=== block 1 ===
**Block 1: M1 wires**

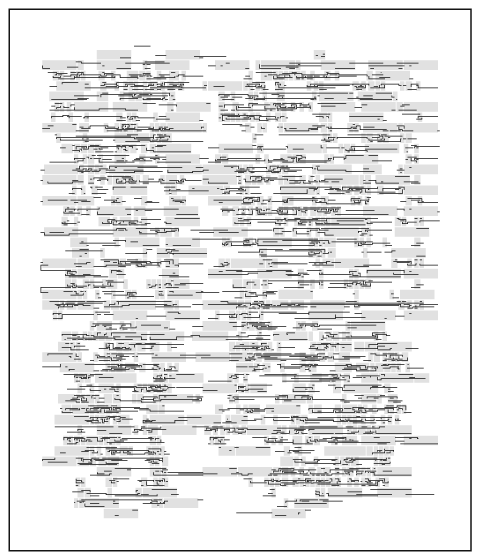
**Block 1: metal 2**

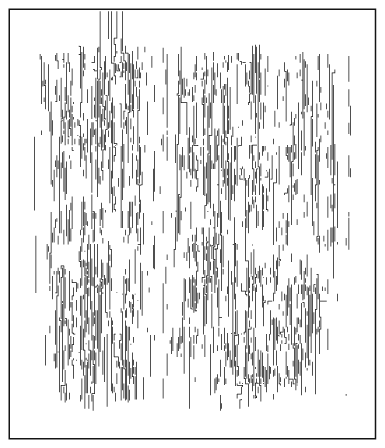
<file path="src/rtl/uart_crc_pkg.sv">
// Shared types, constants and the CRC-16/CCITT byte update for the UART CRC loopback block.
package uart_crc_pkg;

   localparam logic [15:0] CRC16_POLY  = 16'h1021;
   localparam int          FRAME_BYTES = 3;

   typedef enum logic [1:0] {TX_IDLE, TX_START, TX_DATA, TX_STOP} tx_state_t;
   typedef enum logic [1:0] {RX_IDLE, RX_START, RX_DATA, RX_STOP} rx_state_t;

   // MSB-first, unreflected, no final XOR
   function automatic logic [15:0] crc16_update_byte(input logic [15:0] crc, input logic [7:0] data);
      logic [15:0] c;
      c = crc ^ {data, 8'h00};
      for (int i = 0; i < 8; i++) begin
         c = c[15] ? ((c << 1) ^ CRC16_POLY) : (c << 1);
      end
      return c;
   endfunction

endpackage

</file>
<file path="src/rtl/uart_crc16_byte.sv">
// Combinational byte-wise CRC-16/CCITT update, shared by the TX and RX paths.
module uart_crc16_byte
   import uart_crc_pkg::*;
(
   input  logic [15:0] crc_in,
   input  logic [7:0]  data_in,
   output logic [15:0] crc_out
);

   assign crc_out = crc16_update_byte(crc_in, data_in);

endmodule

</file>
<file path="src/rtl/uart_crc_top.sv">
// UART loopback with CRC-16: TX sends data + CRC over an internal line, RX re-checks it.
// Optional build macro UART_CRC_ERR_INJECT_EN adds err_inject_in to corrupt byte 0 bit 0 on the line.
//
// state    | meaning
// TX_IDLE  | line high, waiting for tx_start
// TX_START | driving start bit of current byte
// TX_DATA  | driving 8 data bits, LSB first
// TX_STOP  | driving stop bit, then next byte or idle
// RX_IDLE  | waiting for falling edge on the line
// RX_START | counting to mid start bit, glitch check
// RX_DATA  | sampling 8 data bits at mid-bit
// RX_STOP  | sampling stop bit, CRC update, completion
module uart_crc_top
   import uart_crc_pkg::*;
#(
   parameter int          CLKS_PER_BIT = 4,
   parameter logic [15:0] CRC_INIT     = 16'hFFFF
)(
   input  logic       clk,
   input  logic       reset,
   input  logic [7:0] tx_data_in,
   input  logic       tx_start,
`ifdef UART_CRC_ERR_INJECT_EN
   input  logic       err_inject_in,
`endif
   output logic [7:0] rx_data_out,
   output logic       rx_ready_out,
   output logic       crc_valid_out
);

   localparam logic [15:0] BIT_LAST  = 16'(CLKS_PER_BIT - 1);
   localparam logic [15:0] HALF_LAST = 16'(CLKS_PER_BIT / 2 - 1);
   localparam logic [1:0]  LAST_BYTE = 2'(FRAME_BYTES - 1);

   logic        inject;
   logic        serial_line;
   tx_state_t   tx_state;
   logic [15:0] tx_cnt;
   logic [2:0]  tx_bit;
   logic [1:0]  tx_byte;
   logic [7:0]  tx_shift;
   logic [15:0] tx_crc, tx_crc_next;

   rx_state_t   rx_state;
   logic        rx_prev;
   logic [15:0] rx_cnt;
   logic [2:0]  rx_bit;
   logic [1:0]  rx_byte;
   logic [7:0]  rx_shift, rx_byte0;
   logic [15:0] rx_crc, rx_crc_next;

`ifdef UART_CRC_ERR_INJECT_EN
   assign inject = err_inject_in;
`else
   assign inject = 1'b0;
`endif

   uart_crc16_byte u_tx_crc (.crc_in(CRC_INIT), .data_in(tx_data_in), .crc_out(tx_crc_next));
   uart_crc16_byte u_rx_crc (.crc_in(rx_crc),   .data_in(rx_shift),   .crc_out(rx_crc_next));

   always_ff @(posedge clk or negedge reset) begin
      if (!reset) begin
         tx_state    <= TX_IDLE;
         serial_line <= 1'b1;
         tx_cnt      <= '0;
         tx_bit      <= '0;
         tx_byte     <= '0;
         tx_shift    <= '0;
         tx_crc      <= '0;
      end else begin
         case (tx_state)
            TX_IDLE: if (tx_start) begin
               tx_crc      <= tx_crc_next;
               tx_shift    <= tx_data_in ^ {7'd0, inject};
               serial_line <= 1'b0;
               tx_cnt      <= BIT_LAST;
               tx_byte     <= '0;
               tx_state    <= TX_START;
            end
            TX_START: if (tx_cnt == '0) begin
               serial_line <= tx_shift[0];
               tx_cnt      <= BIT_LAST;
               tx_bit      <= '0;
               tx_state    <= TX_DATA;
            end else tx_cnt <= tx_cnt - 16'd1;
            TX_DATA: if (tx_cnt == '0) begin
               tx_cnt <= BIT_LAST;
               if (tx_bit == 3'd7) begin
                  serial_line <= 1'b1;
                  tx_state    <= TX_STOP;
               end else begin
                  tx_bit      <= tx_bit + 3'd1;
                  tx_shift    <= {1'b0, tx_shift[7:1]};
                  serial_line <= tx_shift[1];
               end
            end else tx_cnt <= tx_cnt - 16'd1;
            TX_STOP: if (tx_cnt == '0) begin
               if (tx_byte == LAST_BYTE) begin
                  tx_state <= TX_IDLE;
               end else begin
                  tx_byte     <= tx_byte + 2'd1;
                  tx_shift    <= (tx_byte == 2'd0) ? tx_crc[15:8] : tx_crc[7:0];
                  serial_line <= 1'b0;
                  tx_cnt      <= BIT_LAST;
                  tx_state    <= TX_START;
               end
            end else tx_cnt <= tx_cnt - 16'd1;
            default: tx_state <= TX_IDLE;
         endcase
      end
   end

   // rx_byte stays nonzero between bytes of one frame so only the first start bit clears the flags
   always_ff @(posedge clk or negedge reset) begin
      if (!reset) begin
         rx_state      <= RX_IDLE;
         rx_prev       <= 1'b1;
         rx_cnt        <= '0;
         rx_bit        <= '0;
         rx_byte       <= '0;
         rx_shift      <= '0;
         rx_byte0      <= '0;
         rx_crc        <= '0;
         rx_data_out   <= '0;
         rx_ready_out  <= 1'b0;
         crc_valid_out <= 1'b0;
      end else begin
         rx_prev <= serial_line;
         case (rx_state)
            RX_IDLE: if (rx_prev && !serial_line) begin
               rx_cnt   <= HALF_LAST;
               rx_state <= RX_START;
               if (rx_byte == 2'd0) begin
                  rx_ready_out  <= 1'b0;
                  crc_valid_out <= 1'b0;
                  rx_crc        <= CRC_INIT;
               end
            end
            RX_START: if (rx_cnt == '0) begin
               if (serial_line) begin
                  rx_state <= RX_IDLE;
                  rx_byte  <= '0;
               end else begin
                  rx_cnt   <= BIT_LAST;
                  rx_bit   <= '0;
                  rx_state <= RX_DATA;
               end
            end else rx_cnt <= rx_cnt - 16'd1;
            RX_DATA: if (rx_cnt == '0) begin
               rx_shift <= {serial_line, rx_shift[7:1]};
               rx_cnt   <= BIT_LAST;
               if (rx_bit == 3'd7) rx_state <= RX_STOP;
               else                rx_bit   <= rx_bit + 3'd1;
            end else rx_cnt <= rx_cnt - 16'd1;
            RX_STOP: if (rx_cnt == '0) begin
               rx_state <= RX_IDLE;
               if (!serial_line) begin
                  rx_byte       <= '0;
                  rx_ready_out  <= 1'b1;
                  crc_valid_out <= 1'b0;
               end else begin
                  rx_crc <= rx_crc_next;
                  if (rx_byte == 2'd0) rx_byte0 <= rx_shift;
                  if (rx_byte == LAST_BYTE) begin
                     rx_byte       <= '0;
                     rx_data_out   <= rx_byte0;
                     rx_ready_out  <= 1'b1;
                     crc_valid_out <= (rx_crc_next == 16'h0000);
                  end else rx_byte <= rx_byte + 2'd1;
               end
            end else rx_cnt <= rx_cnt - 16'd1;
            default: rx_state <= RX_IDLE;
         endcase
      end
   end

endmodule

</file>
<file path="config.mk">
export PLATFORM = sky130hd
export DESIGN_NAME = uart_crc_top
export DESIGN_NICKNAME = d
export VERILOG_FILES = /design/src/rtl/uart_crc_pkg.sv /design/src/rtl/uart_crc16_byte.sv /design/src/rtl/uart_crc_top.sv
export SDC_FILE = /design/constraint.sdc
export NUM_CORES = 1
export LEC_CHECK = 0
export ABC_AREA = 1
export CORE_ASPECT_RATIO = 1.2
export CORE_MARGIN = 8
export CORE_UTILIZATION = 50
export DETAILED_ROUTE_END_ITERATION = 12
export DONT_BUFFER_PORTS = 1
export GPL_TIMING_DRIVEN = 1
export SETUP_SLACK_MARGIN = 0.2
export SYNTH_ARGS = -nofsm -noshare
export SYNTH_HDL_FRONTEND = slang
export SYNTH_SLANG_ARGS = --single-unit
</file>
<file path="constraint.sdc">
create_clock -name clk -period 5.4 [get_ports clk]
set_clock_uncertainty 0.2 [all_clocks]
set_input_delay 1.08 -clock clk [delete_from_list [all_inputs] [get_ports clk]]
set_output_delay 1.08 -clock clk [all_outputs]
set_load 0.01 [all_outputs]
</file>
==> run notes <==
Physical implementation status

The design internal power stands at 2510 µW. The actual transition at the worst max-transition pin stands at 641 ps. The cell area after layout stands at 7160 µm².

The average wire per standard cell stands at 13.6 µm. The power consumption stands at 4520 µW. Yosys reported a register bit count of 113. The combined area of all synthesized cells stands at 6500 µm². Routing resource usage on met1 recorded by global route was 0.207. Among the stages of the critical path, the cell type that occurs most often is sky130_fd_sc_hd__inv_2. The part of the Yosys area used for sequential elements stands at 0.436. Sorting the synthesized cells by how often they occur yields sky130_fd_sc_hd__nand2_1, sky130_fd_sc_hd__dfrtp_1, sky130_fd_sc_hd__inv_1, sky130_fd_sc_hd__nor2_1, sky130_fd_sc_hd__o21ai_0.

After its last routability iteration, the placer logged a weighted congestion of 0.834. Counting buffers and inverters, the worst setup path is 9 cells deep. The sum of buffers and inverters on the critical path stands at 3. The run finished with clean final reports. In this run, the synthesized area fraction spent on and/or/nand/nor cells is recorded as 0.296. For this run, the detailed router's first-pass iteration total came to 5.
About 'M1 wires' of block 1:
The layer carries 6,360 µm of wire. The longest straight run is 37.3 µm. 846 nets have wire on it. The layer holds 45% of the routed length. The wires run mostly horizontal.

About 'metal 2' of block 1:
The longest straight run is 63.6 µm. The layer holds 49% of the routed length.
Routed Wire Length: 14,300 µm
met2 demand-to-capacity share in global routing: 0.307


=== block 2 ===
**Block 2: M1 wires**

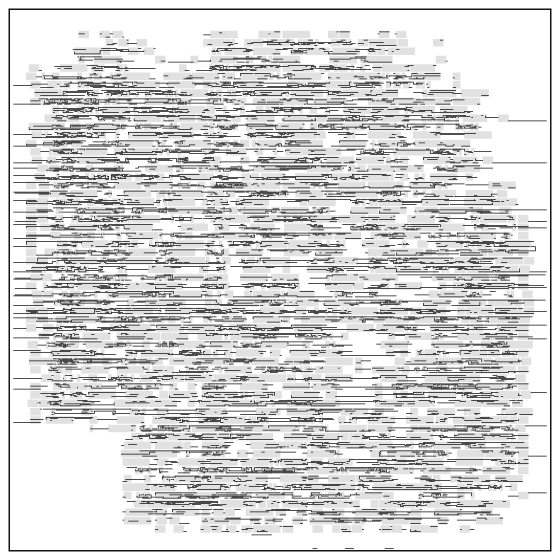
$ cat src/rtl/if_prefetch_queue_pkg.sv
// Shared definitions for the instruction prefetch queue: opcode field, default HALT opcode, FSM states.
package if_prefetch_queue_pkg;

  localparam int unsigned OPC_W = 6;
  localparam logic [OPC_W-1:0] DEFAULT_HALT_OP = 6'b111011;

  typedef enum logic {
    ST_FETCH  = 1'b0,
    ST_HALTED = 1'b1
  } if_state_e;

endpackage

$ cat src/rtl/if_prefetch_queue_fifo.sv
// DEPTH-entry registered FIFO of {instr, pc1} words with flush; head is the entry at rd_ptr.
module if_prefetch_queue_fifo #(
  parameter int unsigned DEPTH = 4,
  parameter int unsigned W     = 64
) (
  input  logic                     clk,
  input  logic                     rst,
  input  logic                     push,
  input  logic                     pop,
  input  logic                     flush,
  input  logic [W-1:0]             wdata,
  output logic [$clog2(DEPTH):0]   count,
  output logic [W-1:0]             head
);

  localparam int unsigned PTR_W = $clog2(DEPTH);
  localparam int unsigned CNT_W = PTR_W + 1;

  logic [W-1:0]     mem_q [DEPTH];
  logic [W-1:0]     mem_d [DEPTH];
  logic [PTR_W-1:0] rd_ptr_q, rd_ptr_d, wr_ptr_q, wr_ptr_d;
  logic [CNT_W-1:0] count_q, count_d;

  always_comb begin
    mem_d    = mem_q;
    rd_ptr_d = rd_ptr_q;
    wr_ptr_d = wr_ptr_q;
    count_d  = count_q;
    if (flush) begin
      rd_ptr_d = '0;
      wr_ptr_d = '0;
      count_d  = '0;
    end else begin
      if (push) begin
        mem_d[wr_ptr_q] = wdata;
        wr_ptr_d        = wr_ptr_q + PTR_W'(1);
      end
      if (pop) rd_ptr_d = rd_ptr_q + PTR_W'(1);
      case ({push, pop})
        2'b10:   count_d = count_q + CNT_W'(1);
        2'b01:   count_d = count_q - CNT_W'(1);
        default: count_d = count_q;
      endcase
    end
  end

  always_ff @(posedge clk or posedge rst) begin
    if (rst) begin
      for (int i = 0; i < int'(DEPTH); i++) mem_q[i] <= '0;
      rd_ptr_q <= '0;
      wr_ptr_q <= '0;
      count_q  <= '0;
    end else begin
      mem_q    <= mem_d;
      rd_ptr_q <= rd_ptr_d;
      wr_ptr_q <= wr_ptr_d;
      count_q  <= count_d;
    end
  end

  assign count = count_q;
  assign head  = mem_q[rd_ptr_q];

endmodule

$ cat src/rtl/if_prefetch_queue.sv
// Instruction-fetch front end: PC generation, epoch-tagged imem requests, prefetch FIFO to decode, HALT stop.
// Optional perf counters (perf_fetched / perf_flushed) are enabled with `define IF_PERF_CNT_EN.
module if_prefetch_queue
  import if_prefetch_queue_pkg::*;
#(
  parameter int unsigned      DEPTH    = 4,
  parameter int unsigned      ADDR_W   = 32,
  parameter int unsigned      DATA_W   = 32,
  parameter logic [ADDR_W-1:0] RESET_PC = '0,
  parameter logic [OPC_W-1:0]  HALT_OP  = DEFAULT_HALT_OP
) (
  input  logic              clk,
  input  logic              reset,
  output logic              imem_req,
  output logic [ADDR_W-1:0] imem_addr,
  input  logic [DATA_W-1:0] imem_data,
  input  logic              imem_valid,
  input  logic              redirect,
  input  logic [ADDR_W-1:0] redirect_target,
  input  logic              id_stall,
  output logic              id_valid,
  output logic [DATA_W-1:0] id_instr,
  output logic [ADDR_W-1:0] id_pc1,
  output logic              halted
`ifdef IF_PERF_CNT_EN
  ,
  output logic [31:0]       perf_fetched,
  output logic [31:0]       perf_flushed
`endif
);

  localparam int unsigned CNT_W = $clog2(DEPTH) + 1;
  localparam int unsigned OCC_W = CNT_W + 1;
  localparam int unsigned ENT_W = DATA_W + ADDR_W;

  logic [ADDR_W-1:0] pc_q, pc_d, addr_q, addr_d;
  logic              inflight_q, inflight_d, tag_q, tag_d, epoch_q, epoch_d;
  if_state_e         state_q, state_d;

  logic [CNT_W-1:0]  count;
  logic [ENT_W-1:0]  head, wdata;
  logic [OCC_W-1:0]  occ;
  logic              issue, push, pop, is_halt;

  // Issue/response/FSM next-state; redirect overrides everything else.
  always_comb begin
    occ     = OCC_W'(count) + OCC_W'(inflight_q);
    issue   = !reset && (state_q == ST_FETCH) && !redirect && (occ < OCC_W'(DEPTH));
    push    = imem_valid && inflight_q && (tag_q == epoch_q) && !redirect;
    pop     = (count != '0) && !id_stall && !redirect;
    is_halt = (imem_data[DATA_W-1 -: OPC_W] == HALT_OP);
    wdata   = {imem_data, addr_q + ADDR_W'(1)};

    pc_d       = pc_q;
    addr_d     = addr_q;
    tag_d      = tag_q;
    epoch_d    = epoch_q;
    state_d    = state_q;
    inflight_d = issue;
    if (issue) begin
      pc_d   = pc_q + ADDR_W'(1);
      addr_d = pc_q;
      tag_d  = epoch_q;
    end
    if (push && is_halt) state_d = ST_HALTED;
    if (redirect) begin
      pc_d    = redirect_target;
      epoch_d = ~epoch_q;
      state_d = ST_FETCH;
    end
  end

  always_ff @(posedge clk or posedge reset) begin
    if (reset) begin
      pc_q       <= RESET_PC;
      addr_q     <= '0;
      inflight_q <= 1'b0;
      tag_q      <= 1'b0;
      epoch_q    <= 1'b0;
      state_q    <= ST_FETCH;
    end else begin
      pc_q       <= pc_d;
      addr_q     <= addr_d;
      inflight_q <= inflight_d;
      tag_q      <= tag_d;
      epoch_q    <= epoch_d;
      state_q    <= state_d;
    end
  end

  if_prefetch_queue_fifo #(
    .DEPTH (DEPTH),
    .W     (ENT_W)
  ) u_fifo (
    .clk   (clk),
    .rst   (reset),
    .push  (push),
    .pop   (pop),
    .flush (redirect),
    .wdata (wdata),
    .count (count),
    .head  (head)
  );

  assign imem_req  = issue;
  assign imem_addr = pc_q;
  assign id_valid  = (count != '0);
  assign id_instr  = head[ENT_W-1 -: DATA_W];
  assign id_pc1    = head[ADDR_W-1:0];
  assign halted    = (state_q == ST_HALTED);

`ifdef IF_PERF_CNT_EN
  logic [31:0] fetched_q, fetched_d, flushed_q, flushed_d;
  logic [32:0] fetched_sum, flushed_sum;

  // Saturating counters; a redirect discards the queued words plus any response arriving with it.
  always_comb begin
    fetched_sum = {1'b0, fetched_q} + 33'(push);
    flushed_sum = {1'b0, flushed_q} + 33'(count) + 33'(imem_valid && inflight_q);
    fetched_d   = fetched_sum[32] ? '1 : fetched_sum[31:0];
    flushed_d   = flushed_q;
    if (redirect) flushed_d = flushed_sum[32] ? '1 : flushed_sum[31:0];
  end

  always_ff @(posedge clk or posedge reset) begin
    if (reset) begin
      fetched_q <= '0;
      flushed_q <= '0;
    end else begin
      fetched_q <= fetched_d;
      flushed_q <= flushed_d;
    end
  end

  assign perf_fetched = fetched_q;
  assign perf_flushed = flushed_q;
`endif

endmodule

$ cat config.mk
export PLATFORM = sky130hd
export DESIGN_NAME = if_prefetch_queue
export DESIGN_NICKNAME = d
export VERILOG_FILES = /design/src/rtl/if_prefetch_queue_pkg.sv /design/src/rtl/if_prefetch_queue_fifo.sv /design/src/rtl/if_prefetch_queue.sv
export SDC_FILE = /design/constraint.sdc
export NUM_CORES = 1
export LEC_CHECK = 0
export CAP_MARGIN = 10
export CORE_MARGIN = 5
export CORE_UTILIZATION = 55
export CTS_BUF_LIST = sky130_fd_sc_hd__clkbuf_4
export DETAILED_ROUTE_END_ITERATION = 8
export PLACE_DENSITY_LB_ADDON = 0.3
export SLEW_MARGIN = 20
export SYNTH_ARGS = -nofsm -noshare
export SYNTH_HDL_FRONTEND = slang
export SYNTH_SLANG_ARGS = --single-unit
$ cat constraint.sdc
create_clock -name clk -period 27.5 [get_ports clk]
set_clock_uncertainty 0.1 [all_clocks]
set_input_delay 6.875 -clock clk [delete_from_list [all_inputs] [get_ports clk]]
set_output_delay 6.875 -clock clk [all_outputs]
set_load 0.01 [all_outputs]
==> run notes <==
Physical implementation status

The number of sequential cells in the layout stands at 331. The register with the most flip-flops in the final layout is u_fifo.mem_q. The number of nets at the end of the flow stands at 1,665. Counting pins that exceed their max-slew limit in the final report gives 0. Per the OpenROAD power report, leakage power amounts to 0.00824 µW.

The fraction of the core area occupied by cells at floorplan stands at 0.557. The global routing report lists met2 layer usage as 0.344. Checking hold timing, the worst path is listed with class flip-flop to flip-flop. The detailed router finished its first iteration with 758 violations. Relative to the synthesized area, the layout overhead comes to 19.6%. The post-route core utilization stands at 0.666. The cell area after layout stands at 17,900 µm². The number of cells in the design after placement stands at 1,842.

The smallest hold slack stands at 371 ps. The number of antenna violations at the first check in global routing stands at 1. The top-level port count stands at 168. The worst setup path is launched from a primary input.

The tally of non-filler cells in the final layout stands at 1,984. For reference, the top logic cell family by area is simple AND/OR/NAND/NOR gates. For the sequential group, total power comes out at 652 µW. The number of detailed-route iterations in the first pass stands at 5. The met3 capacity usage during global routing stands at 0.0495. The DRC violation total left in the routed layout is recorded as 0. During placement, the flow inserted port buffers numbering 167. The relative contribution of sequential cells to total power stands at 0.428. Along the worst path, the maximum fanout reaches 64. The run finished with clean final reports. In the synthesis report, Yosys lists the chip area as 15,000 µm².

The count of filler cells inserted in the layout stands at 2,134. Once detailed placement completed, the half-perimeter wirelength came to 20,900 µm. After synthesis the cells add up to 15,000 µm².
## Picture notes: 'M1 wires' of block 2
The layer holds 46% of the routed length. The longest straight run is 58.4 µm.


=== block 3 ===
--- src/rtl/vga_pkg.sv ---
// Shared constants for the 640x480@60 video path: geometry, pattern codes, colours.
package vga_pkg;

    localparam int H_ACTIVE = 640;
    localparam int H_FP     = 16;
    localparam int H_SYNC   = 96;
    localparam int H_BP     = 48;
    localparam int H_TOTAL  = H_ACTIVE + H_FP + H_SYNC + H_BP;

    localparam int V_ACTIVE = 480;
    localparam int V_FP     = 10;
    localparam int V_SYNC   = 2;
    localparam int V_BP     = 33;
    localparam int V_TOTAL  = V_ACTIVE + V_FP + V_SYNC + V_BP;

    localparam logic [1:0] MODE_BARS     = 2'd0;
    localparam logic [1:0] MODE_CHECKER  = 2'd1;
    localparam logic [1:0] MODE_GRADIENT = 2'd2;
    localparam logic [1:0] MODE_BOX      = 2'd3;

    typedef struct packed {
        logic [3:0] r;
        logic [3:0] g;
        logic [3:0] b;
    } rgb_t;

    localparam rgb_t RGB_WHITE   = 12'hFFF;
    localparam rgb_t RGB_BLACK   = 12'h000;
    localparam rgb_t RGB_BG_BLUE = 12'h008;

    // Colour-bar lookup: white, yellow, cyan, green, magenta, red, blue, black.
    function automatic rgb_t bar_rgb(input logic [2:0] idx);
        rgb_t c;
        c.r = (idx == 3'd0 || idx == 3'd1 || idx == 3'd4 || idx == 3'd5) ? 4'hF : 4'h0;
        c.g = (idx <= 3'd3) ? 4'hF : 4'h0;
        c.b = (idx[0] == 1'b0) ? 4'hF : 4'h0;
        return c;
    endfunction

endpackage

--- src/rtl/vga_box_mover.sv ---
// Bouncing-box position state; advances one step per frame-start pulse.
module vga_box_mover
    import vga_pkg::*;
#(
    parameter int H_ACT    = H_ACTIVE,
    parameter int V_ACT    = V_ACTIVE,
    parameter int BOX_SIZE = 32,
    parameter int BOX_STEP = 2
) (
    input  logic       clk_i,
    input  logic       reset_ni,
    input  logic       step_i,
    output logic [9:0] bx_o,
    output logic [9:0] by_o
);

    localparam logic [9:0] X_TURN = 10'(H_ACT - BOX_SIZE - BOX_STEP);
    localparam logic [9:0] X_MAX  = 10'(H_ACT - BOX_SIZE);
    localparam logic [9:0] Y_TURN = 10'(V_ACT - BOX_SIZE - BOX_STEP);
    localparam logic [9:0] Y_MAX  = 10'(V_ACT - BOX_SIZE);
    localparam logic [9:0] STEP   = 10'(BOX_STEP);

    logic [9:0] bx, by, bx_nxt, by_nxt;
    logic       neg_x, neg_y, neg_x_nxt, neg_y_nxt;

    // Clamp to the wall on the turning step so the box never overshoots.
    always_comb begin
        bx_nxt    = bx;
        neg_x_nxt = neg_x;
        if (!neg_x) begin
            if (bx >= X_TURN) begin
                bx_nxt    = X_MAX;
                neg_x_nxt = 1'b1;
            end else begin
                bx_nxt = bx + STEP;
            end
        end else if (bx <= STEP) begin
            bx_nxt    = '0;
            neg_x_nxt = 1'b0;
        end else begin
            bx_nxt = bx - STEP;
        end
    end

    always_comb begin
        by_nxt    = by;
        neg_y_nxt = neg_y;
        if (!neg_y) begin
            if (by >= Y_TURN) begin
                by_nxt    = Y_MAX;
                neg_y_nxt = 1'b1;
            end else begin
                by_nxt = by + STEP;
            end
        end else if (by <= STEP) begin
            by_nxt    = '0;
            neg_y_nxt = 1'b0;
        end else begin
            by_nxt = by - STEP;
        end
    end

    always_ff @(posedge clk_i) begin
        if (!reset_ni) begin
            bx    <= '0;
            by    <= '0;
            neg_x <= 1'b0;
            neg_y <= 1'b0;
        end else if (step_i) begin
            bx    <= bx_nxt;
            by    <= by_nxt;
            neg_x <= neg_x_nxt;
            neg_y <= neg_y_nxt;
        end
    end

    assign bx_o = bx;
    assign by_o = by;

endmodule

--- src/rtl/vga_pattern_gen.sv ---
// Test-pattern colour stage: two-cycle matched pipeline for RGB, syncs and active.
module vga_pattern_gen
    import vga_pkg::*;
#(
    parameter int BOX_SIZE = 32,
    parameter int BOX_STEP = 2
) (
    input  logic       clk_i,
    input  logic       reset_ni,
    input  logic [9:0] x_i,
    input  logic [9:0] y_i,
    input  logic       active_i,
    input  logic       hsync_i,
    input  logic       vsync_i,
    input  logic [1:0] mode_i,
    output logic [3:0] red_o,
    output logic [3:0] green_o,
    output logic [3:0] blue_o,
    output logic       hsync_o,
    output logic       vsync_o,
    output logic       active_o
);

    localparam int BAR_W = H_ACTIVE / 8;

    logic [9:0] x1, y1, bx, by;
    logic       act1, hs1, vs1;
    logic [1:0] mode_q;
    logic       frame_start;
    logic [2:0] bar_idx;
    logic       in_box;
    rgb_t       colour, rgb_q;

    assign frame_start = active_i && (x_i == '0) && (y_i == '0);

    vga_box_mover #(
        .H_ACT(H_ACTIVE), .V_ACT(V_ACTIVE), .BOX_SIZE(BOX_SIZE), .BOX_STEP(BOX_STEP)
    ) u_box (
        .clk_i   (clk_i),
        .reset_ni(reset_ni),
        .step_i  (frame_start),
        .bx_o    (bx),
        .by_o    (by)
    );

    // Stage 1: capture coordinates/syncs; mode and box move only at frame start.
    always_ff @(posedge clk_i) begin
        if (!reset_ni) begin
            x1     <= '0;
            y1     <= '0;
            act1   <= 1'b0;
            hs1    <= 1'b1;
            vs1    <= 1'b1;
            mode_q <= MODE_BARS;
        end else begin
            x1   <= x_i;
            y1   <= y_i;
            act1 <= active_i;
            hs1  <= hsync_i;
            vs1  <= vsync_i;
            if (frame_start) mode_q <= mode_i;
        end
    end

    always_comb begin
        bar_idx = '0;
        for (int k = 1; k < 8; k++)
            if ({1'b0, x1} >= 11'(k * BAR_W)) bar_idx = 3'(k);
    end

    assign in_box = ({1'b0, x1} >= {1'b0, bx}) && ({1'b0, x1} < {1'b0, bx} + 11'(BOX_SIZE)) &&
                    ({1'b0, y1} >= {1'b0, by}) && ({1'b0, y1} < {1'b0, by} + 11'(BOX_SIZE));

    always_comb begin
        colour = RGB_BLACK;
        if (act1) begin
            case (mode_q)
                MODE_BARS:     colour = bar_rgb(bar_idx);
                MODE_CHECKER:  colour = (x1[5] ^ y1[5]) ? RGB_WHITE : RGB_BLACK;
                MODE_GRADIENT: colour = {x1[9:6], y1[8:5], ~x1[9:6]};
                default:       colour = in_box ? RGB_WHITE : RGB_BG_BLUE;
            endcase
        end
    end

    // Stage 2: colour and delayed syncs leave together.
    always_ff @(posedge clk_i) begin
        if (!reset_ni) begin
            rgb_q    <= RGB_BLACK;
            hsync_o  <= 1'b1;
            vsync_o  <= 1'b1;
            active_o <= 1'b0;
        end else begin
            rgb_q    <= colour;
            hsync_o  <= hs1;
            vsync_o  <= vs1;
            active_o <= act1;
        end
    end

    assign red_o   = rgb_q.r;
    assign green_o = rgb_q.g;
    assign blue_o  = rgb_q.b;

endmodule

--- config.mk ---
export PLATFORM = sky130hd
export DESIGN_NAME = vga_pattern_gen
export DESIGN_NICKNAME = d
export VERILOG_FILES = /design/src/rtl/vga_pkg.sv /design/src/rtl/vga_box_mover.sv /design/src/rtl/vga_pattern_gen.sv
export SDC_FILE = /design/constraint.sdc
export NUM_CORES = 1
export LEC_CHECK = 0
export CAP_MARGIN = 20
export CORE_MARGIN = 1
export CORE_UTILIZATION = 45
export CTS_BUF_LIST = sky130_fd_sc_hd__clkbuf_8
export CTS_CLUSTER_SIZE = 12
export DETAILED_ROUTE_END_ITERATION = 12
export PLACE_DENSITY = 0.68
export SLEW_MARGIN = 20
export SYNTH_ARGS = -nofsm -noshare
export SYNTH_HDL_FRONTEND = slang
export SYNTH_HIERARCHICAL = 1
export SYNTH_SLANG_ARGS = --single-unit
--- constraint.sdc ---
create_clock -name clk_i -period 2.35 [get_ports clk_i]
set_clock_uncertainty 0.2 [all_clocks]
set_input_delay 0.47 -clock clk_i [delete_from_list [all_inputs] [get_ports clk_i]]
set_output_delay 0.47 -clock clk_i [all_outputs]
set_load 0.01 [all_outputs]
**Block 3: M1 wires**

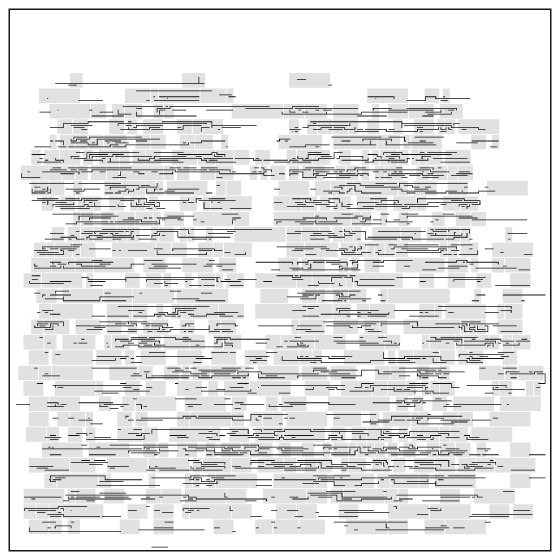
The layer holds 43% of the routed length. 585 nets have wire on it. The longest straight run is 26.2 µm. The wires run mostly horizontal.
met1 Usage GRT: 0.280
via count: 3,757
Routed Wire Length: 10,700 µm

**Block 3: metal 2**

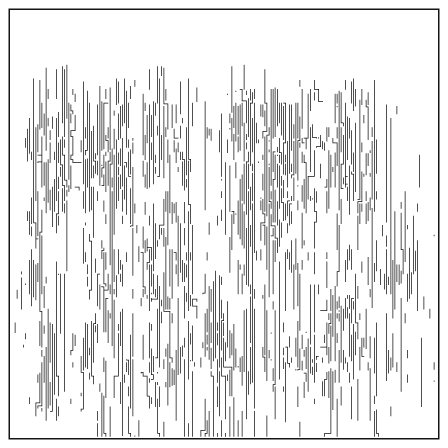
The layer carries 5,250 µm of wire. The longest straight run is 39.8 µm. 529 nets have wire on it. The wires run mostly vertical.
met2 demand-to-capacity share in global routing: 0.408

==> run notes <==
Physical implementation status

The clock network contribution to total cell area stands at 0.0427. The minimum setup slack after placement stands at -667 ps. The worst setup path is of the flip-flop to flip-flop kind.

In this run the clock root is driven by a sky130_fd_sc_hd__clkbuf_8. The met1 wire length stands at 4550 µm. The biggest slice of the total power is consumed by registers. The flow ran to the end, but the final reports show violations. Per the final timing report, the hold violations number 0. TritonCTS created 9 clock buffers. 0 antenna diodes ended up in the layout. The register area stands at 1210 µm². Per the finish-stage timing summary, setup violations number 12. The number of antenna violations at the first check in global routing stands at 0. The number of detailed-route iterations in the first pass stands at 4.

The shortest period the worst path allows stands at 2440 ps. The final reports fail on negative setup slack. The cell area that synthesis handed to floorplanning was 3930 µm². The total stage count of the critical path stands at 9. The smallest setup slack after layout stands at -90.1 ps. The maximum clock frequency stands at 410 MHz.

The area occupied by multi-input gates stands at 2640 µm². The clock sink total stands at 60. The first-pass GRT wire length stands at 16,400 µm. Per the detail_route report, routed wire per instance is 16.1 µm. The design internal power stands at 1820 µW.

After synthesis, the mean cell area works out to 8.53 µm². The main area contributors are sky130_fd_sc_hd__dfxtp_1, sky130_fd_sc_hd__ha_1, sky130_fd_sc_hd__and2_1. Per the placement report, the placed cell count is 630.

In the final layout, the registers with the most flip-flops are x1 x10, y1 x10. The H-tree was split into 3 levels. Summing all non-filler instances in the final layout gives an area of 5280 µm².

The clock transition at the register clock pins on the worst setup and hold paths after CTS stands at 70 ps. Summed over all failing endpoints, the final setup total negative slack is -825 ps. Headroom to the max-slew limit came out at 0.464.

The relative contribution of sequential cells to total power stands at 0.444. Sorting the synthesized cells by how often they occur yields sky130_fd_sc_hd__dfxtp_1, sky130_fd_sc_hd__ha_1, sky130_fd_sc_hd__inv_1, sky130_fd_sc_hd__nand2_1, sky130_fd_sc_hd__a21oi_1.

=== block 4 ===
**Block 4: M1 wires**

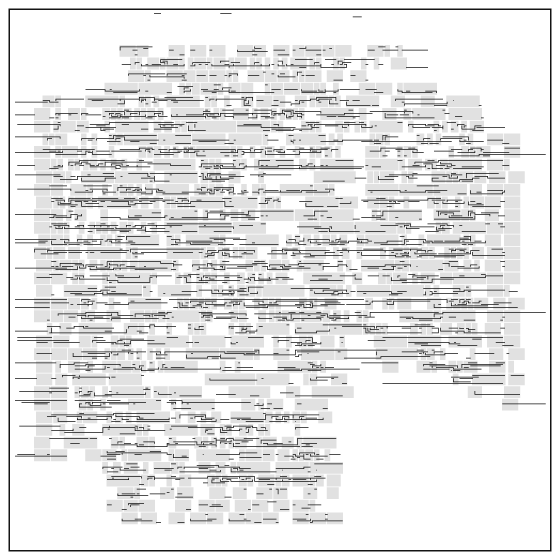
**Block 4: metal 2**

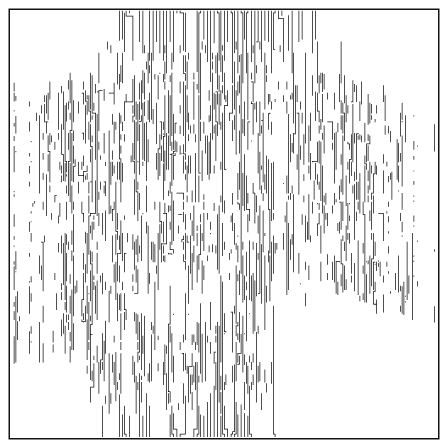
File: src/rtl/bist_ctrl_if.sv
// -----------------------------------------------------------------------------
// bist_ctrl_if
//
// Purpose : Bundles the signals that pass between the chip pins, the BIST
//           controller and the combinational CUT, so that the controller
//           exposes one port instead of seven.
//
// Signals :
//   bistmode  1     request a BIST run (chip side -> controller)
//   pi        PI_W  primary inputs from the package pins
//   cut_po    PO_W  outputs of the circuit under test
//   cut_pi    PI_W  inputs to the circuit under test (controller drives)
//   po        PO_W  primary outputs to the package pins (controller drives)
//   bistdone  1     run finished (registered)
//   bistpass  1     signature matched; meaningful while bistdone=1
//
// Modports:
//   master : the chip / pin / CUT side that surrounds the controller
//   slave  : the BIST controller itself
// -----------------------------------------------------------------------------
interface bist_ctrl_if #(
    parameter int PI_W = 35,
    parameter int PO_W = 49
);
    logic            bistmode;
    logic [PI_W-1:0] pi;
    logic [PO_W-1:0] cut_po;
    logic [PI_W-1:0] cut_pi;
    logic [PO_W-1:0] po;
    logic            bistdone;
    logic            bistpass;

    modport master (
        output bistmode, pi, cut_po,
        input  cut_pi, po, bistdone, bistpass
    );

    modport slave (
        input  bistmode, pi, cut_po,
        output cut_pi, po, bistdone, bistpass
    );
endinterface : bist_ctrl_if

File: src/rtl/bist_ctrl.sv
// -----------------------------------------------------------------------------
// bist_ctrl
//
// Purpose : On-chip BIST controller for a combinational (optionally
//           pipelined) CUT. In system mode the pins pass straight through to
//           the CUT. A BIST run drives the CUT from a 35-bit Fibonacci LFSR,
//           compacts the CUT responses into a 49-bit MISR and, at the end of
//           the run, compares the signature against GOLDEN_SIG.
//
// Parameters:
//   PI_W          CUT input width (LFSR width)
//   PO_W          CUT output width (MISR width)
//   NUM_PATTERNS  patterns applied per run, >= 1
//   CUT_LAT       CUT pipeline latency in cycles, 0 = combinational
//   LFSR_SEED     LFSR load value; zero is replaced by 1
//   GOLDEN_SIG    expected MISR signature
//
// Ports:
//   clk   single clock, rising edge
//   rst   synchronous, active-high reset
//   bus   bist_ctrl_if.slave (bistmode, pi, cut_po in; cut_pi, po,
//         bistdone, bistpass out)
//
// Run timeline (E0 = IDLE edge that sees bistmode=1):
//   E0               load seed, clear MISR and counter, enter RUN
//   E1 .. E(N+L)     RUN edges; LFSR steps on every one, MISR captures on the
//                    last N of them (the first L only flush the CUT pipeline)
//   E(N+L)           also moves RUN -> COMPARE
//   E(N+L+1)         COMPARE edge: bistdone/bistpass registered, -> DONE
//   DONE is left only through rst.
// -----------------------------------------------------------------------------
module bist_ctrl #(
    parameter int              PI_W         = 35,
    parameter int              PO_W         = 49,
    parameter int              NUM_PATTERNS = 2000,
    parameter int              CUT_LAT      = 0,
    parameter logic [PI_W-1:0] LFSR_SEED    = {{(PI_W-1){1'b0}}, 1'b1},
    parameter logic [PO_W-1:0] GOLDEN_SIG   = '0
) (
    input  logic       clk,
    input  logic       rst,
    bist_ctrl_if.slave bus
);

    // -------------------------------------------------------------------------
    // Derived constants
    // -------------------------------------------------------------------------
    // Total RUN length: the pattern cycles plus the cycles needed to flush
    // the last pattern through a pipelined CUT.
    localparam int RUN_LEN = NUM_PATTERNS + CUT_LAT;

    // The counter has to hold RUN_LEN itself, because it keeps incrementing
    // on the final RUN edge and is not allowed to wrap.
    localparam int CNT_W = $clog2(RUN_LEN + 1);

    localparam logic [CNT_W-1:0] LAST_CNT = CNT_W'(RUN_LEN - 1);
    localparam logic [CNT_W-1:0] END_CNT  = CNT_W'(RUN_LEN);

    // An all-zero seed would lock the LFSR at zero for the whole run.
    localparam logic [PI_W-1:0] SEED_EFF =
        (LFSR_SEED == '0) ? PI_W'(1) : LFSR_SEED;

    // Feedback taps: x^35 + x^33 + 1 for the LFSR, x^49 + x^40 + 1 for the
    // MISR. The polynomials are only maximal for the default 35/49 widths.
    localparam int LFSR_TAP = PI_W - 3;
    localparam int MISR_TAP = PO_W - 10;

    // -------------------------------------------------------------------------
    // State
    // -------------------------------------------------------------------------
    typedef enum logic [1:0] {
        IDLE    = 2'd0,
        RUN     = 2'd1,
        COMPARE = 2'd2,
        DONE    = 2'd3
    } state_t;

    state_t          state;
    logic [PI_W-1:0] lfsr;
    logic [PO_W-1:0] misr;
    logic [CNT_W-1:0] cnt;
    logic            done_r;
    logic            pass_r;

    // -------------------------------------------------------------------------
    // Next-value logic for the two shift registers
    // -------------------------------------------------------------------------
    logic [PI_W-1:0] lfsr_next;
    logic [PO_W-1:0] misr_next;
    logic            capture_en;

    assign lfsr_next = {lfsr[PI_W-2:0], lfsr[PI_W-1] ^ lfsr[LFSR_TAP]};
    assign misr_next = {misr[PO_W-2:0], misr[PO_W-1] ^ misr[MISR_TAP]}
                       ^ bus.cut_po;

    // The first CUT_LAT RUN edges see stale pipeline contents, so the MISR
    // only starts compacting once the counter has reached the latency. With
    // a combinational CUT every RUN edge captures; that case is split out so
    // no always-true unsigned comparison is built.
    generate
        if (CUT_LAT == 0) begin : g_comb_cut
            assign capture_en = 1'b1;
        end else begin : g_piped_cut
            assign capture_en = (cnt >= CNT_W'(CUT_LAT));
        end
    endgenerate

    // -------------------------------------------------------------------------
    // Controller FSM with registered status outputs
    // -------------------------------------------------------------------------
    // NOTE: every register here uses non-blocking assignment so all of them
    // sample the pre-edge values of each other (e.g. COMPARE reads the final
    // MISR, not one being updated in the same edge).
    always_ff @(posedge clk) begin
        if (rst) begin
            // Abort clears every piece of run state, so a later run cannot
            // inherit anything from an interrupted one.
            state  <= IDLE;
            done_r <= 1'b0;
            pass_r <= 1'b0;
            lfsr   <= SEED_EFF;
            misr   <= '0;
            cnt    <= '0;
        end else begin
            unique case (state)
                IDLE: begin
                    if (bus.bistmode) begin
                        state <= RUN;
                        lfsr  <= SEED_EFF;
                        misr  <= '0;
                        cnt   <= '0;
                    end
                end

                RUN: begin
                    lfsr <= lfsr_next;
                    cnt  <= cnt + 1'b1;
                    if (capture_en) begin
                        misr <= misr_next;
                    end
                    if (cnt == LAST_CNT) begin
                        state <= COMPARE;
                    end
                end

                COMPARE: begin
                    pass_r <= (misr == GOLDEN_SIG);
                    done_r <= 1'b1;
                    state  <= DONE;
                end

                DONE: begin
                    // Terminal until rst; bistmode is deliberately ignored.
                end

                default: begin
                    state <= IDLE;
                end
            endcase
        end
    end

    // -------------------------------------------------------------------------
    // Outputs
    // -------------------------------------------------------------------------
    // The CUT sees the LFSR only while patterns are being applied; in every
    // other state (including DONE) the pins drive it directly.
    assign bus.cut_pi   = (state == RUN) ? lfsr : bus.pi;
    assign bus.po       = bus.cut_po;
    assign bus.bistdone = done_r;
    assign bus.bistpass = pass_r;

    // -------------------------------------------------------------------------
    // Invariants
    // -------------------------------------------------------------------------
    // The counter never reaches its end value while still in RUN.
    a_cnt_in_range : assert property (
        @(posedge clk) disable iff (rst)
        (state == RUN) |-> (cnt < END_CNT)
    );

    // bistdone is exactly the DONE state as seen from outside.
    a_done_is_done_state : assert property (
        @(posedge clk) disable iff (rst)
        done_r |-> (state == DONE)
    );

    // A pass can only be reported together with done.
    a_pass_implies_done : assert property (
        @(posedge clk) disable iff (rst)
        pass_r |-> done_r
    );

endmodule : bist_ctrl

File: src/flat_wrapper.sv
// flat-port wrapper written by rule: the top's interface ports become plain ports
module bist_ctrl_flat 
#(
    parameter int              PI_W         = 35,
    parameter int              PO_W         = 49,
    parameter int              NUM_PATTERNS = 2000,
    parameter int              CUT_LAT      = 0,
    parameter logic [PI_W-1:0] LFSR_SEED    = {{(PI_W-1){1'b0}}, 1'b1},
    parameter logic [PO_W-1:0] GOLDEN_SIG   = '0
)
  (clk, rst, bus_bistmode, bus_pi, bus_cut_po, bus_cut_pi, bus_po, bus_bistdone, bus_bistpass);
  bist_ctrl_if #(.PI_W(PI_W), .PO_W(PO_W)) bus_i ();
  input  logic clk;
  input  logic rst;
  input wire logic [$bits(bus_i.bistmode)-1:0] bus_bistmode;
  input wire logic [$bits(bus_i.pi)-1:0] bus_pi;
  input wire logic [$bits(bus_i.cut_po)-1:0] bus_cut_po;
  output wire logic [$bits(bus_i.cut_pi)-1:0] bus_cut_pi;
  output wire logic [$bits(bus_i.po)-1:0] bus_po;
  output wire logic [$bits(bus_i.bistdone)-1:0] bus_bistdone;
  output wire logic [$bits(bus_i.bistpass)-1:0] bus_bistpass;
  assign bus_i.bistmode = bus_bistmode;
  assign bus_i.pi = bus_pi;
  assign bus_i.cut_po = bus_cut_po;
  assign bus_cut_pi = bus_i.cut_pi;
  assign bus_po = bus_i.po;
  assign bus_bistdone = bus_i.bistdone;
  assign bus_bistpass = bus_i.bistpass;
  bist_ctrl #(.PI_W(PI_W), .PO_W(PO_W), .NUM_PATTERNS(NUM_PATTERNS), .CUT_LAT(CUT_LAT), .LFSR_SEED(LFSR_SEED), .GOLDEN_SIG(GOLDEN_SIG)) u_core (.clk(clk), .rst(rst), .bus(bus_i));
endmodule
File: config.mk
export PLATFORM = sky130hd
export DESIGN_NAME = bist_ctrl_flat
export DESIGN_NICKNAME = d
export VERILOG_FILES = /design/src/rtl/bist_ctrl_if.sv /design/src/rtl/bist_ctrl.sv /design/src/flat_wrapper.sv
export SDC_FILE = /design/constraint.sdc
export NUM_CORES = 1
export LEC_CHECK = 0
export ABC_AREA = 1
export CORE_MARGIN = 5
export CORE_UTILIZATION = 45
export CTS_BUF_LIST = sky130_fd_sc_hd__clkbuf_16
export CTS_CLUSTER_SIZE = 40
export DETAILED_ROUTE_END_ITERATION = 10
export HOLD_SLACK_MARGIN = 0.03
export PLACE_DENSITY = 0.91
export RECOVER_POWER = 50
export SKIP_CTS_REPAIR_TIMING = 1
export SLEW_MARGIN = 20
export SYNTH_ARGS = -nofsm -noshare
export SYNTH_HDL_FRONTEND = slang
export SYNTH_SLANG_ARGS = --single-unit
export TNS_END_PERCENT = 50
File: constraint.sdc
create_clock -name clk -period 2.3 [get_ports clk]
set_clock_uncertainty 0.15 [all_clocks]
set_input_delay 0.46 -clock clk [delete_from_list [all_inputs] [get_ports clk]]
set_output_delay 0.46 -clock clk [all_outputs]
set_load 0.03 [all_outputs]
==> run notes <==
Physical implementation status

By instance count after routing, the leading logic cell types are sky130_fd_sc_hd__nand2_1, sky130_fd_sc_hd__clkdlybuf4s50_1, sky130_fd_sc_hd__dfxtp_1. Of the combinational cells, the family taking the most area is simple AND/OR/NAND/NOR gates. The residual overflow from global routing stands at 0. The met1 wire length stands at 5270 µm. The total area inside the core boundary comes to 10,900 µm². The stage delay of the slowest cell on the critical path stands at 680 ps.

Synthesis handed over a netlist of 743 instances. For the worst min-delay path, the startpoint reported by OpenROAD is u_core.bus.bistdone$_SDFFE_PP0N_. The post-synthesis compound-gate area fraction stands at 0.0998. The flow ran to the end, and the final reports show no timing, DRC or antenna violations.

The count of filler cells inserted in the layout stands at 1,005. The highest layer touched by signal routing is met4. The number of warning messages in the yosys log stands at 0. The total of flip-flops plus latches after synthesis stands at 99. The cell area reported after detailed placement stands at 6620 µm². The part of the Yosys area used for sequential elements stands at 0.390. At the worst endpoint, the arrival time is 1650 ps. The logs give a warning total of 29. The synthesized netlist was found by Yosys to have 743 cells.
## Picture notes: 'M1 wires' of block 4
The longest straight run is 41.9 µm. The wires run mostly horizontal.
via count: 4,844
met1 Usage GRT: 0.219

## Picture notes: 'metal 2' of block 4
The wires run mostly vertical. The longest straight run is 59.5 µm. The layer carries 6,350 µm of wire. 760 nets have wire on it. The layer holds 51% of the routed length.
Routed Wire Length: 12,500 µm
met2 demand-to-capacity share in global routing: 0.317


=== block 5 ===
**Block 5: M1 wires**

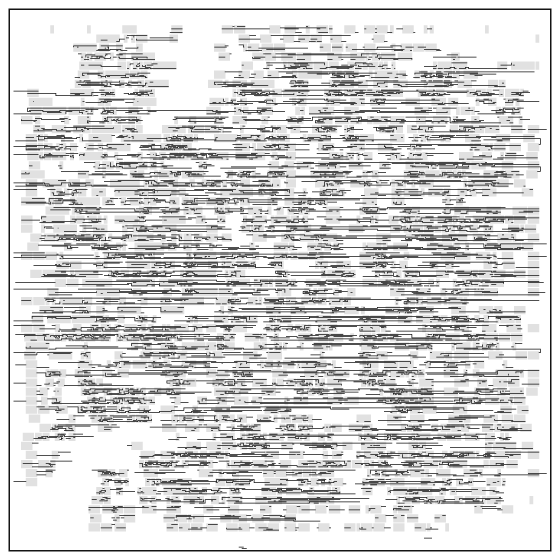
**Block 5: metal 2**

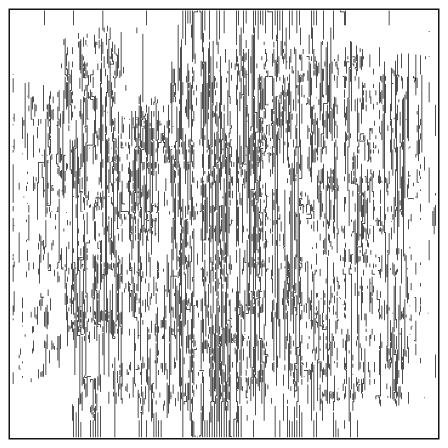
**src/rtl/ship_motion_ctrl.sv**
```systemverilog
// ship_motion_ctrl: per-frame player ship controller.
// Decodes held WASD keys from the keycode slots, moves and clamps the ship,
// tests it against OBJ_NUM enemy boxes and runs the lives / invulnerability /
// game-over state machine.
// Optional feature macro: SHIP_BLINK_EN. When defined, the ship blinks
// (8 frames visible, 8 hidden) during the invulnerability window.
//
// Handshake note: there is no valid/ready flow here. Every output is a
// frame-rate register (except Ship_W/Ship_H, which are decoded from
// registers) and is valid for the whole frame after each frame_clk edge.
module ship_motion_ctrl #(
   parameter int OBJ_NUM       = 4,
   parameter int KEY_SLOTS     = 3,
   parameter int STEP          = 3,
   parameter int LIVES         = 3,
   parameter int INVULN_FRAMES = 120,
   parameter int X_MIN         = 9,
   parameter int X_MAX         = 630,
   parameter int Y_MIN         = 6,
   parameter int Y_MAX         = 473,
   parameter int SPAWN_X       = 320,
   parameter int SPAWN_Y       = 450,
   parameter int HALF_W        = 17,
   parameter int HALF_W_MOVE   = 14,
   parameter int HALF_H        = 16
) (
   input  logic                       frame_clk,
   input  logic                       Reset,
   input  logic [8*KEY_SLOTS-1:0]     keycode,
   input  logic [10*OBJ_NUM-1:0]      enemy_x,
   input  logic [10*OBJ_NUM-1:0]      enemy_y,
   input  logic [10*OBJ_NUM-1:0]      enemy_size,
   input  logic [OBJ_NUM-1:0]         enemy_alive,
   output logic [9:0]                 ShipX,
   output logic [9:0]                 ShipY,
   output logic [9:0]                 Ship_W,
   output logic [9:0]                 Ship_H,
   output logic                       left_move,
   output logic                       right_move,
   output logic [3:0]                 lives,
   output logic                       hit_pulse,
   output logic [$clog2(OBJ_NUM)-1:0] hit_idx,
   output logic                       invuln,
   output logic                       ship_visible,
   output logic                       Ship_die,
   output logic [1:0]                 state_dbg
);

   localparam int IDX_W = $clog2(OBJ_NUM);

   // Clamp limits use the idle half-width so the ship never leaves the field.
   localparam logic signed [11:0] X_LO   = 12'(X_MIN + HALF_W);
   localparam logic signed [11:0] X_HI   = 12'(X_MAX - HALF_W);
   localparam logic signed [11:0] Y_LO   = 12'(Y_MIN + HALF_H);
   localparam logic signed [11:0] Y_HI   = 12'(Y_MAX - HALF_H);
   localparam logic signed [11:0] STEP_S = 12'(STEP);
   localparam logic signed [11:0] HH_S   = 12'(HALF_H);

   localparam logic [9:0] SPAWN_X_L  = 10'(SPAWN_X);
   localparam logic [9:0] SPAWN_Y_L  = 10'(SPAWN_Y);
   localparam logic [9:0] INV_INIT   = 10'(INVULN_FRAMES - 1);
   localparam logic [3:0] LIVES_L    = 4'(LIVES);

   localparam logic [7:0] KEY_A = 8'h04;
   localparam logic [7:0] KEY_D = 8'h07;
   localparam logic [7:0] KEY_W = 8'h1A;
   localparam logic [7:0] KEY_S = 8'h16;

`ifdef SHIP_BLINK_EN
   localparam logic NO_BLINK = 1'b0;
`else
   localparam logic NO_BLINK = 1'b1;
`endif

   typedef enum logic [1:0] {
      PLAY   = 2'd0,
      INVULN = 2'd1,
      OVER   = 2'd2
   } state_t;

   state_t state;
   logic [9:0] timer;

   logic key_a, key_d, key_w, key_s;
   logic go_left, go_right, go_up, go_down;
   logic signed [11:0] x_s, y_s, x_mv, y_mv, x_cl, y_cl;
   logic signed [11:0] ship_l, ship_r, ship_t, ship_b;
   logic hit_any;
   logic [IDX_W-1:0] hit_sel;

   // Zero-extend a 10-bit coordinate into signed 12-bit working space.
   function automatic logic signed [11:0] ext(input logic [9:0] v);
      return {2'b00, v};
   endfunction

   // Visibility for a given remaining invulnerability count: bit 3 low = shown.
   function automatic logic blink_vis(input logic [9:0] t);
      return NO_BLINK | ~t[3];
   endfunction

   assign Ship_W    = (left_move || right_move) ? 10'(HALF_W_MOVE) : 10'(HALF_W);
   assign Ship_H    = 10'(HALF_H);
   assign state_dbg = state;

   // Scan every keycode slot for the four movement keys; A beats D, S beats W.
   always_comb begin
      key_a = 1'b0;
      key_d = 1'b0;
      key_w = 1'b0;
      key_s = 1'b0;
      for (int i = 0; i < KEY_SLOTS; i++) begin
         if (keycode[8*i +: 8] == KEY_A) key_a = 1'b1;
         if (keycode[8*i +: 8] == KEY_D) key_d = 1'b1;
         if (keycode[8*i +: 8] == KEY_W) key_w = 1'b1;
         if (keycode[8*i +: 8] == KEY_S) key_s = 1'b1;
      end
      go_left  = key_a;
      go_right = key_d & ~key_a;
      go_down  = key_s;
      go_up    = key_w & ~key_s;
   end

   // Candidate next position: step in 12-bit signed space, then clamp.
   always_comb begin
      x_s = ext(ShipX);
      y_s = ext(ShipY);
      x_mv = x_s;
      y_mv = y_s;
      if (go_left)       x_mv = x_s - STEP_S;
      else if (go_right) x_mv = x_s + STEP_S;
      if (go_down)       y_mv = y_s + STEP_S;
      else if (go_up)    y_mv = y_s - STEP_S;
      x_cl = x_mv;
      y_cl = y_mv;
      if (x_mv < X_LO)      x_cl = X_LO;
      else if (x_mv > X_HI) x_cl = X_HI;
      if (y_mv < Y_LO)      y_cl = Y_LO;
      else if (y_mv > Y_HI) y_cl = Y_HI;
   end

   // Box overlap against every live enemy; scanning downward leaves the lowest hit index.
   always_comb begin
      ship_l  = ext(ShipX) - ext(Ship_W);
      ship_r  = ext(ShipX) + ext(Ship_W);
      ship_t  = ext(ShipY) - HH_S;
      ship_b  = ext(ShipY) + HH_S;
      hit_any = 1'b0;
      hit_sel = '0;
      for (int i = OBJ_NUM - 1; i >= 0; i--) begin
         if (enemy_alive[i] &&
             (ship_l <= ext(enemy_x[10*i +: 10]) + ext(enemy_size[10*i +: 10])) &&
             (ship_t <= ext(enemy_y[10*i +: 10]) + ext(enemy_size[10*i +: 10])) &&
             (ship_r >  ext(enemy_x[10*i +: 10])) &&
             (ship_b >  ext(enemy_y[10*i +: 10]))) begin
            hit_any = 1'b1;
            hit_sel = IDX_W'(i);
         end
      end
   end

   // Lives / invulnerability / game-over state machine with registered outputs.
   always_ff @(posedge frame_clk) begin
      if (Reset) begin
         state        <= PLAY;
         timer        <= '0;
         ShipX        <= SPAWN_X_L;
         ShipY        <= SPAWN_Y_L;
         lives        <= LIVES_L;
         hit_pulse    <= 1'b0;
         hit_idx      <= '0;
         invuln       <= 1'b0;
         Ship_die     <= 1'b0;
         left_move    <= 1'b0;
         right_move   <= 1'b0;
         ship_visible <= 1'b1;
      end else begin
         hit_pulse <= 1'b0;
         case (state)
            PLAY: begin
               if (hit_any) begin
                  hit_pulse <= 1'b1;
                  hit_idx   <= hit_sel;
                  if (lives == 4'd1) begin
                     // Last life: freeze where we are and stay dead until reset.
                     state        <= OVER;
                     lives        <= 4'd0;
                     Ship_die     <= 1'b1;
                     invuln       <= 1'b0;
                     ship_visible <= 1'b0;
                     left_move    <= 1'b0;
                     right_move   <= 1'b0;
                  end else begin
                     // Respawn overrides any movement requested this frame.
                     state        <= INVULN;
                     lives        <= lives - 4'd1;
                     ShipX        <= SPAWN_X_L;
                     ShipY        <= SPAWN_Y_L;
                     timer        <= INV_INIT;
                     invuln       <= 1'b1;
                     ship_visible <= blink_vis(INV_INIT);
                     left_move    <= go_left;
                     right_move   <= go_right;
                  end
               end else begin
                  ShipX      <= x_cl[9:0];
                  ShipY      <= y_cl[9:0];
                  left_move  <= go_left;
                  right_move <= go_right;
               end
            end
            INVULN: begin
               ShipX      <= x_cl[9:0];
               ShipY      <= y_cl[9:0];
               left_move  <= go_left;
               right_move <= go_right;
               if (timer == 10'd0) begin
                  state        <= PLAY;
                  invuln       <= 1'b0;
                  ship_visible <= 1'b1;
               end else begin
                  timer        <= timer - 10'd1;
                  ship_visible <= blink_vis(timer - 10'd1);
               end
            end
            OVER: begin
               left_move    <= 1'b0;
               right_move   <= 1'b0;
               invuln       <= 1'b0;
               ship_visible <= 1'b0;
            end
            default: begin
               state <= PLAY;
            end
         endcase
      end
   end

endmodule

```
**config.mk**
```make
export PLATFORM = sky130hd
export DESIGN_NAME = ship_motion_ctrl
export DESIGN_NICKNAME = d
export VERILOG_FILES = /design/src/rtl/ship_motion_ctrl.sv
export SDC_FILE = /design/constraint.sdc
export NUM_CORES = 1
export LEC_CHECK = 0
export CORE_MARGIN = 3
export CORE_UTILIZATION = 45
export DETAILED_ROUTE_END_ITERATION = 6
export HOLD_SLACK_MARGIN = 0.12
export PLACE_DENSITY_LB_ADDON = 0.12
export SKIP_LAST_GASP = 1
export SYNTH_ARGS = -nofsm -noshare
export SYNTH_HDL_FRONTEND = slang
export SYNTH_SLANG_ARGS = --single-unit
```
**constraint.sdc**
```tcl
create_clock -name frame_clk -period 8.4 [get_ports frame_clk]
set_clock_uncertainty 0.1 [all_clocks]
set_input_delay 2.1 -clock frame_clk [delete_from_list [all_inputs] [get_ports frame_clk]]
set_output_delay 2.1 -clock frame_clk [all_outputs]
set_load 0.05 [all_outputs]
```
==> run notes <==
Physical implementation status

The worst setup path is captured at a flip-flop. The H-tree depth stands at 2. The fraction of final layout cells with drive strength greater than 1 stands at 0.0287. Per the final report, the share of cell area in clock cells is 0.0116. In the synthesized netlist the dominant register cell turns out to be sky130_fd_sc_hd__dfxtp_1. The internal portion of the total power is 754 µW.

The number of hold buffers added after CTS was 0. The OpenROAD warning count stands at 38. The routed via count stands at 11.4k. The remaining max-slew budget at the tightest pin stands at 0.310.

Per the layout report, the design carries 196 non-clock buffers. The most critical setup path has its startpoint at enemy_size[11]. The y dimension of the die stands at 162 µm. The maximum clock frequency stands at 130 MHz. The combinational cell fraction of total power stands at 0.665. For reference, the post-synthesis area per instance comes to 7.68 µm². The minimum setup slack after placement stands at 665 ps. The run finished with clean final reports. The number of input and output port buffers inserted stands at 188. Per the layout report, the design carries 6 clock buffers. The endpoint identified for the worst register-to-register timing path is ShipX[9]$_SDFFE_PP0P_.
About 'M1 wires' of block 5:
The layer holds 44% of the routed length. The wires run mostly horizontal.

About 'metal 2' of block 5:
The layer holds 46% of the routed length. The layer carries 17,000 µm of wire.


=== block 6 ===
$ cat src/rtl/width_converter_stream_if.sv
// Stream bundle for the width converter: input beat side and output beat side.
// The converter binds the slave modport; the producer/consumer side binds master.
interface width_converter_stream_if #(
  parameter int IN_WIDTH  = 8,
  parameter int OUT_WIDTH = 32
);
  localparam int KEEP_W = (OUT_WIDTH > IN_WIDTH) ? (OUT_WIDTH / IN_WIDTH) : 1;

  logic                 in_valid;
  logic [IN_WIDTH-1:0]  in_data;
  logic                 in_last;
  logic                 in_ready;
  logic                 out_valid;
  logic [OUT_WIDTH-1:0] out_data;
  logic                 out_last;
  logic [KEEP_W-1:0]    out_keep;
  logic                 out_ready;

  modport slave (
    input  in_valid, in_data, in_last, out_ready,
    output in_ready, out_valid, out_data, out_last, out_keep
  );

  modport master (
    output in_valid, in_data, in_last, out_ready,
    input  in_ready, out_valid, out_data, out_last, out_keep
  );
endinterface

$ cat src/rtl/width_converter_stream.sv
// Stream width converter: packs narrow beats into wide words (upsize), splits wide
// words into narrow beats (downsize), or acts as a one-deep register slice (equal).
// Full valid/ready backpressure on both sides, packet last, per-chunk keep on upsize.
module width_converter_stream #(
  parameter int IN_WIDTH  = 8,
  parameter int OUT_WIDTH = 32,
  parameter bit LSB_FIRST = 1'b1
) (
  input  logic clk,
  input  logic rst,
  width_converter_stream_if.slave bus
);
  localparam int R     = (IN_WIDTH > OUT_WIDTH) ? (IN_WIDTH / OUT_WIDTH) : (OUT_WIDTH / IN_WIDTH);
  localparam int IDX_W = (R > 1) ? $clog2(R) : 1;
  localparam logic [IDX_W-1:0] LAST_SLOT = IDX_W'(R - 1);

  generate
    if (((IN_WIDTH > OUT_WIDTH) ? (IN_WIDTH % OUT_WIDTH) : (OUT_WIDTH % IN_WIDTH)) != 0) begin : g_bad_ratio
      $error("width_converter_stream: larger width must be an integer multiple of the smaller");
    end

    if (OUT_WIDTH > IN_WIDTH) begin : g_up
      typedef enum logic {FILL, HOLD} state_t;
      state_t               r_state;
      logic [IDX_W-1:0]     r_idx;
      logic [OUT_WIDTH-1:0] r_data;
      logic [R-1:0]         r_keep;
      logic                 r_last;
      logic                 r_valid;
      logic                 w_in_fire;
      logic                 w_out_fire;
      logic                 w_close;
      logic [IDX_W-1:0]     w_slot;
      logic [OUT_WIDTH-1:0] w_data_nxt;
      logic [R-1:0]         w_keep_nxt;

      // A beat accepted in HOLD can only arrive alongside the output transfer, so it opens a fresh word.
      assign w_slot     = (r_state == HOLD) ? '0 : r_idx;
      assign w_close    = (w_slot == LAST_SLOT) || bus.in_last;
      assign bus.in_ready = !rst && ((r_state == FILL) || bus.out_ready);
      assign w_in_fire  = bus.in_valid && bus.in_ready;
      assign w_out_fire = r_valid && bus.out_ready;

      // Merge the incoming beat into its slot; slot 0 starts a word from all-zero data/keep.
      always_comb begin
        w_data_nxt = (w_slot == '0) ? '0 : r_data;
        w_keep_nxt = (w_slot == '0) ? '0 : r_keep;
        for (int k = 0; k < R; k++) begin
          if (w_slot == IDX_W'(k)) begin
            w_data_nxt[(LSB_FIRST ? k : (R - 1 - k)) * IN_WIDTH +: IN_WIDTH] = bus.in_data;
            w_keep_nxt[k] = 1'b1;
          end
        end
      end

      // FILL/HOLD sequencing with registered valid/data/keep/last.
      always_ff @(posedge clk or posedge rst) begin
        if (rst) begin
          r_state <= FILL;
          r_idx   <= '0;
          r_data  <= '0;
          r_keep  <= '0;
          r_last  <= 1'b0;
          r_valid <= 1'b0;
        end else if (w_in_fire) begin
          r_data <= w_data_nxt;
          r_keep <= w_keep_nxt;
          if (w_close) begin
            r_state <= HOLD;
            r_valid <= 1'b1;
            r_last  <= bus.in_last;
            r_idx   <= '0;
          end else begin
            r_state <= FILL;
            r_valid <= 1'b0;
            r_last  <= 1'b0;
            r_idx   <= w_slot + IDX_W'(1);
          end
        end else if (w_out_fire) begin
          r_state <= FILL;
          r_valid <= 1'b0;
          r_last  <= 1'b0;
          r_idx   <= '0;
        end
      end

      assign bus.out_valid = r_valid;
      assign bus.out_data  = r_data;
      assign bus.out_last  = r_last;
      assign bus.out_keep  = r_keep;

    end else if (IN_WIDTH > OUT_WIDTH) begin : g_down
      typedef enum logic {IDLE, EMIT} state_t;
      state_t               r_state;
      logic [IDX_W-1:0]     r_idx;
      logic [IN_WIDTH-1:0]  r_word;
      logic                 r_last;
      logic                 r_valid;
      logic                 w_at_end;
      logic                 w_in_fire;
      logic                 w_out_fire;
      logic [OUT_WIDTH-1:0] w_chunk;

      // A new word is only taken when the final chunk leaves this cycle, giving back-to-back words.
      assign w_at_end   = (r_idx == LAST_SLOT);
      assign bus.in_ready = !rst && ((r_state == IDLE) || (bus.out_ready && w_at_end));
      assign w_in_fire  = bus.in_valid && bus.in_ready;
      assign w_out_fire = r_valid && bus.out_ready;

      // Select the chunk addressed by the slot counter.
      always_comb begin
        w_chunk = '0;
        for (int k = 0; k < R; k++) begin
          if (r_idx == IDX_W'(k)) begin
            w_chunk = r_word[(LSB_FIRST ? k : (R - 1 - k)) * OUT_WIDTH +: OUT_WIDTH];
          end
        end
      end

      // IDLE/EMIT sequencing; idx advances only on an output transfer.
      always_ff @(posedge clk or posedge rst) begin
        if (rst) begin
          r_state <= IDLE;
          r_idx   <= '0;
          r_word  <= '0;
          r_last  <= 1'b0;
          r_valid <= 1'b0;
        end else if (w_in_fire) begin
          r_state <= EMIT;
          r_word  <= bus.in_data;
          r_last  <= bus.in_last;
          r_idx   <= '0;
          r_valid <= 1'b1;
        end else if (w_out_fire) begin
          if (w_at_end) begin
            r_state <= IDLE;
            r_valid <= 1'b0;
            r_idx   <= '0;
          end else begin
            r_idx <= r_idx + IDX_W'(1);
          end
        end
      end

      assign bus.out_valid = r_valid;
      assign bus.out_data  = w_chunk;
      assign bus.out_last  = r_valid && r_last && w_at_end;
      assign bus.out_keep  = '1;

    end else begin : g_equal
      logic                 r_valid;
      logic [OUT_WIDTH-1:0] r_data;
      logic                 r_last;

      assign bus.in_ready = !rst && (!r_valid || bus.out_ready);

      // One-deep slice: load when empty or draining, otherwise hold.
      always_ff @(posedge clk or posedge rst) begin
        if (rst) begin
          r_valid <= 1'b0;
          r_data  <= '0;
          r_last  <= 1'b0;
        end else if (bus.in_valid && bus.in_ready) begin
          r_valid <= 1'b1;
          r_data  <= bus.in_data;
          r_last  <= bus.in_last;
        end else if (bus.out_ready) begin
          r_valid <= 1'b0;
        end
      end

      assign bus.out_valid = r_valid;
      assign bus.out_data  = r_data;
      assign bus.out_last  = r_last;
      assign bus.out_keep  = '1;
    end
  endgenerate
endmodule

$ cat src/flat_wrapper.sv
// flat-port wrapper written by rule: the top's interface ports become plain ports
module width_converter_stream_flat 
#(
  parameter int IN_WIDTH  = 8,
  parameter int OUT_WIDTH = 32,
  parameter bit LSB_FIRST = 1'b1
)
  (clk, rst, bus_in_valid, bus_in_data, bus_in_last, bus_out_ready, bus_in_ready, bus_out_valid, bus_out_data, bus_out_last, bus_out_keep);
  width_converter_stream_if #(.IN_WIDTH(IN_WIDTH), .OUT_WIDTH(OUT_WIDTH)) bus_i ();
  input  logic clk;
  input  logic rst;
  input wire logic [$bits(bus_i.in_valid)-1:0] bus_in_valid;
  input wire logic [$bits(bus_i.in_data)-1:0] bus_in_data;
  input wire logic [$bits(bus_i.in_last)-1:0] bus_in_last;
  input wire logic [$bits(bus_i.out_ready)-1:0] bus_out_ready;
  output wire logic [$bits(bus_i.in_ready)-1:0] bus_in_ready;
  output wire logic [$bits(bus_i.out_valid)-1:0] bus_out_valid;
  output wire logic [$bits(bus_i.out_data)-1:0] bus_out_data;
  output wire logic [$bits(bus_i.out_last)-1:0] bus_out_last;
  output wire logic [$bits(bus_i.out_keep)-1:0] bus_out_keep;
  assign bus_i.in_valid = bus_in_valid;
  assign bus_i.in_data = bus_in_data;
  assign bus_i.in_last = bus_in_last;
  assign bus_i.out_ready = bus_out_ready;
  assign bus_in_ready = bus_i.in_ready;
  assign bus_out_valid = bus_i.out_valid;
  assign bus_out_data = bus_i.out_data;
  assign bus_out_last = bus_i.out_last;
  assign bus_out_keep = bus_i.out_keep;
  width_converter_stream #(.IN_WIDTH(IN_WIDTH), .OUT_WIDTH(OUT_WIDTH), .LSB_FIRST(LSB_FIRST)) u_core (.clk(clk), .rst(rst), .bus(bus_i));
endmodule
$ cat config.mk
export PLATFORM = sky130hd
export DESIGN_NAME = width_converter_stream_flat
export DESIGN_NICKNAME = d
export VERILOG_FILES = /design/src/rtl/width_converter_stream_if.sv /design/src/rtl/width_converter_stream.sv /design/src/flat_wrapper.sv
export SDC_FILE = /design/constraint.sdc
export NUM_CORES = 1
export LEC_CHECK = 0
export ABC_AREA = 1
export CAP_MARGIN = 10
export CELL_PAD_IN_SITES_DETAIL_PLACEMENT = 1
export CELL_PAD_IN_SITES_GLOBAL_PLACEMENT = 1
export CORE_MARGIN = 5
export CORE_UTILIZATION = 38
export CTS_CLUSTER_SIZE = 12
export DETAILED_ROUTE_END_ITERATION = 8
export PLACE_DENSITY = 0.8
export SETUP_SLACK_MARGIN = 0.02
export SYNTH_ARGS = -nofsm -noshare
export SYNTH_HDL_FRONTEND = slang
export SYNTH_SLANG_ARGS = --single-unit
$ cat constraint.sdc
create_clock -name clk -period 4.5 [get_ports clk]
set_input_delay 0.45 -clock clk [delete_from_list [all_inputs] [get_ports clk]]
set_output_delay 0.45 -clock clk [all_outputs]
set_load 0.01 [all_outputs]
**Block 6: routing congestion**

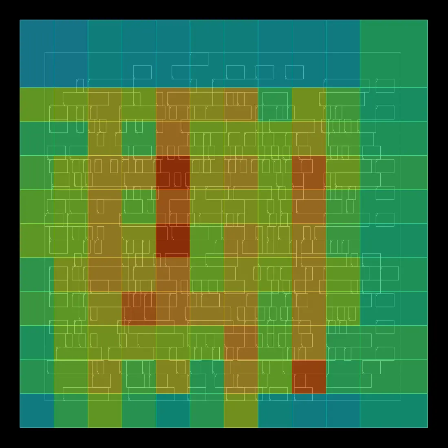
Overall Global Routing Usage: 0.173
Routed wire per std cell: 14.2 µm
met1 Usage GRT: 0.229

==> run notes <==
Physical implementation status

The run finished with clean final reports. According to the finish report, the design has a final net count of 306. In this run the deepest clock path goes through 2 buffers. The H-tree depth stands at 2. Power attributed to sequential cells is 432 µW. Of the total synthesized cell area, the portion taken by full adders, half adders and majority gates is 0.0312. Registers represent a cell area share of 0.382.

The y dimension of the die stands at 82.7 µm. Sorting the synthesized cells by area gives the leading types as sky130_fd_sc_hd__dfrtp_1, sky130_fd_sc_hd__nand2_1, sky130_fd_sc_hd__inv_1. The final max-slew violation count recorded for this run is 0. The design internal power stands at 629 µW. The final layout contains a sequential cell count of 40. From left edge to right edge, the die measures 82.7 µm. OpenSTA, run right after detailed placement, puts the worst setup slack at 1880 ps. The count of standard-cell rows stands at 26.

In this run the top signal layer used is met4. The residual overflow from global routing stands at 0. By instance count, the cell type seen most on the critical path is sky130_fd_sc_hd__clkdlybuf4s50_1. The area fraction in mux cells stands at 0. The fraction of cell area in multi-input combinational cells is reported as 0.313. The post-route core utilization stands at 0.513. The count of routing violations after the opening detailed-route iteration stands at 63. The switching portion of total power comes to 0.313.
**Block 6: metal 2**

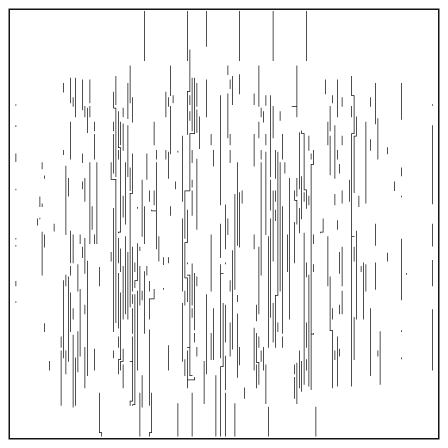
The layer carries 2,400 µm of wire. The longest straight run is 48.8 µm. The wires run mostly vertical.
met2 demand-to-capacity share in global routing: 0.280
via count: 1,666
Routed Wire Length: 5090 µm


=== block 7 ===
**Block 7: M1 wires**

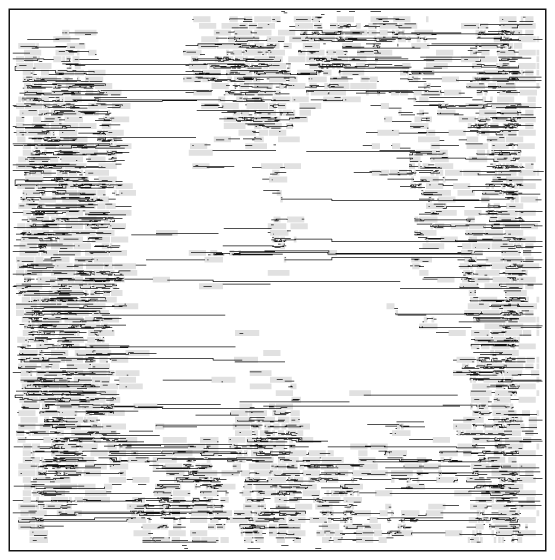
**Block 7: metal 2**

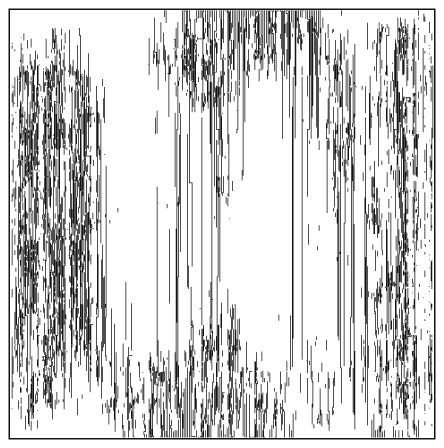
<file path="src/rtl/tlb_op_sequencer_pkg.sv">
// Shared definitions for the TLB op sequencer: op codes, FSM states, packed-entry layout.
// The packed entry is {VPN2, ASID, Mask, G, PFN0, C0, D0, V0, PFN1, C1, D1, V1}, 90 bits.
package tlb_op_sequencer_pkg;

    localparam int TLB_ENTRY_W = 90;

    typedef enum logic [1:0] {
        OP_TLBP  = 2'b00,
        OP_TLBR  = 2'b01,
        OP_TLBWI = 2'b10,
        OP_TLBWR = 2'b11
    } tlb_op_e;

    typedef enum logic [1:0] {
        ST_IDLE    = 2'd0,
        ST_ISSUE   = 2'd1,
        ST_CAPTURE = 2'd2,
        ST_DONE    = 2'd3
    } seq_state_e;

    localparam int VPN2_W   = 19;
    localparam int ASID_W   = 8;
    localparam int MASK_W   = 12;
    localparam int PFN_W    = 20;
    localparam int CATTR_W  = 3;

    localparam int VPN2_LSB = 71;
    localparam int ASID_LSB = 63;
    localparam int MASK_LSB = 51;
    localparam int G_BIT    = 50;
    localparam int PFN0_LSB = 30;
    localparam int C0_LSB   = 27;
    localparam int D0_BIT   = 26;
    localparam int V0_BIT   = 25;
    localparam int PFN1_LSB = 5;
    localparam int C1_LSB   = 2;
    localparam int D1_BIT   = 1;
    localparam int V1_BIT   = 0;

    function automatic logic op_is_write(input tlb_op_e op);
        return (op == OP_TLBWI) || (op == OP_TLBWR);
    endfunction

endpackage

</file>
<file path="src/rtl/tlb_op_sequencer_entry_pack.sv">
// Purpose: combinational CP0 EntryHi/EntryLo0/EntryLo1/PageMask -> packed TLB entry.
// Latency: 0 cycles. Backpressure: none (pure combinational).
module tlb_entry_pack
    import tlb_op_sequencer_pkg::*;
(
    input  logic [31:0]            entryhi,
    input  logic [31:0]            entrylo0,
    input  logic [31:0]            entrylo1,
    input  logic [31:0]            pagemask,
    output logic [TLB_ENTRY_W-1:0] entry
);

    always_comb begin
        entry = '0;
        entry[VPN2_LSB +: VPN2_W]  = entryhi[31:13];
        entry[ASID_LSB +: ASID_W]  = entryhi[7:0];
        entry[MASK_LSB +: MASK_W]  = pagemask[24:13];
        // A TLB entry is global only if both halves are marked global.
        entry[G_BIT]               = entrylo0[0] & entrylo1[0];
        entry[PFN0_LSB +: PFN_W]   = entrylo0[25:6];
        entry[C0_LSB +: CATTR_W]   = entrylo0[5:3];
        entry[D0_BIT]              = entrylo0[2];
        entry[V0_BIT]              = entrylo0[1];
        entry[PFN1_LSB +: PFN_W]   = entrylo1[25:6];
        entry[C1_LSB +: CATTR_W]   = entrylo1[5:3];
        entry[D1_BIT]              = entrylo1[2];
        entry[V1_BIT]              = entrylo1[1];
    end

    logic unused_bits;
    assign unused_bits = ^{entryhi[12:8], entrylo0[31:26], entrylo1[31:26],
                           pagemask[31:25], pagemask[12:0]};

endmodule

</file>
<file path="src/rtl/tlb_op_sequencer.sv">
// Purpose: sequence TLBP/TLBR/TLBWI/TLBWR between CP0 and the TLB array (refetch pulse under TLBOP_REFETCH_EN).
// Latency: accept to done_o 2 cycles for writes, 3 cycles for probe/read.
// Backpressure: req_ready only in IDLE; stall_o holds the pipeline from accept until DONE.
module tlb_op_sequencer
    import tlb_op_sequencer_pkg::*;
#(
    parameter int NUM_ENTRIES = 32,
    parameter int IDX_W       = $clog2(NUM_ENTRIES)
)(
    input  logic                   clk,
    input  logic                   rst,
    input  logic                   req_valid,
    input  logic [1:0]             req_op,
    input  logic [31:0]            req_pc,
    output logic                   req_ready,
    input  logic                   flush,
    output logic                   stall_o,
    input  logic [4:0]             index_i,
    input  logic [31:0]            random_i,
    input  logic [31:0]            entryhi_i,
    input  logic [31:0]            entrylo0_i,
    input  logic [31:0]            entrylo1_i,
    input  logic [31:0]            pagemask_i,
    output logic [IDX_W-1:0]       tlb_idx_o,
    output logic                   tlb_re_o,
    output logic                   tlb_we_o,
    output logic [TLB_ENTRY_W-1:0] tlb_wdata_o,
    input  logic [TLB_ENTRY_W-1:0] tlb_rdata_i,
    output logic                   probe_req_o,
    output logic [18:0]            probe_vpn2_o,
    output logic [7:0]             probe_asid_o,
    input  logic                   probe_hit_i,
    input  logic [IDX_W-1:0]       probe_idx_i,
    output logic                   write_all_o,
    output logic [TLB_ENTRY_W-1:0] cp0_entry_o,
    output logic                   w_index_o,
    output logic                   found_o,
    output logic [4:0]             index_lo5_o,
    output logic                   done_o,
    output logic                   refetch_o,
    output logic [31:0]            refetch_pc_o
);

    seq_state_e             state;
    tlb_op_e                op_q;
    logic                   accept;
    logic [TLB_ENTRY_W-1:0] wr_entry;

    tlb_entry_pack u_pack (
        .entryhi  (entryhi_i),
        .entrylo0 (entrylo0_i),
        .entrylo1 (entrylo1_i),
        .pagemask (pagemask_i),
        .entry    (wr_entry)
    );

    assign accept    = (state == ST_IDLE) && req_valid && !flush;
    assign req_ready = (state == ST_IDLE);
    assign stall_o   = (state != ST_IDLE) || accept;

    always_ff @(posedge clk) begin
        if (!rst) begin
            state        <= ST_IDLE;
            op_q         <= OP_TLBP;
            tlb_idx_o    <= '0;
            tlb_re_o     <= 1'b0;
            tlb_we_o     <= 1'b0;
            tlb_wdata_o  <= '0;
            probe_req_o  <= 1'b0;
            probe_vpn2_o <= '0;
            probe_asid_o <= '0;
            write_all_o  <= 1'b0;
            cp0_entry_o  <= '0;
            w_index_o    <= 1'b0;
            found_o      <= 1'b0;
            index_lo5_o  <= '0;
            done_o       <= 1'b0;
        end else begin
            tlb_re_o    <= 1'b0;
            tlb_we_o    <= 1'b0;
            probe_req_o <= 1'b0;
            write_all_o <= 1'b0;
            w_index_o   <= 1'b0;
            done_o      <= 1'b0;
            case (state)
                ST_IDLE: begin
                    if (accept) begin
                        state        <= ST_ISSUE;
                        op_q         <= tlb_op_e'(req_op);
                        probe_vpn2_o <= entryhi_i[31:13];
                        probe_asid_o <= entryhi_i[7:0];
                        // Strobes are registered here so they are high for exactly the ISSUE cycle.
                        case (tlb_op_e'(req_op))
                            OP_TLBP: begin
                                probe_req_o <= 1'b1;
                                tlb_idx_o   <= '0;
                            end
                            OP_TLBR: begin
                                tlb_re_o  <= 1'b1;
                                tlb_idx_o <= index_i[IDX_W-1:0];
                            end
                            OP_TLBWI: begin
                                tlb_we_o    <= 1'b1;
                                tlb_idx_o   <= index_i[IDX_W-1:0];
                                tlb_wdata_o <= wr_entry;
                            end
                            default: begin
                                tlb_we_o    <= 1'b1;
                                tlb_idx_o   <= random_i[IDX_W-1:0];
                                tlb_wdata_o <= wr_entry;
                            end
                        endcase
                    end
                end
                ST_ISSUE: begin
                    tlb_wdata_o <= '0;
                    if (op_is_write(op_q)) begin
                        state  <= ST_DONE;
                        done_o <= 1'b1;
                    end else begin
                        state <= ST_CAPTURE;
                    end
                end
                ST_CAPTURE: begin
                    state  <= ST_DONE;
                    done_o <= 1'b1;
                    if (op_q == OP_TLBP) begin
                        w_index_o   <= 1'b1;
                        found_o     <= probe_hit_i;
                        index_lo5_o <= probe_hit_i ? 5'(probe_idx_i) : 5'd0;
                    end else begin
                        write_all_o <= 1'b1;
                        cp0_entry_o <= tlb_rdata_i;
                    end
                end
                default: begin
                    state <= ST_IDLE;
                end
            endcase
        end
    end

`ifdef TLBOP_REFETCH_EN
    logic [31:0] pc_q;

    // Refetch fires alongside done_o for ops that can change translations seen by fetch.
    always_ff @(posedge clk) begin
        if (!rst) begin
            pc_q         <= '0;
            refetch_o    <= 1'b0;
            refetch_pc_o <= '0;
        end else begin
            refetch_o <= 1'b0;
            if (accept) begin
                pc_q <= req_pc;
            end
            if ((state == ST_ISSUE && op_is_write(op_q)) ||
                (state == ST_CAPTURE && op_q == OP_TLBR)) begin
                refetch_o    <= 1'b1;
                refetch_pc_o <= pc_q + 32'd4;
            end
        end
    end
`else
    assign refetch_o    = 1'b0;
    assign refetch_pc_o = '0;

    logic unused_pc;
    assign unused_pc = ^req_pc;
`endif

    logic unused_rand;
    assign unused_rand = ^random_i[31:IDX_W];

endmodule

</file>
<file path="config.mk">
export PLATFORM = sky130hd
export DESIGN_NAME = tlb_op_sequencer
export DESIGN_NICKNAME = d
export VERILOG_FILES = /design/src/rtl/tlb_op_sequencer_pkg.sv /design/src/rtl/tlb_op_sequencer_entry_pack.sv /design/src/rtl/tlb_op_sequencer.sv
export SDC_FILE = /design/constraint.sdc
export NUM_CORES = 1
export LEC_CHECK = 0
export ABC_AREA = 0
export ABC_CLOCK_PERIOD_IN_PS = 1600
export CORE_AREA = 2 2 216 218
export DETAILED_ROUTE_END_ITERATION = 16
export DIE_AREA = 0 0 218 220
export HOLD_SLACK_MARGIN = 0.08
export SYNTH_ARGS = -nofsm -noshare
export SYNTH_HDL_FRONTEND = slang
export SYNTH_SLANG_ARGS = --single-unit
</file>
<file path="constraint.sdc">
create_clock -name clk -period 1.6 [get_ports clk]
set_input_delay 0.48 -clock clk [delete_from_list [all_inputs] [get_ports clk]]
set_output_delay 0.48 -clock clk [all_outputs]
set_load 0.05 [all_outputs]
</file>
==> run notes <==
Physical implementation status

The switching portion of total power comes to 0.344. The cell area reported after detailed placement stands at 16,300 µm². In this run, the synthesized area fraction spent on xor and xnor cells is recorded as 0.

The total stage count of the critical path stands at 5. The slowest stage of the critical path is the sky130_fd_sc_hd__dfxtp_2 cell. The clock transition at the register clock pins on the worst setup and hold paths after CTS stands at 60 ps. The tally of nets with antenna violations remaining after routing stands at 0. The number of buffers inserted during clock tree synthesis stands at 28. The smallest setup slack after layout stands at -298 ps. Setup repair after global routing could not meet its margin everywhere. The final timing report counts setup violations totalling 125.

The run finished, with violations left. The antenna diode instance count stands at 0. The cell family contributing the most delay on the critical path is flip-flops.

The overall die area stands at 48,000 µm². The checks that failed: negative setup slack. Walking the worst path, the cells encountered are inv_2, ha_4, buf_6, nand2_4, buf_12.
About 'M1 wires' of block 7:
The longest straight run is 80.0 µm. The wires run mostly horizontal.

About 'metal 2' of block 7:
The wires run mostly vertical. The longest straight run is 145 µm. The layer carries 23.5 mm of wire. 1,555 nets have wire on it.


=== block 8 ===
**Block 8: M1 wires**

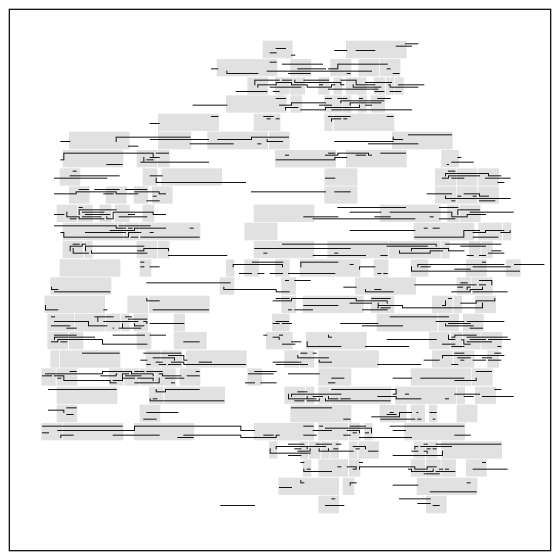
**Block 8: local utilization**

The bar under the picture is 20 µm long. The die is cut into 8 by 8 equal tiles; dark blue is low, red is high, 0 to 100% covered.
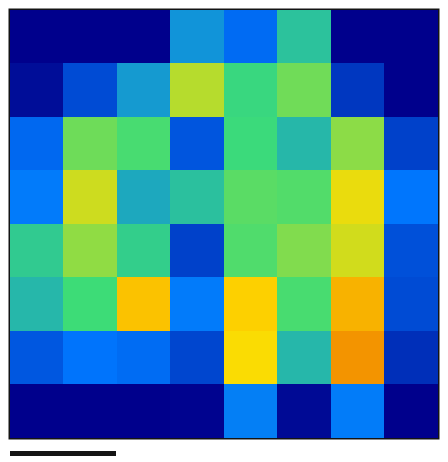
File: config.mk
export PLATFORM = sky130hd
export DESIGN_NAME = haz_issue_sched
export DESIGN_NICKNAME = d
export VERILOG_FILES = /design/src/rtl/haz_issue_sched.sv
export SDC_FILE = /design/constraint.sdc
export NUM_CORES = 1
export LEC_CHECK = 0
export CAP_MARGIN = 15
export CORE_MARGIN = 4
export CORE_UTILIZATION = 40
export DETAILED_ROUTE_END_ITERATION = 8
export DONT_BUFFER_PORTS = 1
export SLEW_MARGIN = 20
export SYNTH_ARGS = -nofsm -noshare
export SYNTH_HDL_FRONTEND = slang
export SYNTH_SLANG_ARGS = --single-unit
File: constraint.sdc
create_clock -name clk -period 4 [get_ports clk]
set_input_delay 1.2 -clock clk [delete_from_list [all_inputs] [get_ports clk]]
set_output_delay 1.2 -clock clk [all_outputs]
set_load 0.005 [all_outputs]
File: src/rtl/haz_issue_sched.sv
// Issue-side scheduler: derives hazard classes for the hazard-resolver FSM from a
// small destination scoreboard and a single unresolved-branch tracker.
module haz_issue_sched #(
  parameter int unsigned RAW    = 5,
  parameter int unsigned BR_TMO = 15,
  parameter int unsigned CNT_W  = 16
) (
  input  logic             clk,
  input  logic             rst_n,
  input  logic             id_valid,
  output logic             id_ready,
  input  logic [RAW-1:0]   id_rs1,
  input  logic [RAW-1:0]   id_rs2,
  input  logic [RAW-1:0]   id_rd,
  input  logic             id_rd_we,
  input  logic             id_is_load,
  input  logic             id_is_mem,
  input  logic             id_is_br,
  input  logic             id_pred_tk,
  input  logic             mem_busy,
  input  logic             ex_br_valid,
  input  logic             ex_br_taken,
  input  logic             pc_freeze,
  input  logic             do_flush,
  output logic             data,
  output logic             fwrd,
  output logic             str,
  output logic             ctrl,
  output logic             branch,
  output logic             crct,
  output logic [7:0]       flush_cnt,
  output logic [CNT_W-1:0] stall_cnt,
  output logic             br_err
);

  localparam int unsigned TW = $clog2(BR_TMO + 1);

  typedef enum logic {BR_IDLE, BR_PEND} br_state_t;

  typedef struct packed {
    logic           v;
    logic [RAW-1:0] rd;
    logic           ld;
  } slot_t;

  // The WB slot is bypassed through the register file and can never raise a
  // hazard, so only EX and MEM are held as state.
  slot_t     r_ex, r_mem;
  br_state_t r_state, w_state_nxt;
  logic [TW-1:0] r_timer;
  logic      r_pred;
  logic      w_m_ex, w_m_mem, w_accept, w_err_set;

  always_comb begin
    w_m_ex  = id_valid && r_ex.v && (r_ex.rd != '0) &&
              ((r_ex.rd == id_rs1) || (r_ex.rd == id_rs2));
    w_m_mem = id_valid && r_mem.v && (r_mem.rd != '0) &&
              ((r_mem.rd == id_rs1) || (r_mem.rd == id_rs2));
    data     = w_m_ex || w_m_mem;
    fwrd     = data && !(w_m_ex && r_ex.ld);
    str      = id_valid && id_is_mem && mem_busy;
    id_ready = !pc_freeze && !do_flush && !(data && !fwrd) && !str &&
               (r_state != BR_PEND);
    w_accept = id_valid && id_ready;
  end

  always_ff @(posedge clk or negedge rst_n) begin
    if (!rst_n) begin
      r_ex  <= '0;
      r_mem <= '0;
    end else begin
      r_mem <= r_ex;
      if (w_accept) begin
        r_ex.v  <= id_rd_we && (id_rd != '0);
        r_ex.rd <= id_rd;
        r_ex.ld <= id_is_load;
      end else begin
        r_ex <= '0;
      end
    end
  end

  always_ff @(posedge clk or negedge rst_n) begin
    if (!rst_n) r_state <= BR_IDLE;
    else        r_state <= w_state_nxt;
  end

  always_comb begin
    w_state_nxt = r_state;
    ctrl        = 1'b0;
    branch      = 1'b0;
    crct        = 1'b0;
    w_err_set   = 1'b0;
    case (r_state)
      BR_IDLE: begin
        if (ex_br_valid) w_err_set = 1'b1;
        if (w_accept && id_is_br) w_state_nxt = BR_PEND;
      end
      BR_PEND: begin
        ctrl = 1'b1;
        if (ex_br_valid) begin
          branch      = 1'b1;
          crct        = (ex_br_taken == r_pred);
          w_state_nxt = BR_IDLE;
        end else if (r_timer == TW'(BR_TMO - 1)) begin
          w_err_set = 1'b1;
        end
      end
      default: w_state_nxt = BR_IDLE;
    endcase
  end

  always_ff @(posedge clk or negedge rst_n) begin
    if (!rst_n) begin
      r_timer <= '0;
      r_pred  <= 1'b0;
      br_err  <= 1'b0;
    end else begin
      if (w_err_set) br_err <= 1'b1;
      if ((r_state == BR_IDLE) && w_accept && id_is_br) begin
        r_timer <= '0;
        r_pred  <= id_pred_tk;
      end else if ((r_state == BR_PEND) && (r_timer != TW'(BR_TMO))) begin
        r_timer <= r_timer + 1'b1;
      end
    end
  end

  always_ff @(posedge clk or negedge rst_n) begin
    if (!rst_n) begin
      flush_cnt <= '0;
      stall_cnt <= '0;
    end else begin
      if (do_flush && (flush_cnt != '1)) flush_cnt <= flush_cnt + 1'b1;
      if (id_valid && !id_ready && (stall_cnt != '1)) stall_cnt <= stall_cnt + 1'b1;
    end
  end

endmodule

==> run notes <==
Physical implementation status

The run finished with clean final reports. The data required time of the worst path stands at 2800 ps. The number of antenna violations at the first check in global routing stands at 1. The report counts max-capacitance violations totalling 0.

The wire length on met3 stands at 356 µm. Detailed routing inserted a total of 1,424 vias. The maximum clock frequency stands at 293 MHz. The setup path with the least slack is of type primary input to primary output. The synth_stat.txt file lists the number of cells as 187.

The H-tree depth stands at 2. The startpoint identified for the worst hold timing path is r_ex[6]$_DFF_PN0_. The clock network power reported by the tool is 283 µW. The fraction of final layout cells with drive strength greater than 1 stands at 0.0625. The cell area after layout stands at 2270 µm². By count the netlist is led by sky130_fd_sc_hd__dfrtp_1, sky130_fd_sc_hd__xnor2_1, sky130_fd_sc_hd__and3_1, sky130_fd_sc_hd__nand3_1, sky130_fd_sc_hd__nand2_1. The analysis attributes to net switching a power of 361 µW. In the final layout, excluding clock buffers the buffer count is 0. The first TritonRoute pass finished after 4 iterations.

The detailed-routed wire length on met2 stands at 2230 µm. After global routing, the most crowded layer is met2. The share of the Yosys chip area taken by registers is 0.521.

The number of multi-input combinational cells in the layout stands at 136. In this run the core area contains 26 standard-cell rows. By instance count after routing, the leading logic cell types are sky130_fd_sc_hd__dfrtp_1, sky130_fd_sc_hd__xnor2_1, sky130_fd_sc_hd__and3_1, sky130_fd_sc_hd__nand3_1, sky130_fd_sc_hd__nand2_1. The count of filler cells inserted in the layout stands at 491. The global routing usage summed across all routing layers stands at 0.150.

The well-tap cell count stands at 70. The post-synthesis cell type count stands at 32. The total of endpoints with negative setup slack in the final report stands at 0. STA shows the worst min-delay path finishing at r_mem[6]$_DFF_PN0_. The largest registers in the layout are stall_cnt x16, flush_cnt x8, r_ex x7.

Counting every instance in the synthesized netlist gives 187. The smallest hold slack stands at 394 ps. The stage logs contain a warning count of 27. Looking at the reg2reg group, the worst path ends at stall_cnt[1]$_DFFE_PN0P_.
About 'M1 wires' of block 8:
203 nets have wire on it. The layer holds 39% of the routed length.
Routed Wire Length: 4400 µm
met1 Usage GRT: 0.176

About 'local utilization' of block 8:
The mean over all tiles is 34%. The emptiest ninth of the die: north-west. 17% of the tiles are nearly empty.


=== block 9 ===
==> src/rtl/imem_loader.sv <==
// Boot-time instruction memory loader: takes a length-prefixed little-endian byte
// stream, writes 32-bit words to consecutive addresses, then releases the core.
`timescale 1ns/1ps
module imem_loader #(
  parameter int WIDTH  = 32,
  parameter int ADDR_W = 11,
  parameter int DEPTH  = 2048
) (
  input  logic              clk,
  input  logic              rst,
  input  logic              start,
  input  logic [7:0]        in_data,
  input  logic              in_valid,
  output logic              in_ready,
  output logic              mem_we,
  output logic [ADDR_W-1:0] mem_adr,
  output logic [WIDTH-1:0]  mem_wdata,
  output logic              core_rst_n,
  output logic              busy,
  output logic              done,
  output logic              err,
  output logic [2:0]        dbg_state
);

  // Handshake: a byte moves on a rising edge where in_valid and in_ready are both 1;
  // in_ready is registered and never depends combinationally on in_valid.

  typedef enum logic [2:0] {
    IDLE   = 3'd0,
    LEN_LO = 3'd1,
    LEN_HI = 3'd2,
    DATA   = 3'd3,
    DONE   = 3'd4,
    ERR    = 3'd5
  } state_t;

  state_t              state, state_n;
  logic [1:0]          byte_cnt, byte_cnt_n;
  logic [ADDR_W:0]     word_cnt, word_cnt_n;
  logic [15:0]         len, len_n;
  logic [23:0]         part_q, part_n;
  logic                last_wr, last_wr_n;

  logic                in_ready_n, mem_we_n, core_rst_n_n, busy_n, done_n, err_n;
  logic [ADDR_W-1:0]   mem_adr_n;
  logic [WIDTH-1:0]    mem_wdata_n;

  logic                xfer;
  logic [15:0]         len_chk;
  logic [16:0]         next_words;

  assign xfer      = in_valid & in_ready;
  assign dbg_state = state;

  always_comb begin
    state_n      = state;
    byte_cnt_n   = byte_cnt;
    word_cnt_n   = word_cnt;
    len_n        = len;
    part_n       = part_q;
    last_wr_n    = last_wr;
    in_ready_n   = in_ready;
    mem_we_n     = 1'b0;
    mem_adr_n    = mem_adr;
    mem_wdata_n  = mem_wdata;
    core_rst_n_n = core_rst_n;
    busy_n       = busy;
    done_n       = done;
    err_n        = err;
    len_chk      = {in_data, len[7:0]};
    next_words   = 17'(word_cnt) + 17'd1;

    case (state)
      IDLE, DONE, ERR: begin
        in_ready_n = 1'b0;
        if (start) begin
          state_n      = LEN_LO;
          busy_n       = 1'b1;
          in_ready_n   = 1'b1;
          done_n       = 1'b0;
          err_n        = 1'b0;
          core_rst_n_n = 1'b0;
          word_cnt_n   = '0;
          byte_cnt_n   = '0;
          last_wr_n    = 1'b0;
        end
      end

      LEN_LO: begin
        if (xfer) begin
          len_n[7:0] = in_data;
          state_n    = LEN_HI;
        end
      end

      LEN_HI: begin
        if (xfer) begin
          len_n = len_chk;
          if (len_chk == 16'd0 || 17'(len_chk) > 17'(DEPTH)) begin
            state_n    = ERR;
            err_n      = 1'b1;
            busy_n     = 1'b0;
            in_ready_n = 1'b0;
          end else begin
            state_n = DATA;
          end
        end
      end

      DATA: begin
        if (last_wr) begin
          // Final word is on the memory port this cycle; release the core next.
          state_n      = DONE;
          last_wr_n    = 1'b0;
          done_n       = 1'b1;
          busy_n       = 1'b0;
          core_rst_n_n = 1'b1;
        end else if (xfer) begin
          byte_cnt_n = byte_cnt + 2'd1;
          case (byte_cnt)
            2'd0: part_n[7:0]   = in_data;
            2'd1: part_n[15:8]  = in_data;
            2'd2: part_n[23:16] = in_data;
            default: begin
              mem_we_n    = 1'b1;
              mem_adr_n   = word_cnt[ADDR_W-1:0];
              mem_wdata_n = {in_data, part_q};
              word_cnt_n  = next_words[ADDR_W:0];
              if (next_words == 17'(len)) begin
                in_ready_n = 1'b0;
                last_wr_n  = 1'b1;
              end
            end
          endcase
        end
      end

      default: state_n = IDLE;
    endcase
  end

  always_ff @(posedge clk or negedge rst) begin
    if (!rst) begin
      state      <= IDLE;
      byte_cnt   <= '0;
      word_cnt   <= '0;
      len        <= '0;
      part_q     <= '0;
      last_wr    <= 1'b0;
      in_ready   <= 1'b0;
      mem_we     <= 1'b0;
      mem_adr    <= '0;
      mem_wdata  <= '0;
      core_rst_n <= 1'b0;
      busy       <= 1'b0;
      done       <= 1'b0;
      err        <= 1'b0;
    end else begin
      state      <= state_n;
      byte_cnt   <= byte_cnt_n;
      word_cnt   <= word_cnt_n;
      len        <= len_n;
      part_q     <= part_n;
      last_wr    <= last_wr_n;
      in_ready   <= in_ready_n;
      mem_we     <= mem_we_n;
      mem_adr    <= mem_adr_n;
      mem_wdata  <= mem_wdata_n;
      core_rst_n <= core_rst_n_n;
      busy       <= busy_n;
      done       <= done_n;
      err        <= err_n;
    end
  end

endmodule
==> config.mk <==
export PLATFORM = sky130hd
export DESIGN_NAME = imem_loader
export DESIGN_NICKNAME = d
export VERILOG_FILES = /design/src/rtl/imem_loader.sv
export SDC_FILE = /design/constraint.sdc
export NUM_CORES = 1
export LEC_CHECK = 0
export CAP_MARGIN = 40
export CORE_UTILIZATION = 35
export DETAILED_ROUTE_END_ITERATION = 7
export GPL_ROUTABILITY_DRIVEN = 0
export HOLD_SLACK_MARGIN = 0.08
export MAX_ROUTING_LAYER = met4
export PLACE_DENSITY_LB_ADDON = 0.25
export SLEW_MARGIN = 20
export SYNTH_ARGS = -nofsm -noshare
export SYNTH_HDL_FRONTEND = slang
export SYNTH_SLANG_ARGS = --single-unit
==> constraint.sdc <==
create_clock -name clk -period 2.63 [get_ports clk]
set_input_delay 0.263 -clock clk [delete_from_list [all_inputs] [get_ports clk]]
set_output_delay 0.263 -clock clk [all_outputs]
set_load 0.05 [all_outputs]
**Block 9: metal 2**

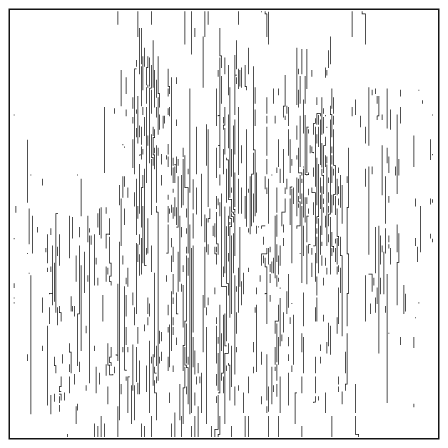
The wires run mostly vertical. 445 nets have wire on it. The layer holds 48% of the routed length.
Routed Wire Length: 10,600 µm
via count: 3,415
met2 demand-to-capacity share in global routing: 0.266

==> run notes <==
Physical implementation status

The run finished with clean final reports. At the pin with the least slew margin, the transition time is 699 ps. The timing report attributes the biggest portion of critical-path delay to simple AND/OR/NAND/NOR gates. STA reports the tightest min-delay check as being of type flip-flop to flip-flop.

After global routing the overflow that remains totals 0. The number of max-capacitance violations reported stands at 0. In the final layout, the share of cells above drive strength 1 is 0.136. The top-level port count stands at 64.

Overall routing resource usage recorded by global route was 0.169. Of the total synthesized cell area, the portion taken by AND-OR and OR-AND cells is 0.0630. The internal portion of the total power is 4080 µW. The H-tree depth stands at 3.

The cell area reported after detailed placement stands at 5550 µm². The non-clock buffer count in the final layout stands at 77. Looking at the critical path, the single cell with the biggest stage delay is sky130_fd_sc_hd__dfrtp_1. The maximum VDD drop stands at 0.000519 V. TritonRoute output was used to compute an average wire per cell of 15.1 µm. Counting flops with an async set or reset pin after synthesis yields a share of 1.00. Counting I/O delays and the setup requirement, the final critical path takes 2290 ps. After detailed routing, the number of remaining DRC violations is 0. The well-tap cell count stands at 172. The first-pass GRT wire length stands at 17,800 µm.

=== block 10 ===
**Block 10: M1 wires**

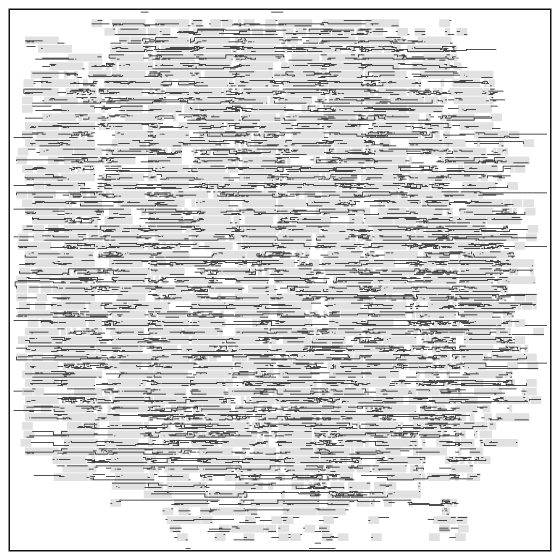
## src/rtl/wb_merge_buffer_pkg.sv

```systemverilog
// Shared types and default widths for the write-back merge buffer.
// The default entry layout is {uses_rw, rw_addr, rw_data, id}.
`ifndef ADDR_WIDTH
`define ADDR_WIDTH 8
`endif

package wb_merge_buffer_pkg;

    localparam int unsigned WB_RADDR_W = 5;
    localparam int unsigned WB_DATA_W  = 32;
    localparam int unsigned WB_ID_W    = `ADDR_WIDTH;

    typedef struct packed {
        logic                  uses_rw;
        logic [WB_RADDR_W-1:0] rw_addr;
        logic [WB_DATA_W-1:0]  rw_data;
        logic [WB_ID_W-1:0]    id;
    } wb_entry_t;

endpackage

```

## src/rtl/wb_merge_buffer_if.sv

```systemverilog
// Completion-channel inputs and the merged write-back output of the merge buffer.
// The slave modport is the buffer; the master modport is the producers and the consumer.
interface wb_merge_buffer_if #(
    parameter int unsigned NUM_CH  = 2,
    parameter int unsigned DATA_W  = 32,
    parameter int unsigned RADDR_W = 5,
    parameter int unsigned ID_W    = 8,
    parameter int unsigned CH_W    = (NUM_CH > 1) ? $clog2(NUM_CH) : 1
);
    logic [NUM_CH-1:0]         in_valid;
    logic [NUM_CH-1:0]         in_ready;
    logic [NUM_CH-1:0]         in_uses_rw;
    logic [NUM_CH*RADDR_W-1:0] in_rw_addr;
    logic [NUM_CH*DATA_W-1:0]  in_rw_data;
    logic [NUM_CH*ID_W-1:0]    in_id;
    logic                      out_valid;
    logic                      out_ready;
    logic                      out_uses_rw;
    logic [RADDR_W-1:0]        out_rw_addr;
    logic [DATA_W-1:0]         out_rw_data;
    logic [ID_W-1:0]           out_id;
    logic [CH_W-1:0]           out_ch;
    logic                      overflow_err;

    modport slave (
        input  in_valid, in_uses_rw, in_rw_addr, in_rw_data, in_id, out_ready,
        output in_ready, out_valid, out_uses_rw, out_rw_addr, out_rw_data, out_id,
               out_ch, overflow_err
    );

    modport master (
        output in_valid, in_uses_rw, in_rw_addr, in_rw_data, in_id, out_ready,
        input  in_ready, out_valid, out_uses_rw, out_rw_addr, out_rw_data, out_id,
               out_ch, overflow_err
    );
endinterface

```

## src/rtl/wb_merge_buffer_fifo.sv

```systemverilog
// Per-channel completion FIFO; full/empty come from the registered count only.
// Pushes while full and pops while empty are ignored.
import wb_merge_buffer_pkg::*;

module wb_chan_fifo #(
    parameter int unsigned DEPTH = 4,
    parameter type T = wb_entry_t
) (
    input  logic clk,
    input  logic rst,
    input  logic push,
    input  logic pop,
    input  T     din,
    output logic full,
    output logic empty,
    output T     head
);
    localparam int unsigned PTR_W = $clog2(DEPTH);

    T                 mem [DEPTH];
    logic [PTR_W-1:0] wr_ptr;
    logic [PTR_W-1:0] rd_ptr;
    logic [PTR_W:0]   count;
    logic             wr_en;
    logic             rd_en;

    assign full  = (count == (PTR_W + 1)'(DEPTH));
    assign empty = (count == '0);
    assign wr_en = push & ~full;
    assign rd_en = pop & ~empty;
    assign head  = mem[rd_ptr];

    always_ff @(posedge clk) begin
        if (wr_en) mem[wr_ptr] <= din;
    end

    always_ff @(posedge clk) begin
        if (rst) begin
            wr_ptr <= '0;
            rd_ptr <= '0;
            count  <= '0;
        end else begin
            if (wr_en) wr_ptr <= wr_ptr + 1'b1;
            if (rd_en) rd_ptr <= rd_ptr + 1'b1;
            case ({wr_en, rd_en})
                2'b10:   count <= count + 1'b1;
                2'b01:   count <= count - 1'b1;
                default: count <= count;
            endcase
        end
    end
endmodule

```

## src/rtl/wb_merge_buffer.sv

```systemverilog
// Merges NUM_CH completion channels into one registered write-back port
// using per-channel FIFOs and a round-robin arbiter.
import wb_merge_buffer_pkg::*;

module wb_merge_buffer #(
    parameter int unsigned NUM_CH  = 2,
    parameter int unsigned DEPTH   = 4,
    parameter int unsigned DATA_W  = WB_DATA_W,
    parameter int unsigned RADDR_W = WB_RADDR_W,
    parameter int unsigned ID_W    = WB_ID_W
) (
    input logic           clk,
    input logic           rst,
    wb_merge_buffer_if.slave bus
);
    localparam int unsigned CH_W = (NUM_CH > 1) ? $clog2(NUM_CH) : 1;

    typedef struct packed {
        logic               uses_rw;
        logic [RADDR_W-1:0] rw_addr;
        logic [DATA_W-1:0]  rw_data;
        logic [ID_W-1:0]    id;
    } entry_t;

    entry_t              heads [NUM_CH];
    logic [NUM_CH-1:0]   full;
    logic [NUM_CH-1:0]   empty;
    logic [NUM_CH-1:0]   push;
    logic [NUM_CH-1:0]   pop;
    logic [2*NUM_CH-1:0] rot;
    logic [CH_W-1:0]     rr_ptr;
    logic [CH_W-1:0]     grant;
    logic                found;
    logic                ld;
    entry_t              sel;
    entry_t              out_q;
    logic                out_valid_q;
    logic [CH_W-1:0]     out_ch_q;
    logic                overflow_q;
    int unsigned         idx;

    assign ld = ~out_valid_q | bus.out_ready;

    for (genvar i = 0; i < NUM_CH; i++) begin : g_ch
        entry_t din;
        assign din = '{uses_rw: bus.in_uses_rw[i],
                       rw_addr: bus.in_rw_addr[i*RADDR_W +: RADDR_W],
                       rw_data: bus.in_rw_data[i*DATA_W +: DATA_W],
                       id:      bus.in_id[i*ID_W +: ID_W]};
        assign push[i] = bus.in_valid[i] & ~full[i];
        assign pop[i]  = ld & found & (grant == CH_W'(i));

        wb_chan_fifo #(.DEPTH(DEPTH), .T(entry_t)) u_fifo (
            .clk   (clk),
            .rst   (rst),
            .push  (push[i]),
            .pop   (pop[i]),
            .din   (din),
            .full  (full[i]),
            .empty (empty[i]),
            .head  (heads[i])
        );
    end

    // Rotating the doubled request vector by rr_ptr puts the highest-priority
    // channel at bit 0; the first set bit is then the offset from rr_ptr.
    always_comb begin
        rot   = {~empty, ~empty} >> rr_ptr;
        found = 1'b0;
        grant = '0;
        idx   = 0;
        for (int unsigned k = 0; k < NUM_CH; k++) begin
            if (!found && rot[k]) begin
                found = 1'b1;
                idx   = 32'(rr_ptr) + k;
                if (idx >= NUM_CH) idx = idx - NUM_CH;
                grant = CH_W'(idx);
            end
        end
    end

    always_comb begin
        sel = '0;
        for (int unsigned i = 0; i < NUM_CH; i++) begin
            if (grant == CH_W'(i)) sel = heads[i];
        end
    end

    always_ff @(posedge clk) begin
        if (rst) begin
            out_valid_q <= 1'b0;
            out_q       <= '0;
            out_ch_q    <= '0;
            rr_ptr      <= '0;
            overflow_q  <= 1'b0;
        end else begin
            overflow_q <= overflow_q | (|(bus.in_valid & full));
            if (ld) begin
                if (found) begin
                    out_valid_q   <= 1'b1;
                    out_q         <= sel;
                    out_q.uses_rw <= sel.uses_rw & (sel.rw_addr != '0);
                    out_ch_q      <= grant;
                    rr_ptr        <= (grant == CH_W'(NUM_CH - 1)) ? '0 : grant + 1'b1;
                end else begin
                    out_valid_q <= 1'b0;
                end
            end
        end
    end

    assign bus.in_ready     = ~full;
    assign bus.out_valid    = out_valid_q;
    assign bus.out_uses_rw  = out_q.uses_rw;
    assign bus.out_rw_addr  = out_q.rw_addr;
    assign bus.out_rw_data  = out_q.rw_data;
    assign bus.out_id       = out_q.id;
    assign bus.out_ch       = out_ch_q;
    assign bus.overflow_err = overflow_q;
endmodule

```

## src/flat_wrapper.sv

```systemverilog
// flat-port wrapper written by rule: the top's interface ports become plain ports
module wb_merge_buffer_flat 
#(
    parameter int unsigned NUM_CH  = 2,
    parameter int unsigned DEPTH   = 4,
    parameter int unsigned DATA_W  = WB_DATA_W,
    parameter int unsigned RADDR_W = WB_RADDR_W,
    parameter int unsigned ID_W    = WB_ID_W
)
  (clk, rst, bus_in_valid, bus_in_uses_rw, bus_in_rw_addr, bus_in_rw_data, bus_in_id, bus_out_ready, bus_in_ready, bus_out_valid, bus_out_uses_rw, bus_out_rw_addr, bus_out_rw_data, bus_out_id, bus_out_ch, bus_overflow_err);
  wb_merge_buffer_if #(.NUM_CH(NUM_CH), .DATA_W(DATA_W), .RADDR_W(RADDR_W), .ID_W(ID_W), .CH_W((1))) bus_i ();
  input logic clk;
  input logic rst;
  input wire logic [$bits(bus_i.in_valid)-1:0] bus_in_valid;
  input wire logic [$bits(bus_i.in_uses_rw)-1:0] bus_in_uses_rw;
  input wire logic [$bits(bus_i.in_rw_addr)-1:0] bus_in_rw_addr;
  input wire logic [$bits(bus_i.in_rw_data)-1:0] bus_in_rw_data;
  input wire logic [$bits(bus_i.in_id)-1:0] bus_in_id;
  input wire logic [$bits(bus_i.out_ready)-1:0] bus_out_ready;
  output wire logic [$bits(bus_i.in_ready)-1:0] bus_in_ready;
  output wire logic [$bits(bus_i.out_valid)-1:0] bus_out_valid;
  output wire logic [$bits(bus_i.out_uses_rw)-1:0] bus_out_uses_rw;
  output wire logic [$bits(bus_i.out_rw_addr)-1:0] bus_out_rw_addr;
  output wire logic [$bits(bus_i.out_rw_data)-1:0] bus_out_rw_data;
  output wire logic [$bits(bus_i.out_id)-1:0] bus_out_id;
  output wire logic [$bits(bus_i.out_ch)-1:0] bus_out_ch;
  output wire logic [$bits(bus_i.overflow_err)-1:0] bus_overflow_err;
  assign bus_i.in_valid = bus_in_valid;
  assign bus_i.in_uses_rw = bus_in_uses_rw;
  assign bus_i.in_rw_addr = bus_in_rw_addr;
  assign bus_i.in_rw_data = bus_in_rw_data;
  assign bus_i.in_id = bus_in_id;
  assign bus_i.out_ready = bus_out_ready;
  assign bus_in_ready = bus_i.in_ready;
  assign bus_out_valid = bus_i.out_valid;
  assign bus_out_uses_rw = bus_i.out_uses_rw;
  assign bus_out_rw_addr = bus_i.out_rw_addr;
  assign bus_out_rw_data = bus_i.out_rw_data;
  assign bus_out_id = bus_i.out_id;
  assign bus_out_ch = bus_i.out_ch;
  assign bus_overflow_err = bus_i.overflow_err;
  wb_merge_buffer #(.NUM_CH(NUM_CH), .DEPTH(DEPTH), .DATA_W(DATA_W), .RADDR_W(RADDR_W), .ID_W(ID_W)) u_core (.clk(clk), .rst(rst), .bus(bus_i));
endmodule
```

## config.mk

```make
export PLATFORM = sky130hd
export DESIGN_NAME = wb_merge_buffer_flat
export DESIGN_NICKNAME = d
export VERILOG_FILES = /design/src/rtl/wb_merge_buffer_pkg.sv /design/src/rtl/wb_merge_buffer_if.sv /design/src/rtl/wb_merge_buffer_fifo.sv /design/src/rtl/wb_merge_buffer.sv /design/src/flat_wrapper.sv
export SDC_FILE = /design/constraint.sdc
export NUM_CORES = 1
export LEC_CHECK = 0
export ABC_AREA = 1
export CORE_MARGIN = 1.5
export CORE_UTILIZATION = 60
export DETAILED_ROUTE_END_ITERATION = 12
export PLACE_DENSITY = 0.82
export REMOVE_ABC_BUFFERS = 1
export SKIP_LAST_GASP = 1
export SLEW_MARGIN = 30
export SYNTH_ARGS = -nofsm -noshare
export SYNTH_HDL_FRONTEND = slang
export SYNTH_SLANG_ARGS = --single-unit
```

## constraint.sdc

```tcl
create_clock -name clk -period 6.9 [get_ports clk]
set_input_delay 1.38 -clock clk [delete_from_list [all_inputs] [get_ports clk]]
set_output_delay 1.38 -clock clk [all_outputs]
set_load 0.02 [all_outputs]
```

==> run notes <==
Physical implementation status

After synthesis the cells add up to 17,000 µm². The number of buffers on the longest clock path stands at 3. Of the total power, the share spent switching nets is 0.343.

The sum of buffers and inverters on the critical path stands at 3. The combinational cell power stands at 2430 µW. The run finished with clean final reports. The H-tree was split into 2 levels. The number of hold violations in the final report stands at 0. STA classifies the critical path startpoint as a primary input. In the final routing, the length of wire on met1 measures 14,500 µm. After synthesis, the largest family of logic cells by area is AND-OR/OR-AND gates. The clock network contribution to total cell area stands at 0.0673. The largest register by flop count is u_core.g_ch.u_fifo.mem. The clock tree has to reach 436 sinks. The area fraction in mux cells stands at 0. The via count of the first global-routing pass came to 11.2k. The data arrival at the endpoint of the critical path stands at 4280 ps. The design internal power stands at 5370 µW.

The root buffer cell chosen for the clock tree is sky130_fd_sc_hd__clkbuf_16. After layout, the setup clock skew is reported as 17.2 ps. The shortest period the worst path allows stands at 3870 ps. The placed instances occupy a cell area of 18,700 µm².
Notes on 'M1 wires' of block 10 above:
1,493 nets have wire on it. The longest straight run is 54.3 µm.
via count: 11.2k
met1 Usage GRT: 0.335
Routed Wire Length: 38,800 µm


=== block 11 ===
`config.mk`:
```
export PLATFORM = sky130hd
export DESIGN_NAME = psum_drain
export DESIGN_NICKNAME = d
export VERILOG_FILES = /design/src/rtl/psum_drain.sv
export SDC_FILE = /design/constraint.sdc
export NUM_CORES = 1
export LEC_CHECK = 0
export ABC_AREA = 1
export CAP_MARGIN = 20
export CORE_MARGIN = 8
export CORE_UTILIZATION = 50
export CTS_BUF_LIST = sky130_fd_sc_hd__clkbuf_8
export CTS_CLUSTER_DIAMETER = 40
export CTS_CLUSTER_SIZE = 40
export DETAILED_ROUTE_END_ITERATION = 8
export PLACE_DENSITY = 0.75
export SLEW_MARGIN = 10
export SYNTH_ARGS = -nofsm -noshare
export SYNTH_HDL_FRONTEND = slang
export SYNTH_SLANG_ARGS = --single-unit
```
`constraint.sdc`:
```
create_clock -name clk -period 8.47 [get_ports clk]
set_input_delay 1.694 -clock clk [delete_from_list [all_inputs] [get_ports clk]]
set_output_delay 1.694 -clock clk [all_outputs]
set_load 0.1 [all_outputs]
```
`src/rtl/psum_drain.sv`:
```
// Drains a PE's partial sums: requests the stream, rounds/saturates each 48-bit psum
// to a 16-bit word and forwards it through a small show-ahead FIFO on a valid/ready port.
module psum_drain #(
    parameter int unsigned DATA_WIDTH      = 16,
    parameter int unsigned PSUM_DATA_WIDTH = 48,
    parameter int unsigned PARA_WIDTH      = 8,
    parameter int unsigned FRAC_SHIFT      = 8,
    parameter int unsigned FIFO_DEPTH      = 4
) (
    input  logic                       clk,
    input  logic                       rst,
    input  logic [PARA_WIDTH-1:0]      num_psum,
    input  logic                       psum_acc_finish,
    output logic                       psum_out_start,
    input  logic                       psum_out_valid,
    input  logic [PSUM_DATA_WIDTH-1:0] psum_to_bus,
    output logic [DATA_WIDTH-1:0]      out_data,
    output logic                       out_valid,
    input  logic                       out_ready,
    output logic                       out_last,
    output logic                       drain_busy,
    output logic                       drain_done,
    output logic                       sat_flag,
    output logic                       err_overflow
);

    localparam int unsigned AW = $clog2(FIFO_DEPTH);
    localparam int unsigned TW = PSUM_DATA_WIDTH + 1;
    localparam logic signed [TW-1:0] RND     = TW'(1) <<< (FRAC_SHIFT - 1);
    localparam logic signed [TW-1:0] SAT_MAX = TW'((2 ** (DATA_WIDTH - 1)) - 1);
    localparam logic signed [TW-1:0] SAT_MIN = ~SAT_MAX;

    typedef enum logic [1:0] {IDLE, START, COLLECT, FLUSH} state_t;

    typedef struct packed {
        logic                  last;
        logic [DATA_WIDTH-1:0] data;
    } entry_t;

    state_t                 state;
    logic [PARA_WIDTH-1:0]  n_lat;
    logic [PARA_WIDTH-1:0]  cnt;
    logic [AW-1:0]          wr_ptr;
    logic [AW-1:0]          rd_ptr;
    logic [AW:0]            fcnt;
    entry_t                 mem [FIFO_DEPTH];

    logic signed [TW-1:0]   cv_sum;
    logic signed [TW-1:0]   cv_shift;
    logic                   cv_hi;
    logic                   cv_lo;
    logic [DATA_WIDTH-1:0]  cv_word;

    logic                   collecting;
    logic                   push_req;
    logic                   pop;
    logic                   full;
    logic                   push_ok;
    logic                   is_last;
    entry_t                 new_e;
    entry_t                 head_nxt;
    logic [AW-1:0]          rd_nxt;
    logic [AW:0]            fcnt_nxt;

    // Round half up at one extra bit so the bias add never wraps, then clamp.
    always_comb begin
        cv_sum   = $signed({psum_to_bus[PSUM_DATA_WIDTH-1], psum_to_bus}) + RND;
        cv_shift = cv_sum >>> FRAC_SHIFT;
        cv_hi    = cv_shift > SAT_MAX;
        cv_lo    = cv_shift < SAT_MIN;
        if (cv_hi) begin
            cv_word = DATA_WIDTH'(SAT_MAX);
        end else if (cv_lo) begin
            cv_word = DATA_WIDTH'(SAT_MIN);
        end else begin
            cv_word = DATA_WIDTH'(cv_shift);
        end
    end

    // FIFO control; a full FIFO still accepts when the head leaves the same cycle.
    always_comb begin
        collecting = (state == START) || (state == COLLECT);
        push_req   = collecting && psum_out_valid;
        pop        = out_valid && out_ready;
        full       = (fcnt == (AW+1)'(FIFO_DEPTH));
        push_ok    = push_req && (!full || pop);
        is_last    = (({1'b0, cnt} + (PARA_WIDTH+1)'(1)) == {1'b0, n_lat});
        new_e      = {is_last, cv_word};
        rd_nxt     = pop ? (rd_ptr + AW'(1)) : rd_ptr;
        case ({push_ok, pop})
            2'b10:   fcnt_nxt = fcnt + (AW+1)'(1);
            2'b01:   fcnt_nxt = fcnt - (AW+1)'(1);
            default: fcnt_nxt = fcnt;
        endcase
        // The next head is the word being written when it lands on the read slot.
        if (push_ok && (wr_ptr == rd_nxt)) begin
            head_nxt = new_e;
        end else begin
            head_nxt = mem[rd_nxt];
        end
    end

    always_ff @(posedge clk) begin
        if (push_ok) begin
            mem[wr_ptr] <= new_e;
        end
    end

    always_ff @(posedge clk or posedge rst) begin
        if (rst) begin
            state          <= IDLE;
            n_lat          <= '0;
            cnt            <= '0;
            wr_ptr         <= '0;
            rd_ptr         <= '0;
            fcnt           <= '0;
            out_data       <= '0;
            out_valid      <= 1'b0;
            out_last       <= 1'b0;
            psum_out_start <= 1'b0;
            drain_busy     <= 1'b0;
            drain_done     <= 1'b0;
            sat_flag       <= 1'b0;
            err_overflow   <= 1'b0;
        end else begin
            psum_out_start <= 1'b0;
            drain_done     <= 1'b0;

            if (push_ok) begin
                wr_ptr <= wr_ptr + AW'(1);
            end
            rd_ptr    <= rd_nxt;
            fcnt      <= fcnt_nxt;
            out_valid <= (fcnt_nxt != '0);
            if (fcnt_nxt != '0) begin
                out_data <= head_nxt.data;
                out_last <= head_nxt.last;
            end else begin
                out_last <= 1'b0;
            end

            if ((push_req && !push_ok) || (psum_out_valid && !collecting)) begin
                err_overflow <= 1'b1;
            end

            case (state)
                IDLE: begin
                    drain_busy <= 1'b0;
                    if (psum_acc_finish) begin
                        n_lat      <= num_psum;
                        cnt        <= '0;
                        sat_flag   <= 1'b0;
                        drain_busy <= 1'b1;
                        if (num_psum != '0) begin
                            state          <= START;
                            psum_out_start <= 1'b1;
                        end else begin
                            state <= FLUSH;
                        end
                    end
                end
                START, COLLECT: begin
                    if (push_req) begin
                        cnt <= cnt + PARA_WIDTH'(1);
                        if (cv_hi || cv_lo) begin
                            sat_flag <= 1'b1;
                        end
                    end
                    if (push_req && is_last) begin
                        state <= FLUSH;
                    end else begin
                        state <= COLLECT;
                    end
                end
                FLUSH: begin
                    // drain_busy stays high through the drain_done cycle.
                    if (fcnt == '0) begin
                        drain_done <= 1'b1;
                        state      <= IDLE;
                    end
                end
                default: state <= IDLE;
            endcase
        end
    end

endmodule

```
**Block 11: M1 wires**

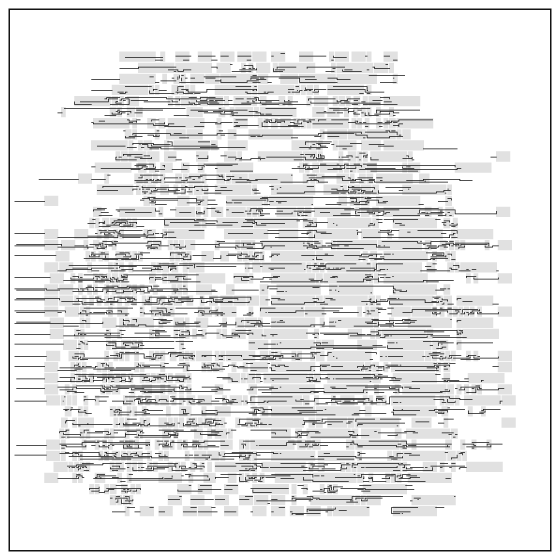
The wires run mostly horizontal. The layer carries 6,930 µm of wire. 930 nets have wire on it. The longest straight run is 30.8 µm.
via count: 5,815
met1 Usage GRT: 0.227

==> run notes <==
Physical implementation status

The run finished with clean final reports. The area added between synthesis and finish stands at 20.2%. The top-level port count stands at 84. The remaining max-slew budget at the tightest pin stands at 0.298. For this run, the slowest stage of the critical path takes 780 ps. In this run the maximum-capacitance check reported violations numbering 0.

OpenSTA lists the critical path startpoint as out_ready. The path depth of the worst reg2reg path stands at 18. For the pin with the worst max-slew slack, the measured transition is 1050 ps. Looking at the hold checks, the worst path lands on err_overflow$_DFFE_PP0P_. Per the synthesis report, the adder-cell share of the synthesized area is 0.0214. Yosys stat counts 855 cells in the synthesized netlist. The root buffer cell chosen for the clock tree is sky130_fd_sc_hd__clkbuf_8. Counting flops with a built-in enable in the synthesized netlist gives 68. The sequential cells in the finished layout cover a total of 3240 µm². Looking at the global route congestion table, the highest-usage layer is met2.

The combinational cell fraction of total power stands at 0.527. The average wire per standard cell stands at 14.6 µm. After the flow finishes, the layout carries non-filler instances totaling 1,125. The worst path meets setup with 3610 ps of slack.

The clock skew stands at 11.6 ps. The flip-flop count of the largest register, all copies and words added stands at 68. The number of sequential cells in the layout stands at 116. The data arrival at the endpoint of the critical path stands at 5170 ps.

Across every metal layer, demand over resource in global routing totals 0.189. The xor and xnor area share after synthesis stands at 0.0383. In the synthesized netlist, the cells that appear most often are sky130_fd_sc_hd__nand2_1, sky130_fd_sc_hd__nor2_1, sky130_fd_sc_hd__edfxtp_1, sky130_fd_sc_hd__inv_1, sky130_fd_sc_hd__dfrtp_1.

The clock transition at the register clock pins on the worst setup and hold paths after CTS stands at 70 ps. The fraction of the core area occupied by cells at floorplan stands at 0.512. Per the OpenROAD floorplan log, the area of the core is 13,200 µm². The critical path's slowest stage uses the library cell sky130_fd_sc_hd__inv_1.


## Gallery

Signal wires on met4.
picture 1
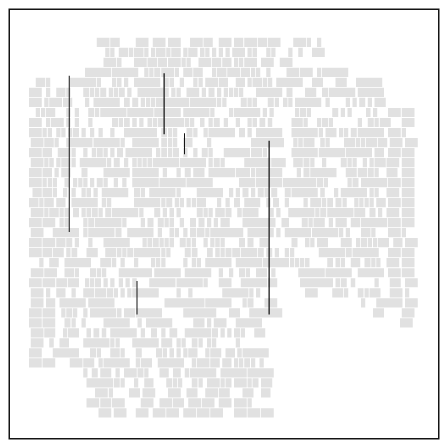
picture 2
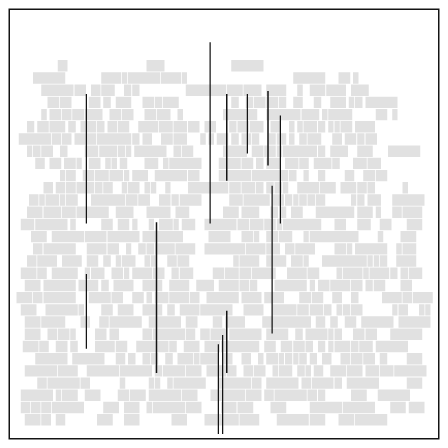
picture 3
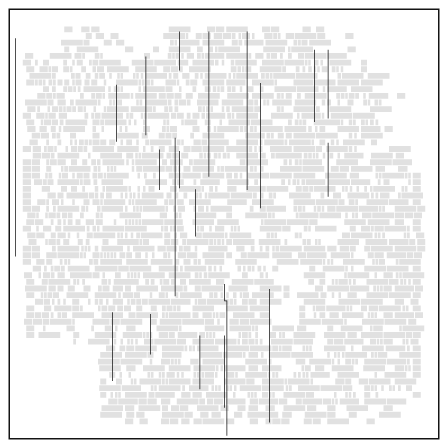
picture 4
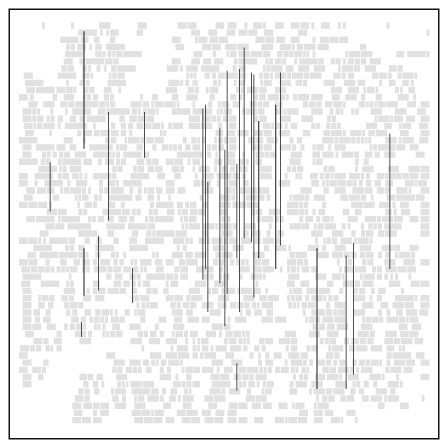
picture 5
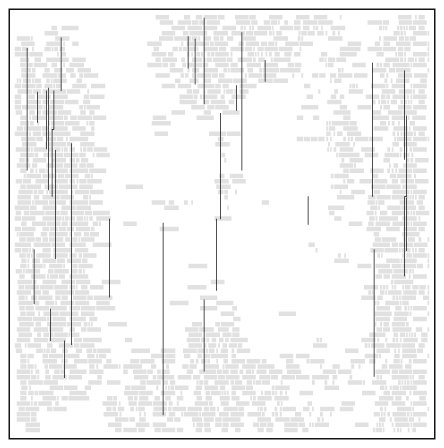
picture 6
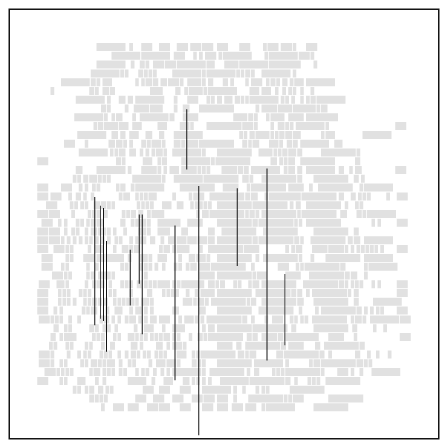
block 5 -> picture 4
block 4 -> picture 1
block 11 -> picture 6
block 2 -> picture 3
block 3 -> picture 2
block 7 -> picture 5


==> layout pictures side by side <==
Metal 2.
panel A
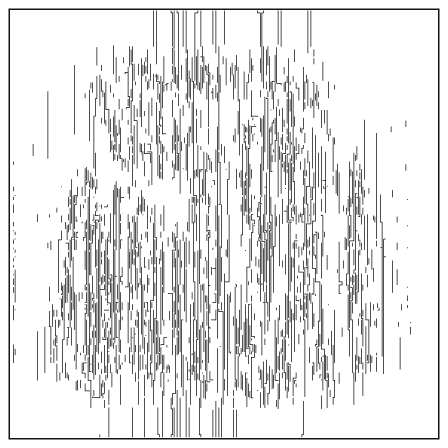
panel B
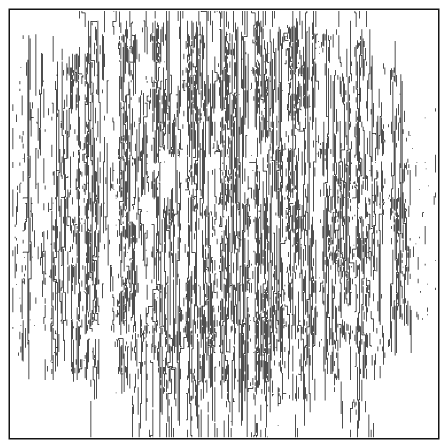
panel C
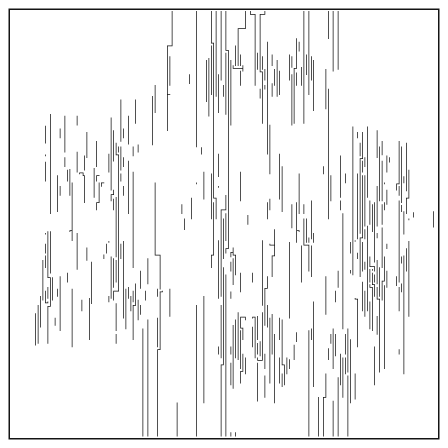
panel D
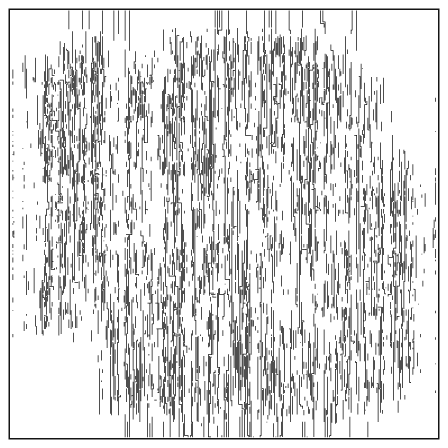
- panel C = block 8
- panel B = block 10
- panel D = block 2
- panel A = block 11

Key to panel D:
1,353 nets have wire on it. The layer carries 15,900 µm of wire.

Power figures rest on the tool's default switching activity, not on a simulated workload.
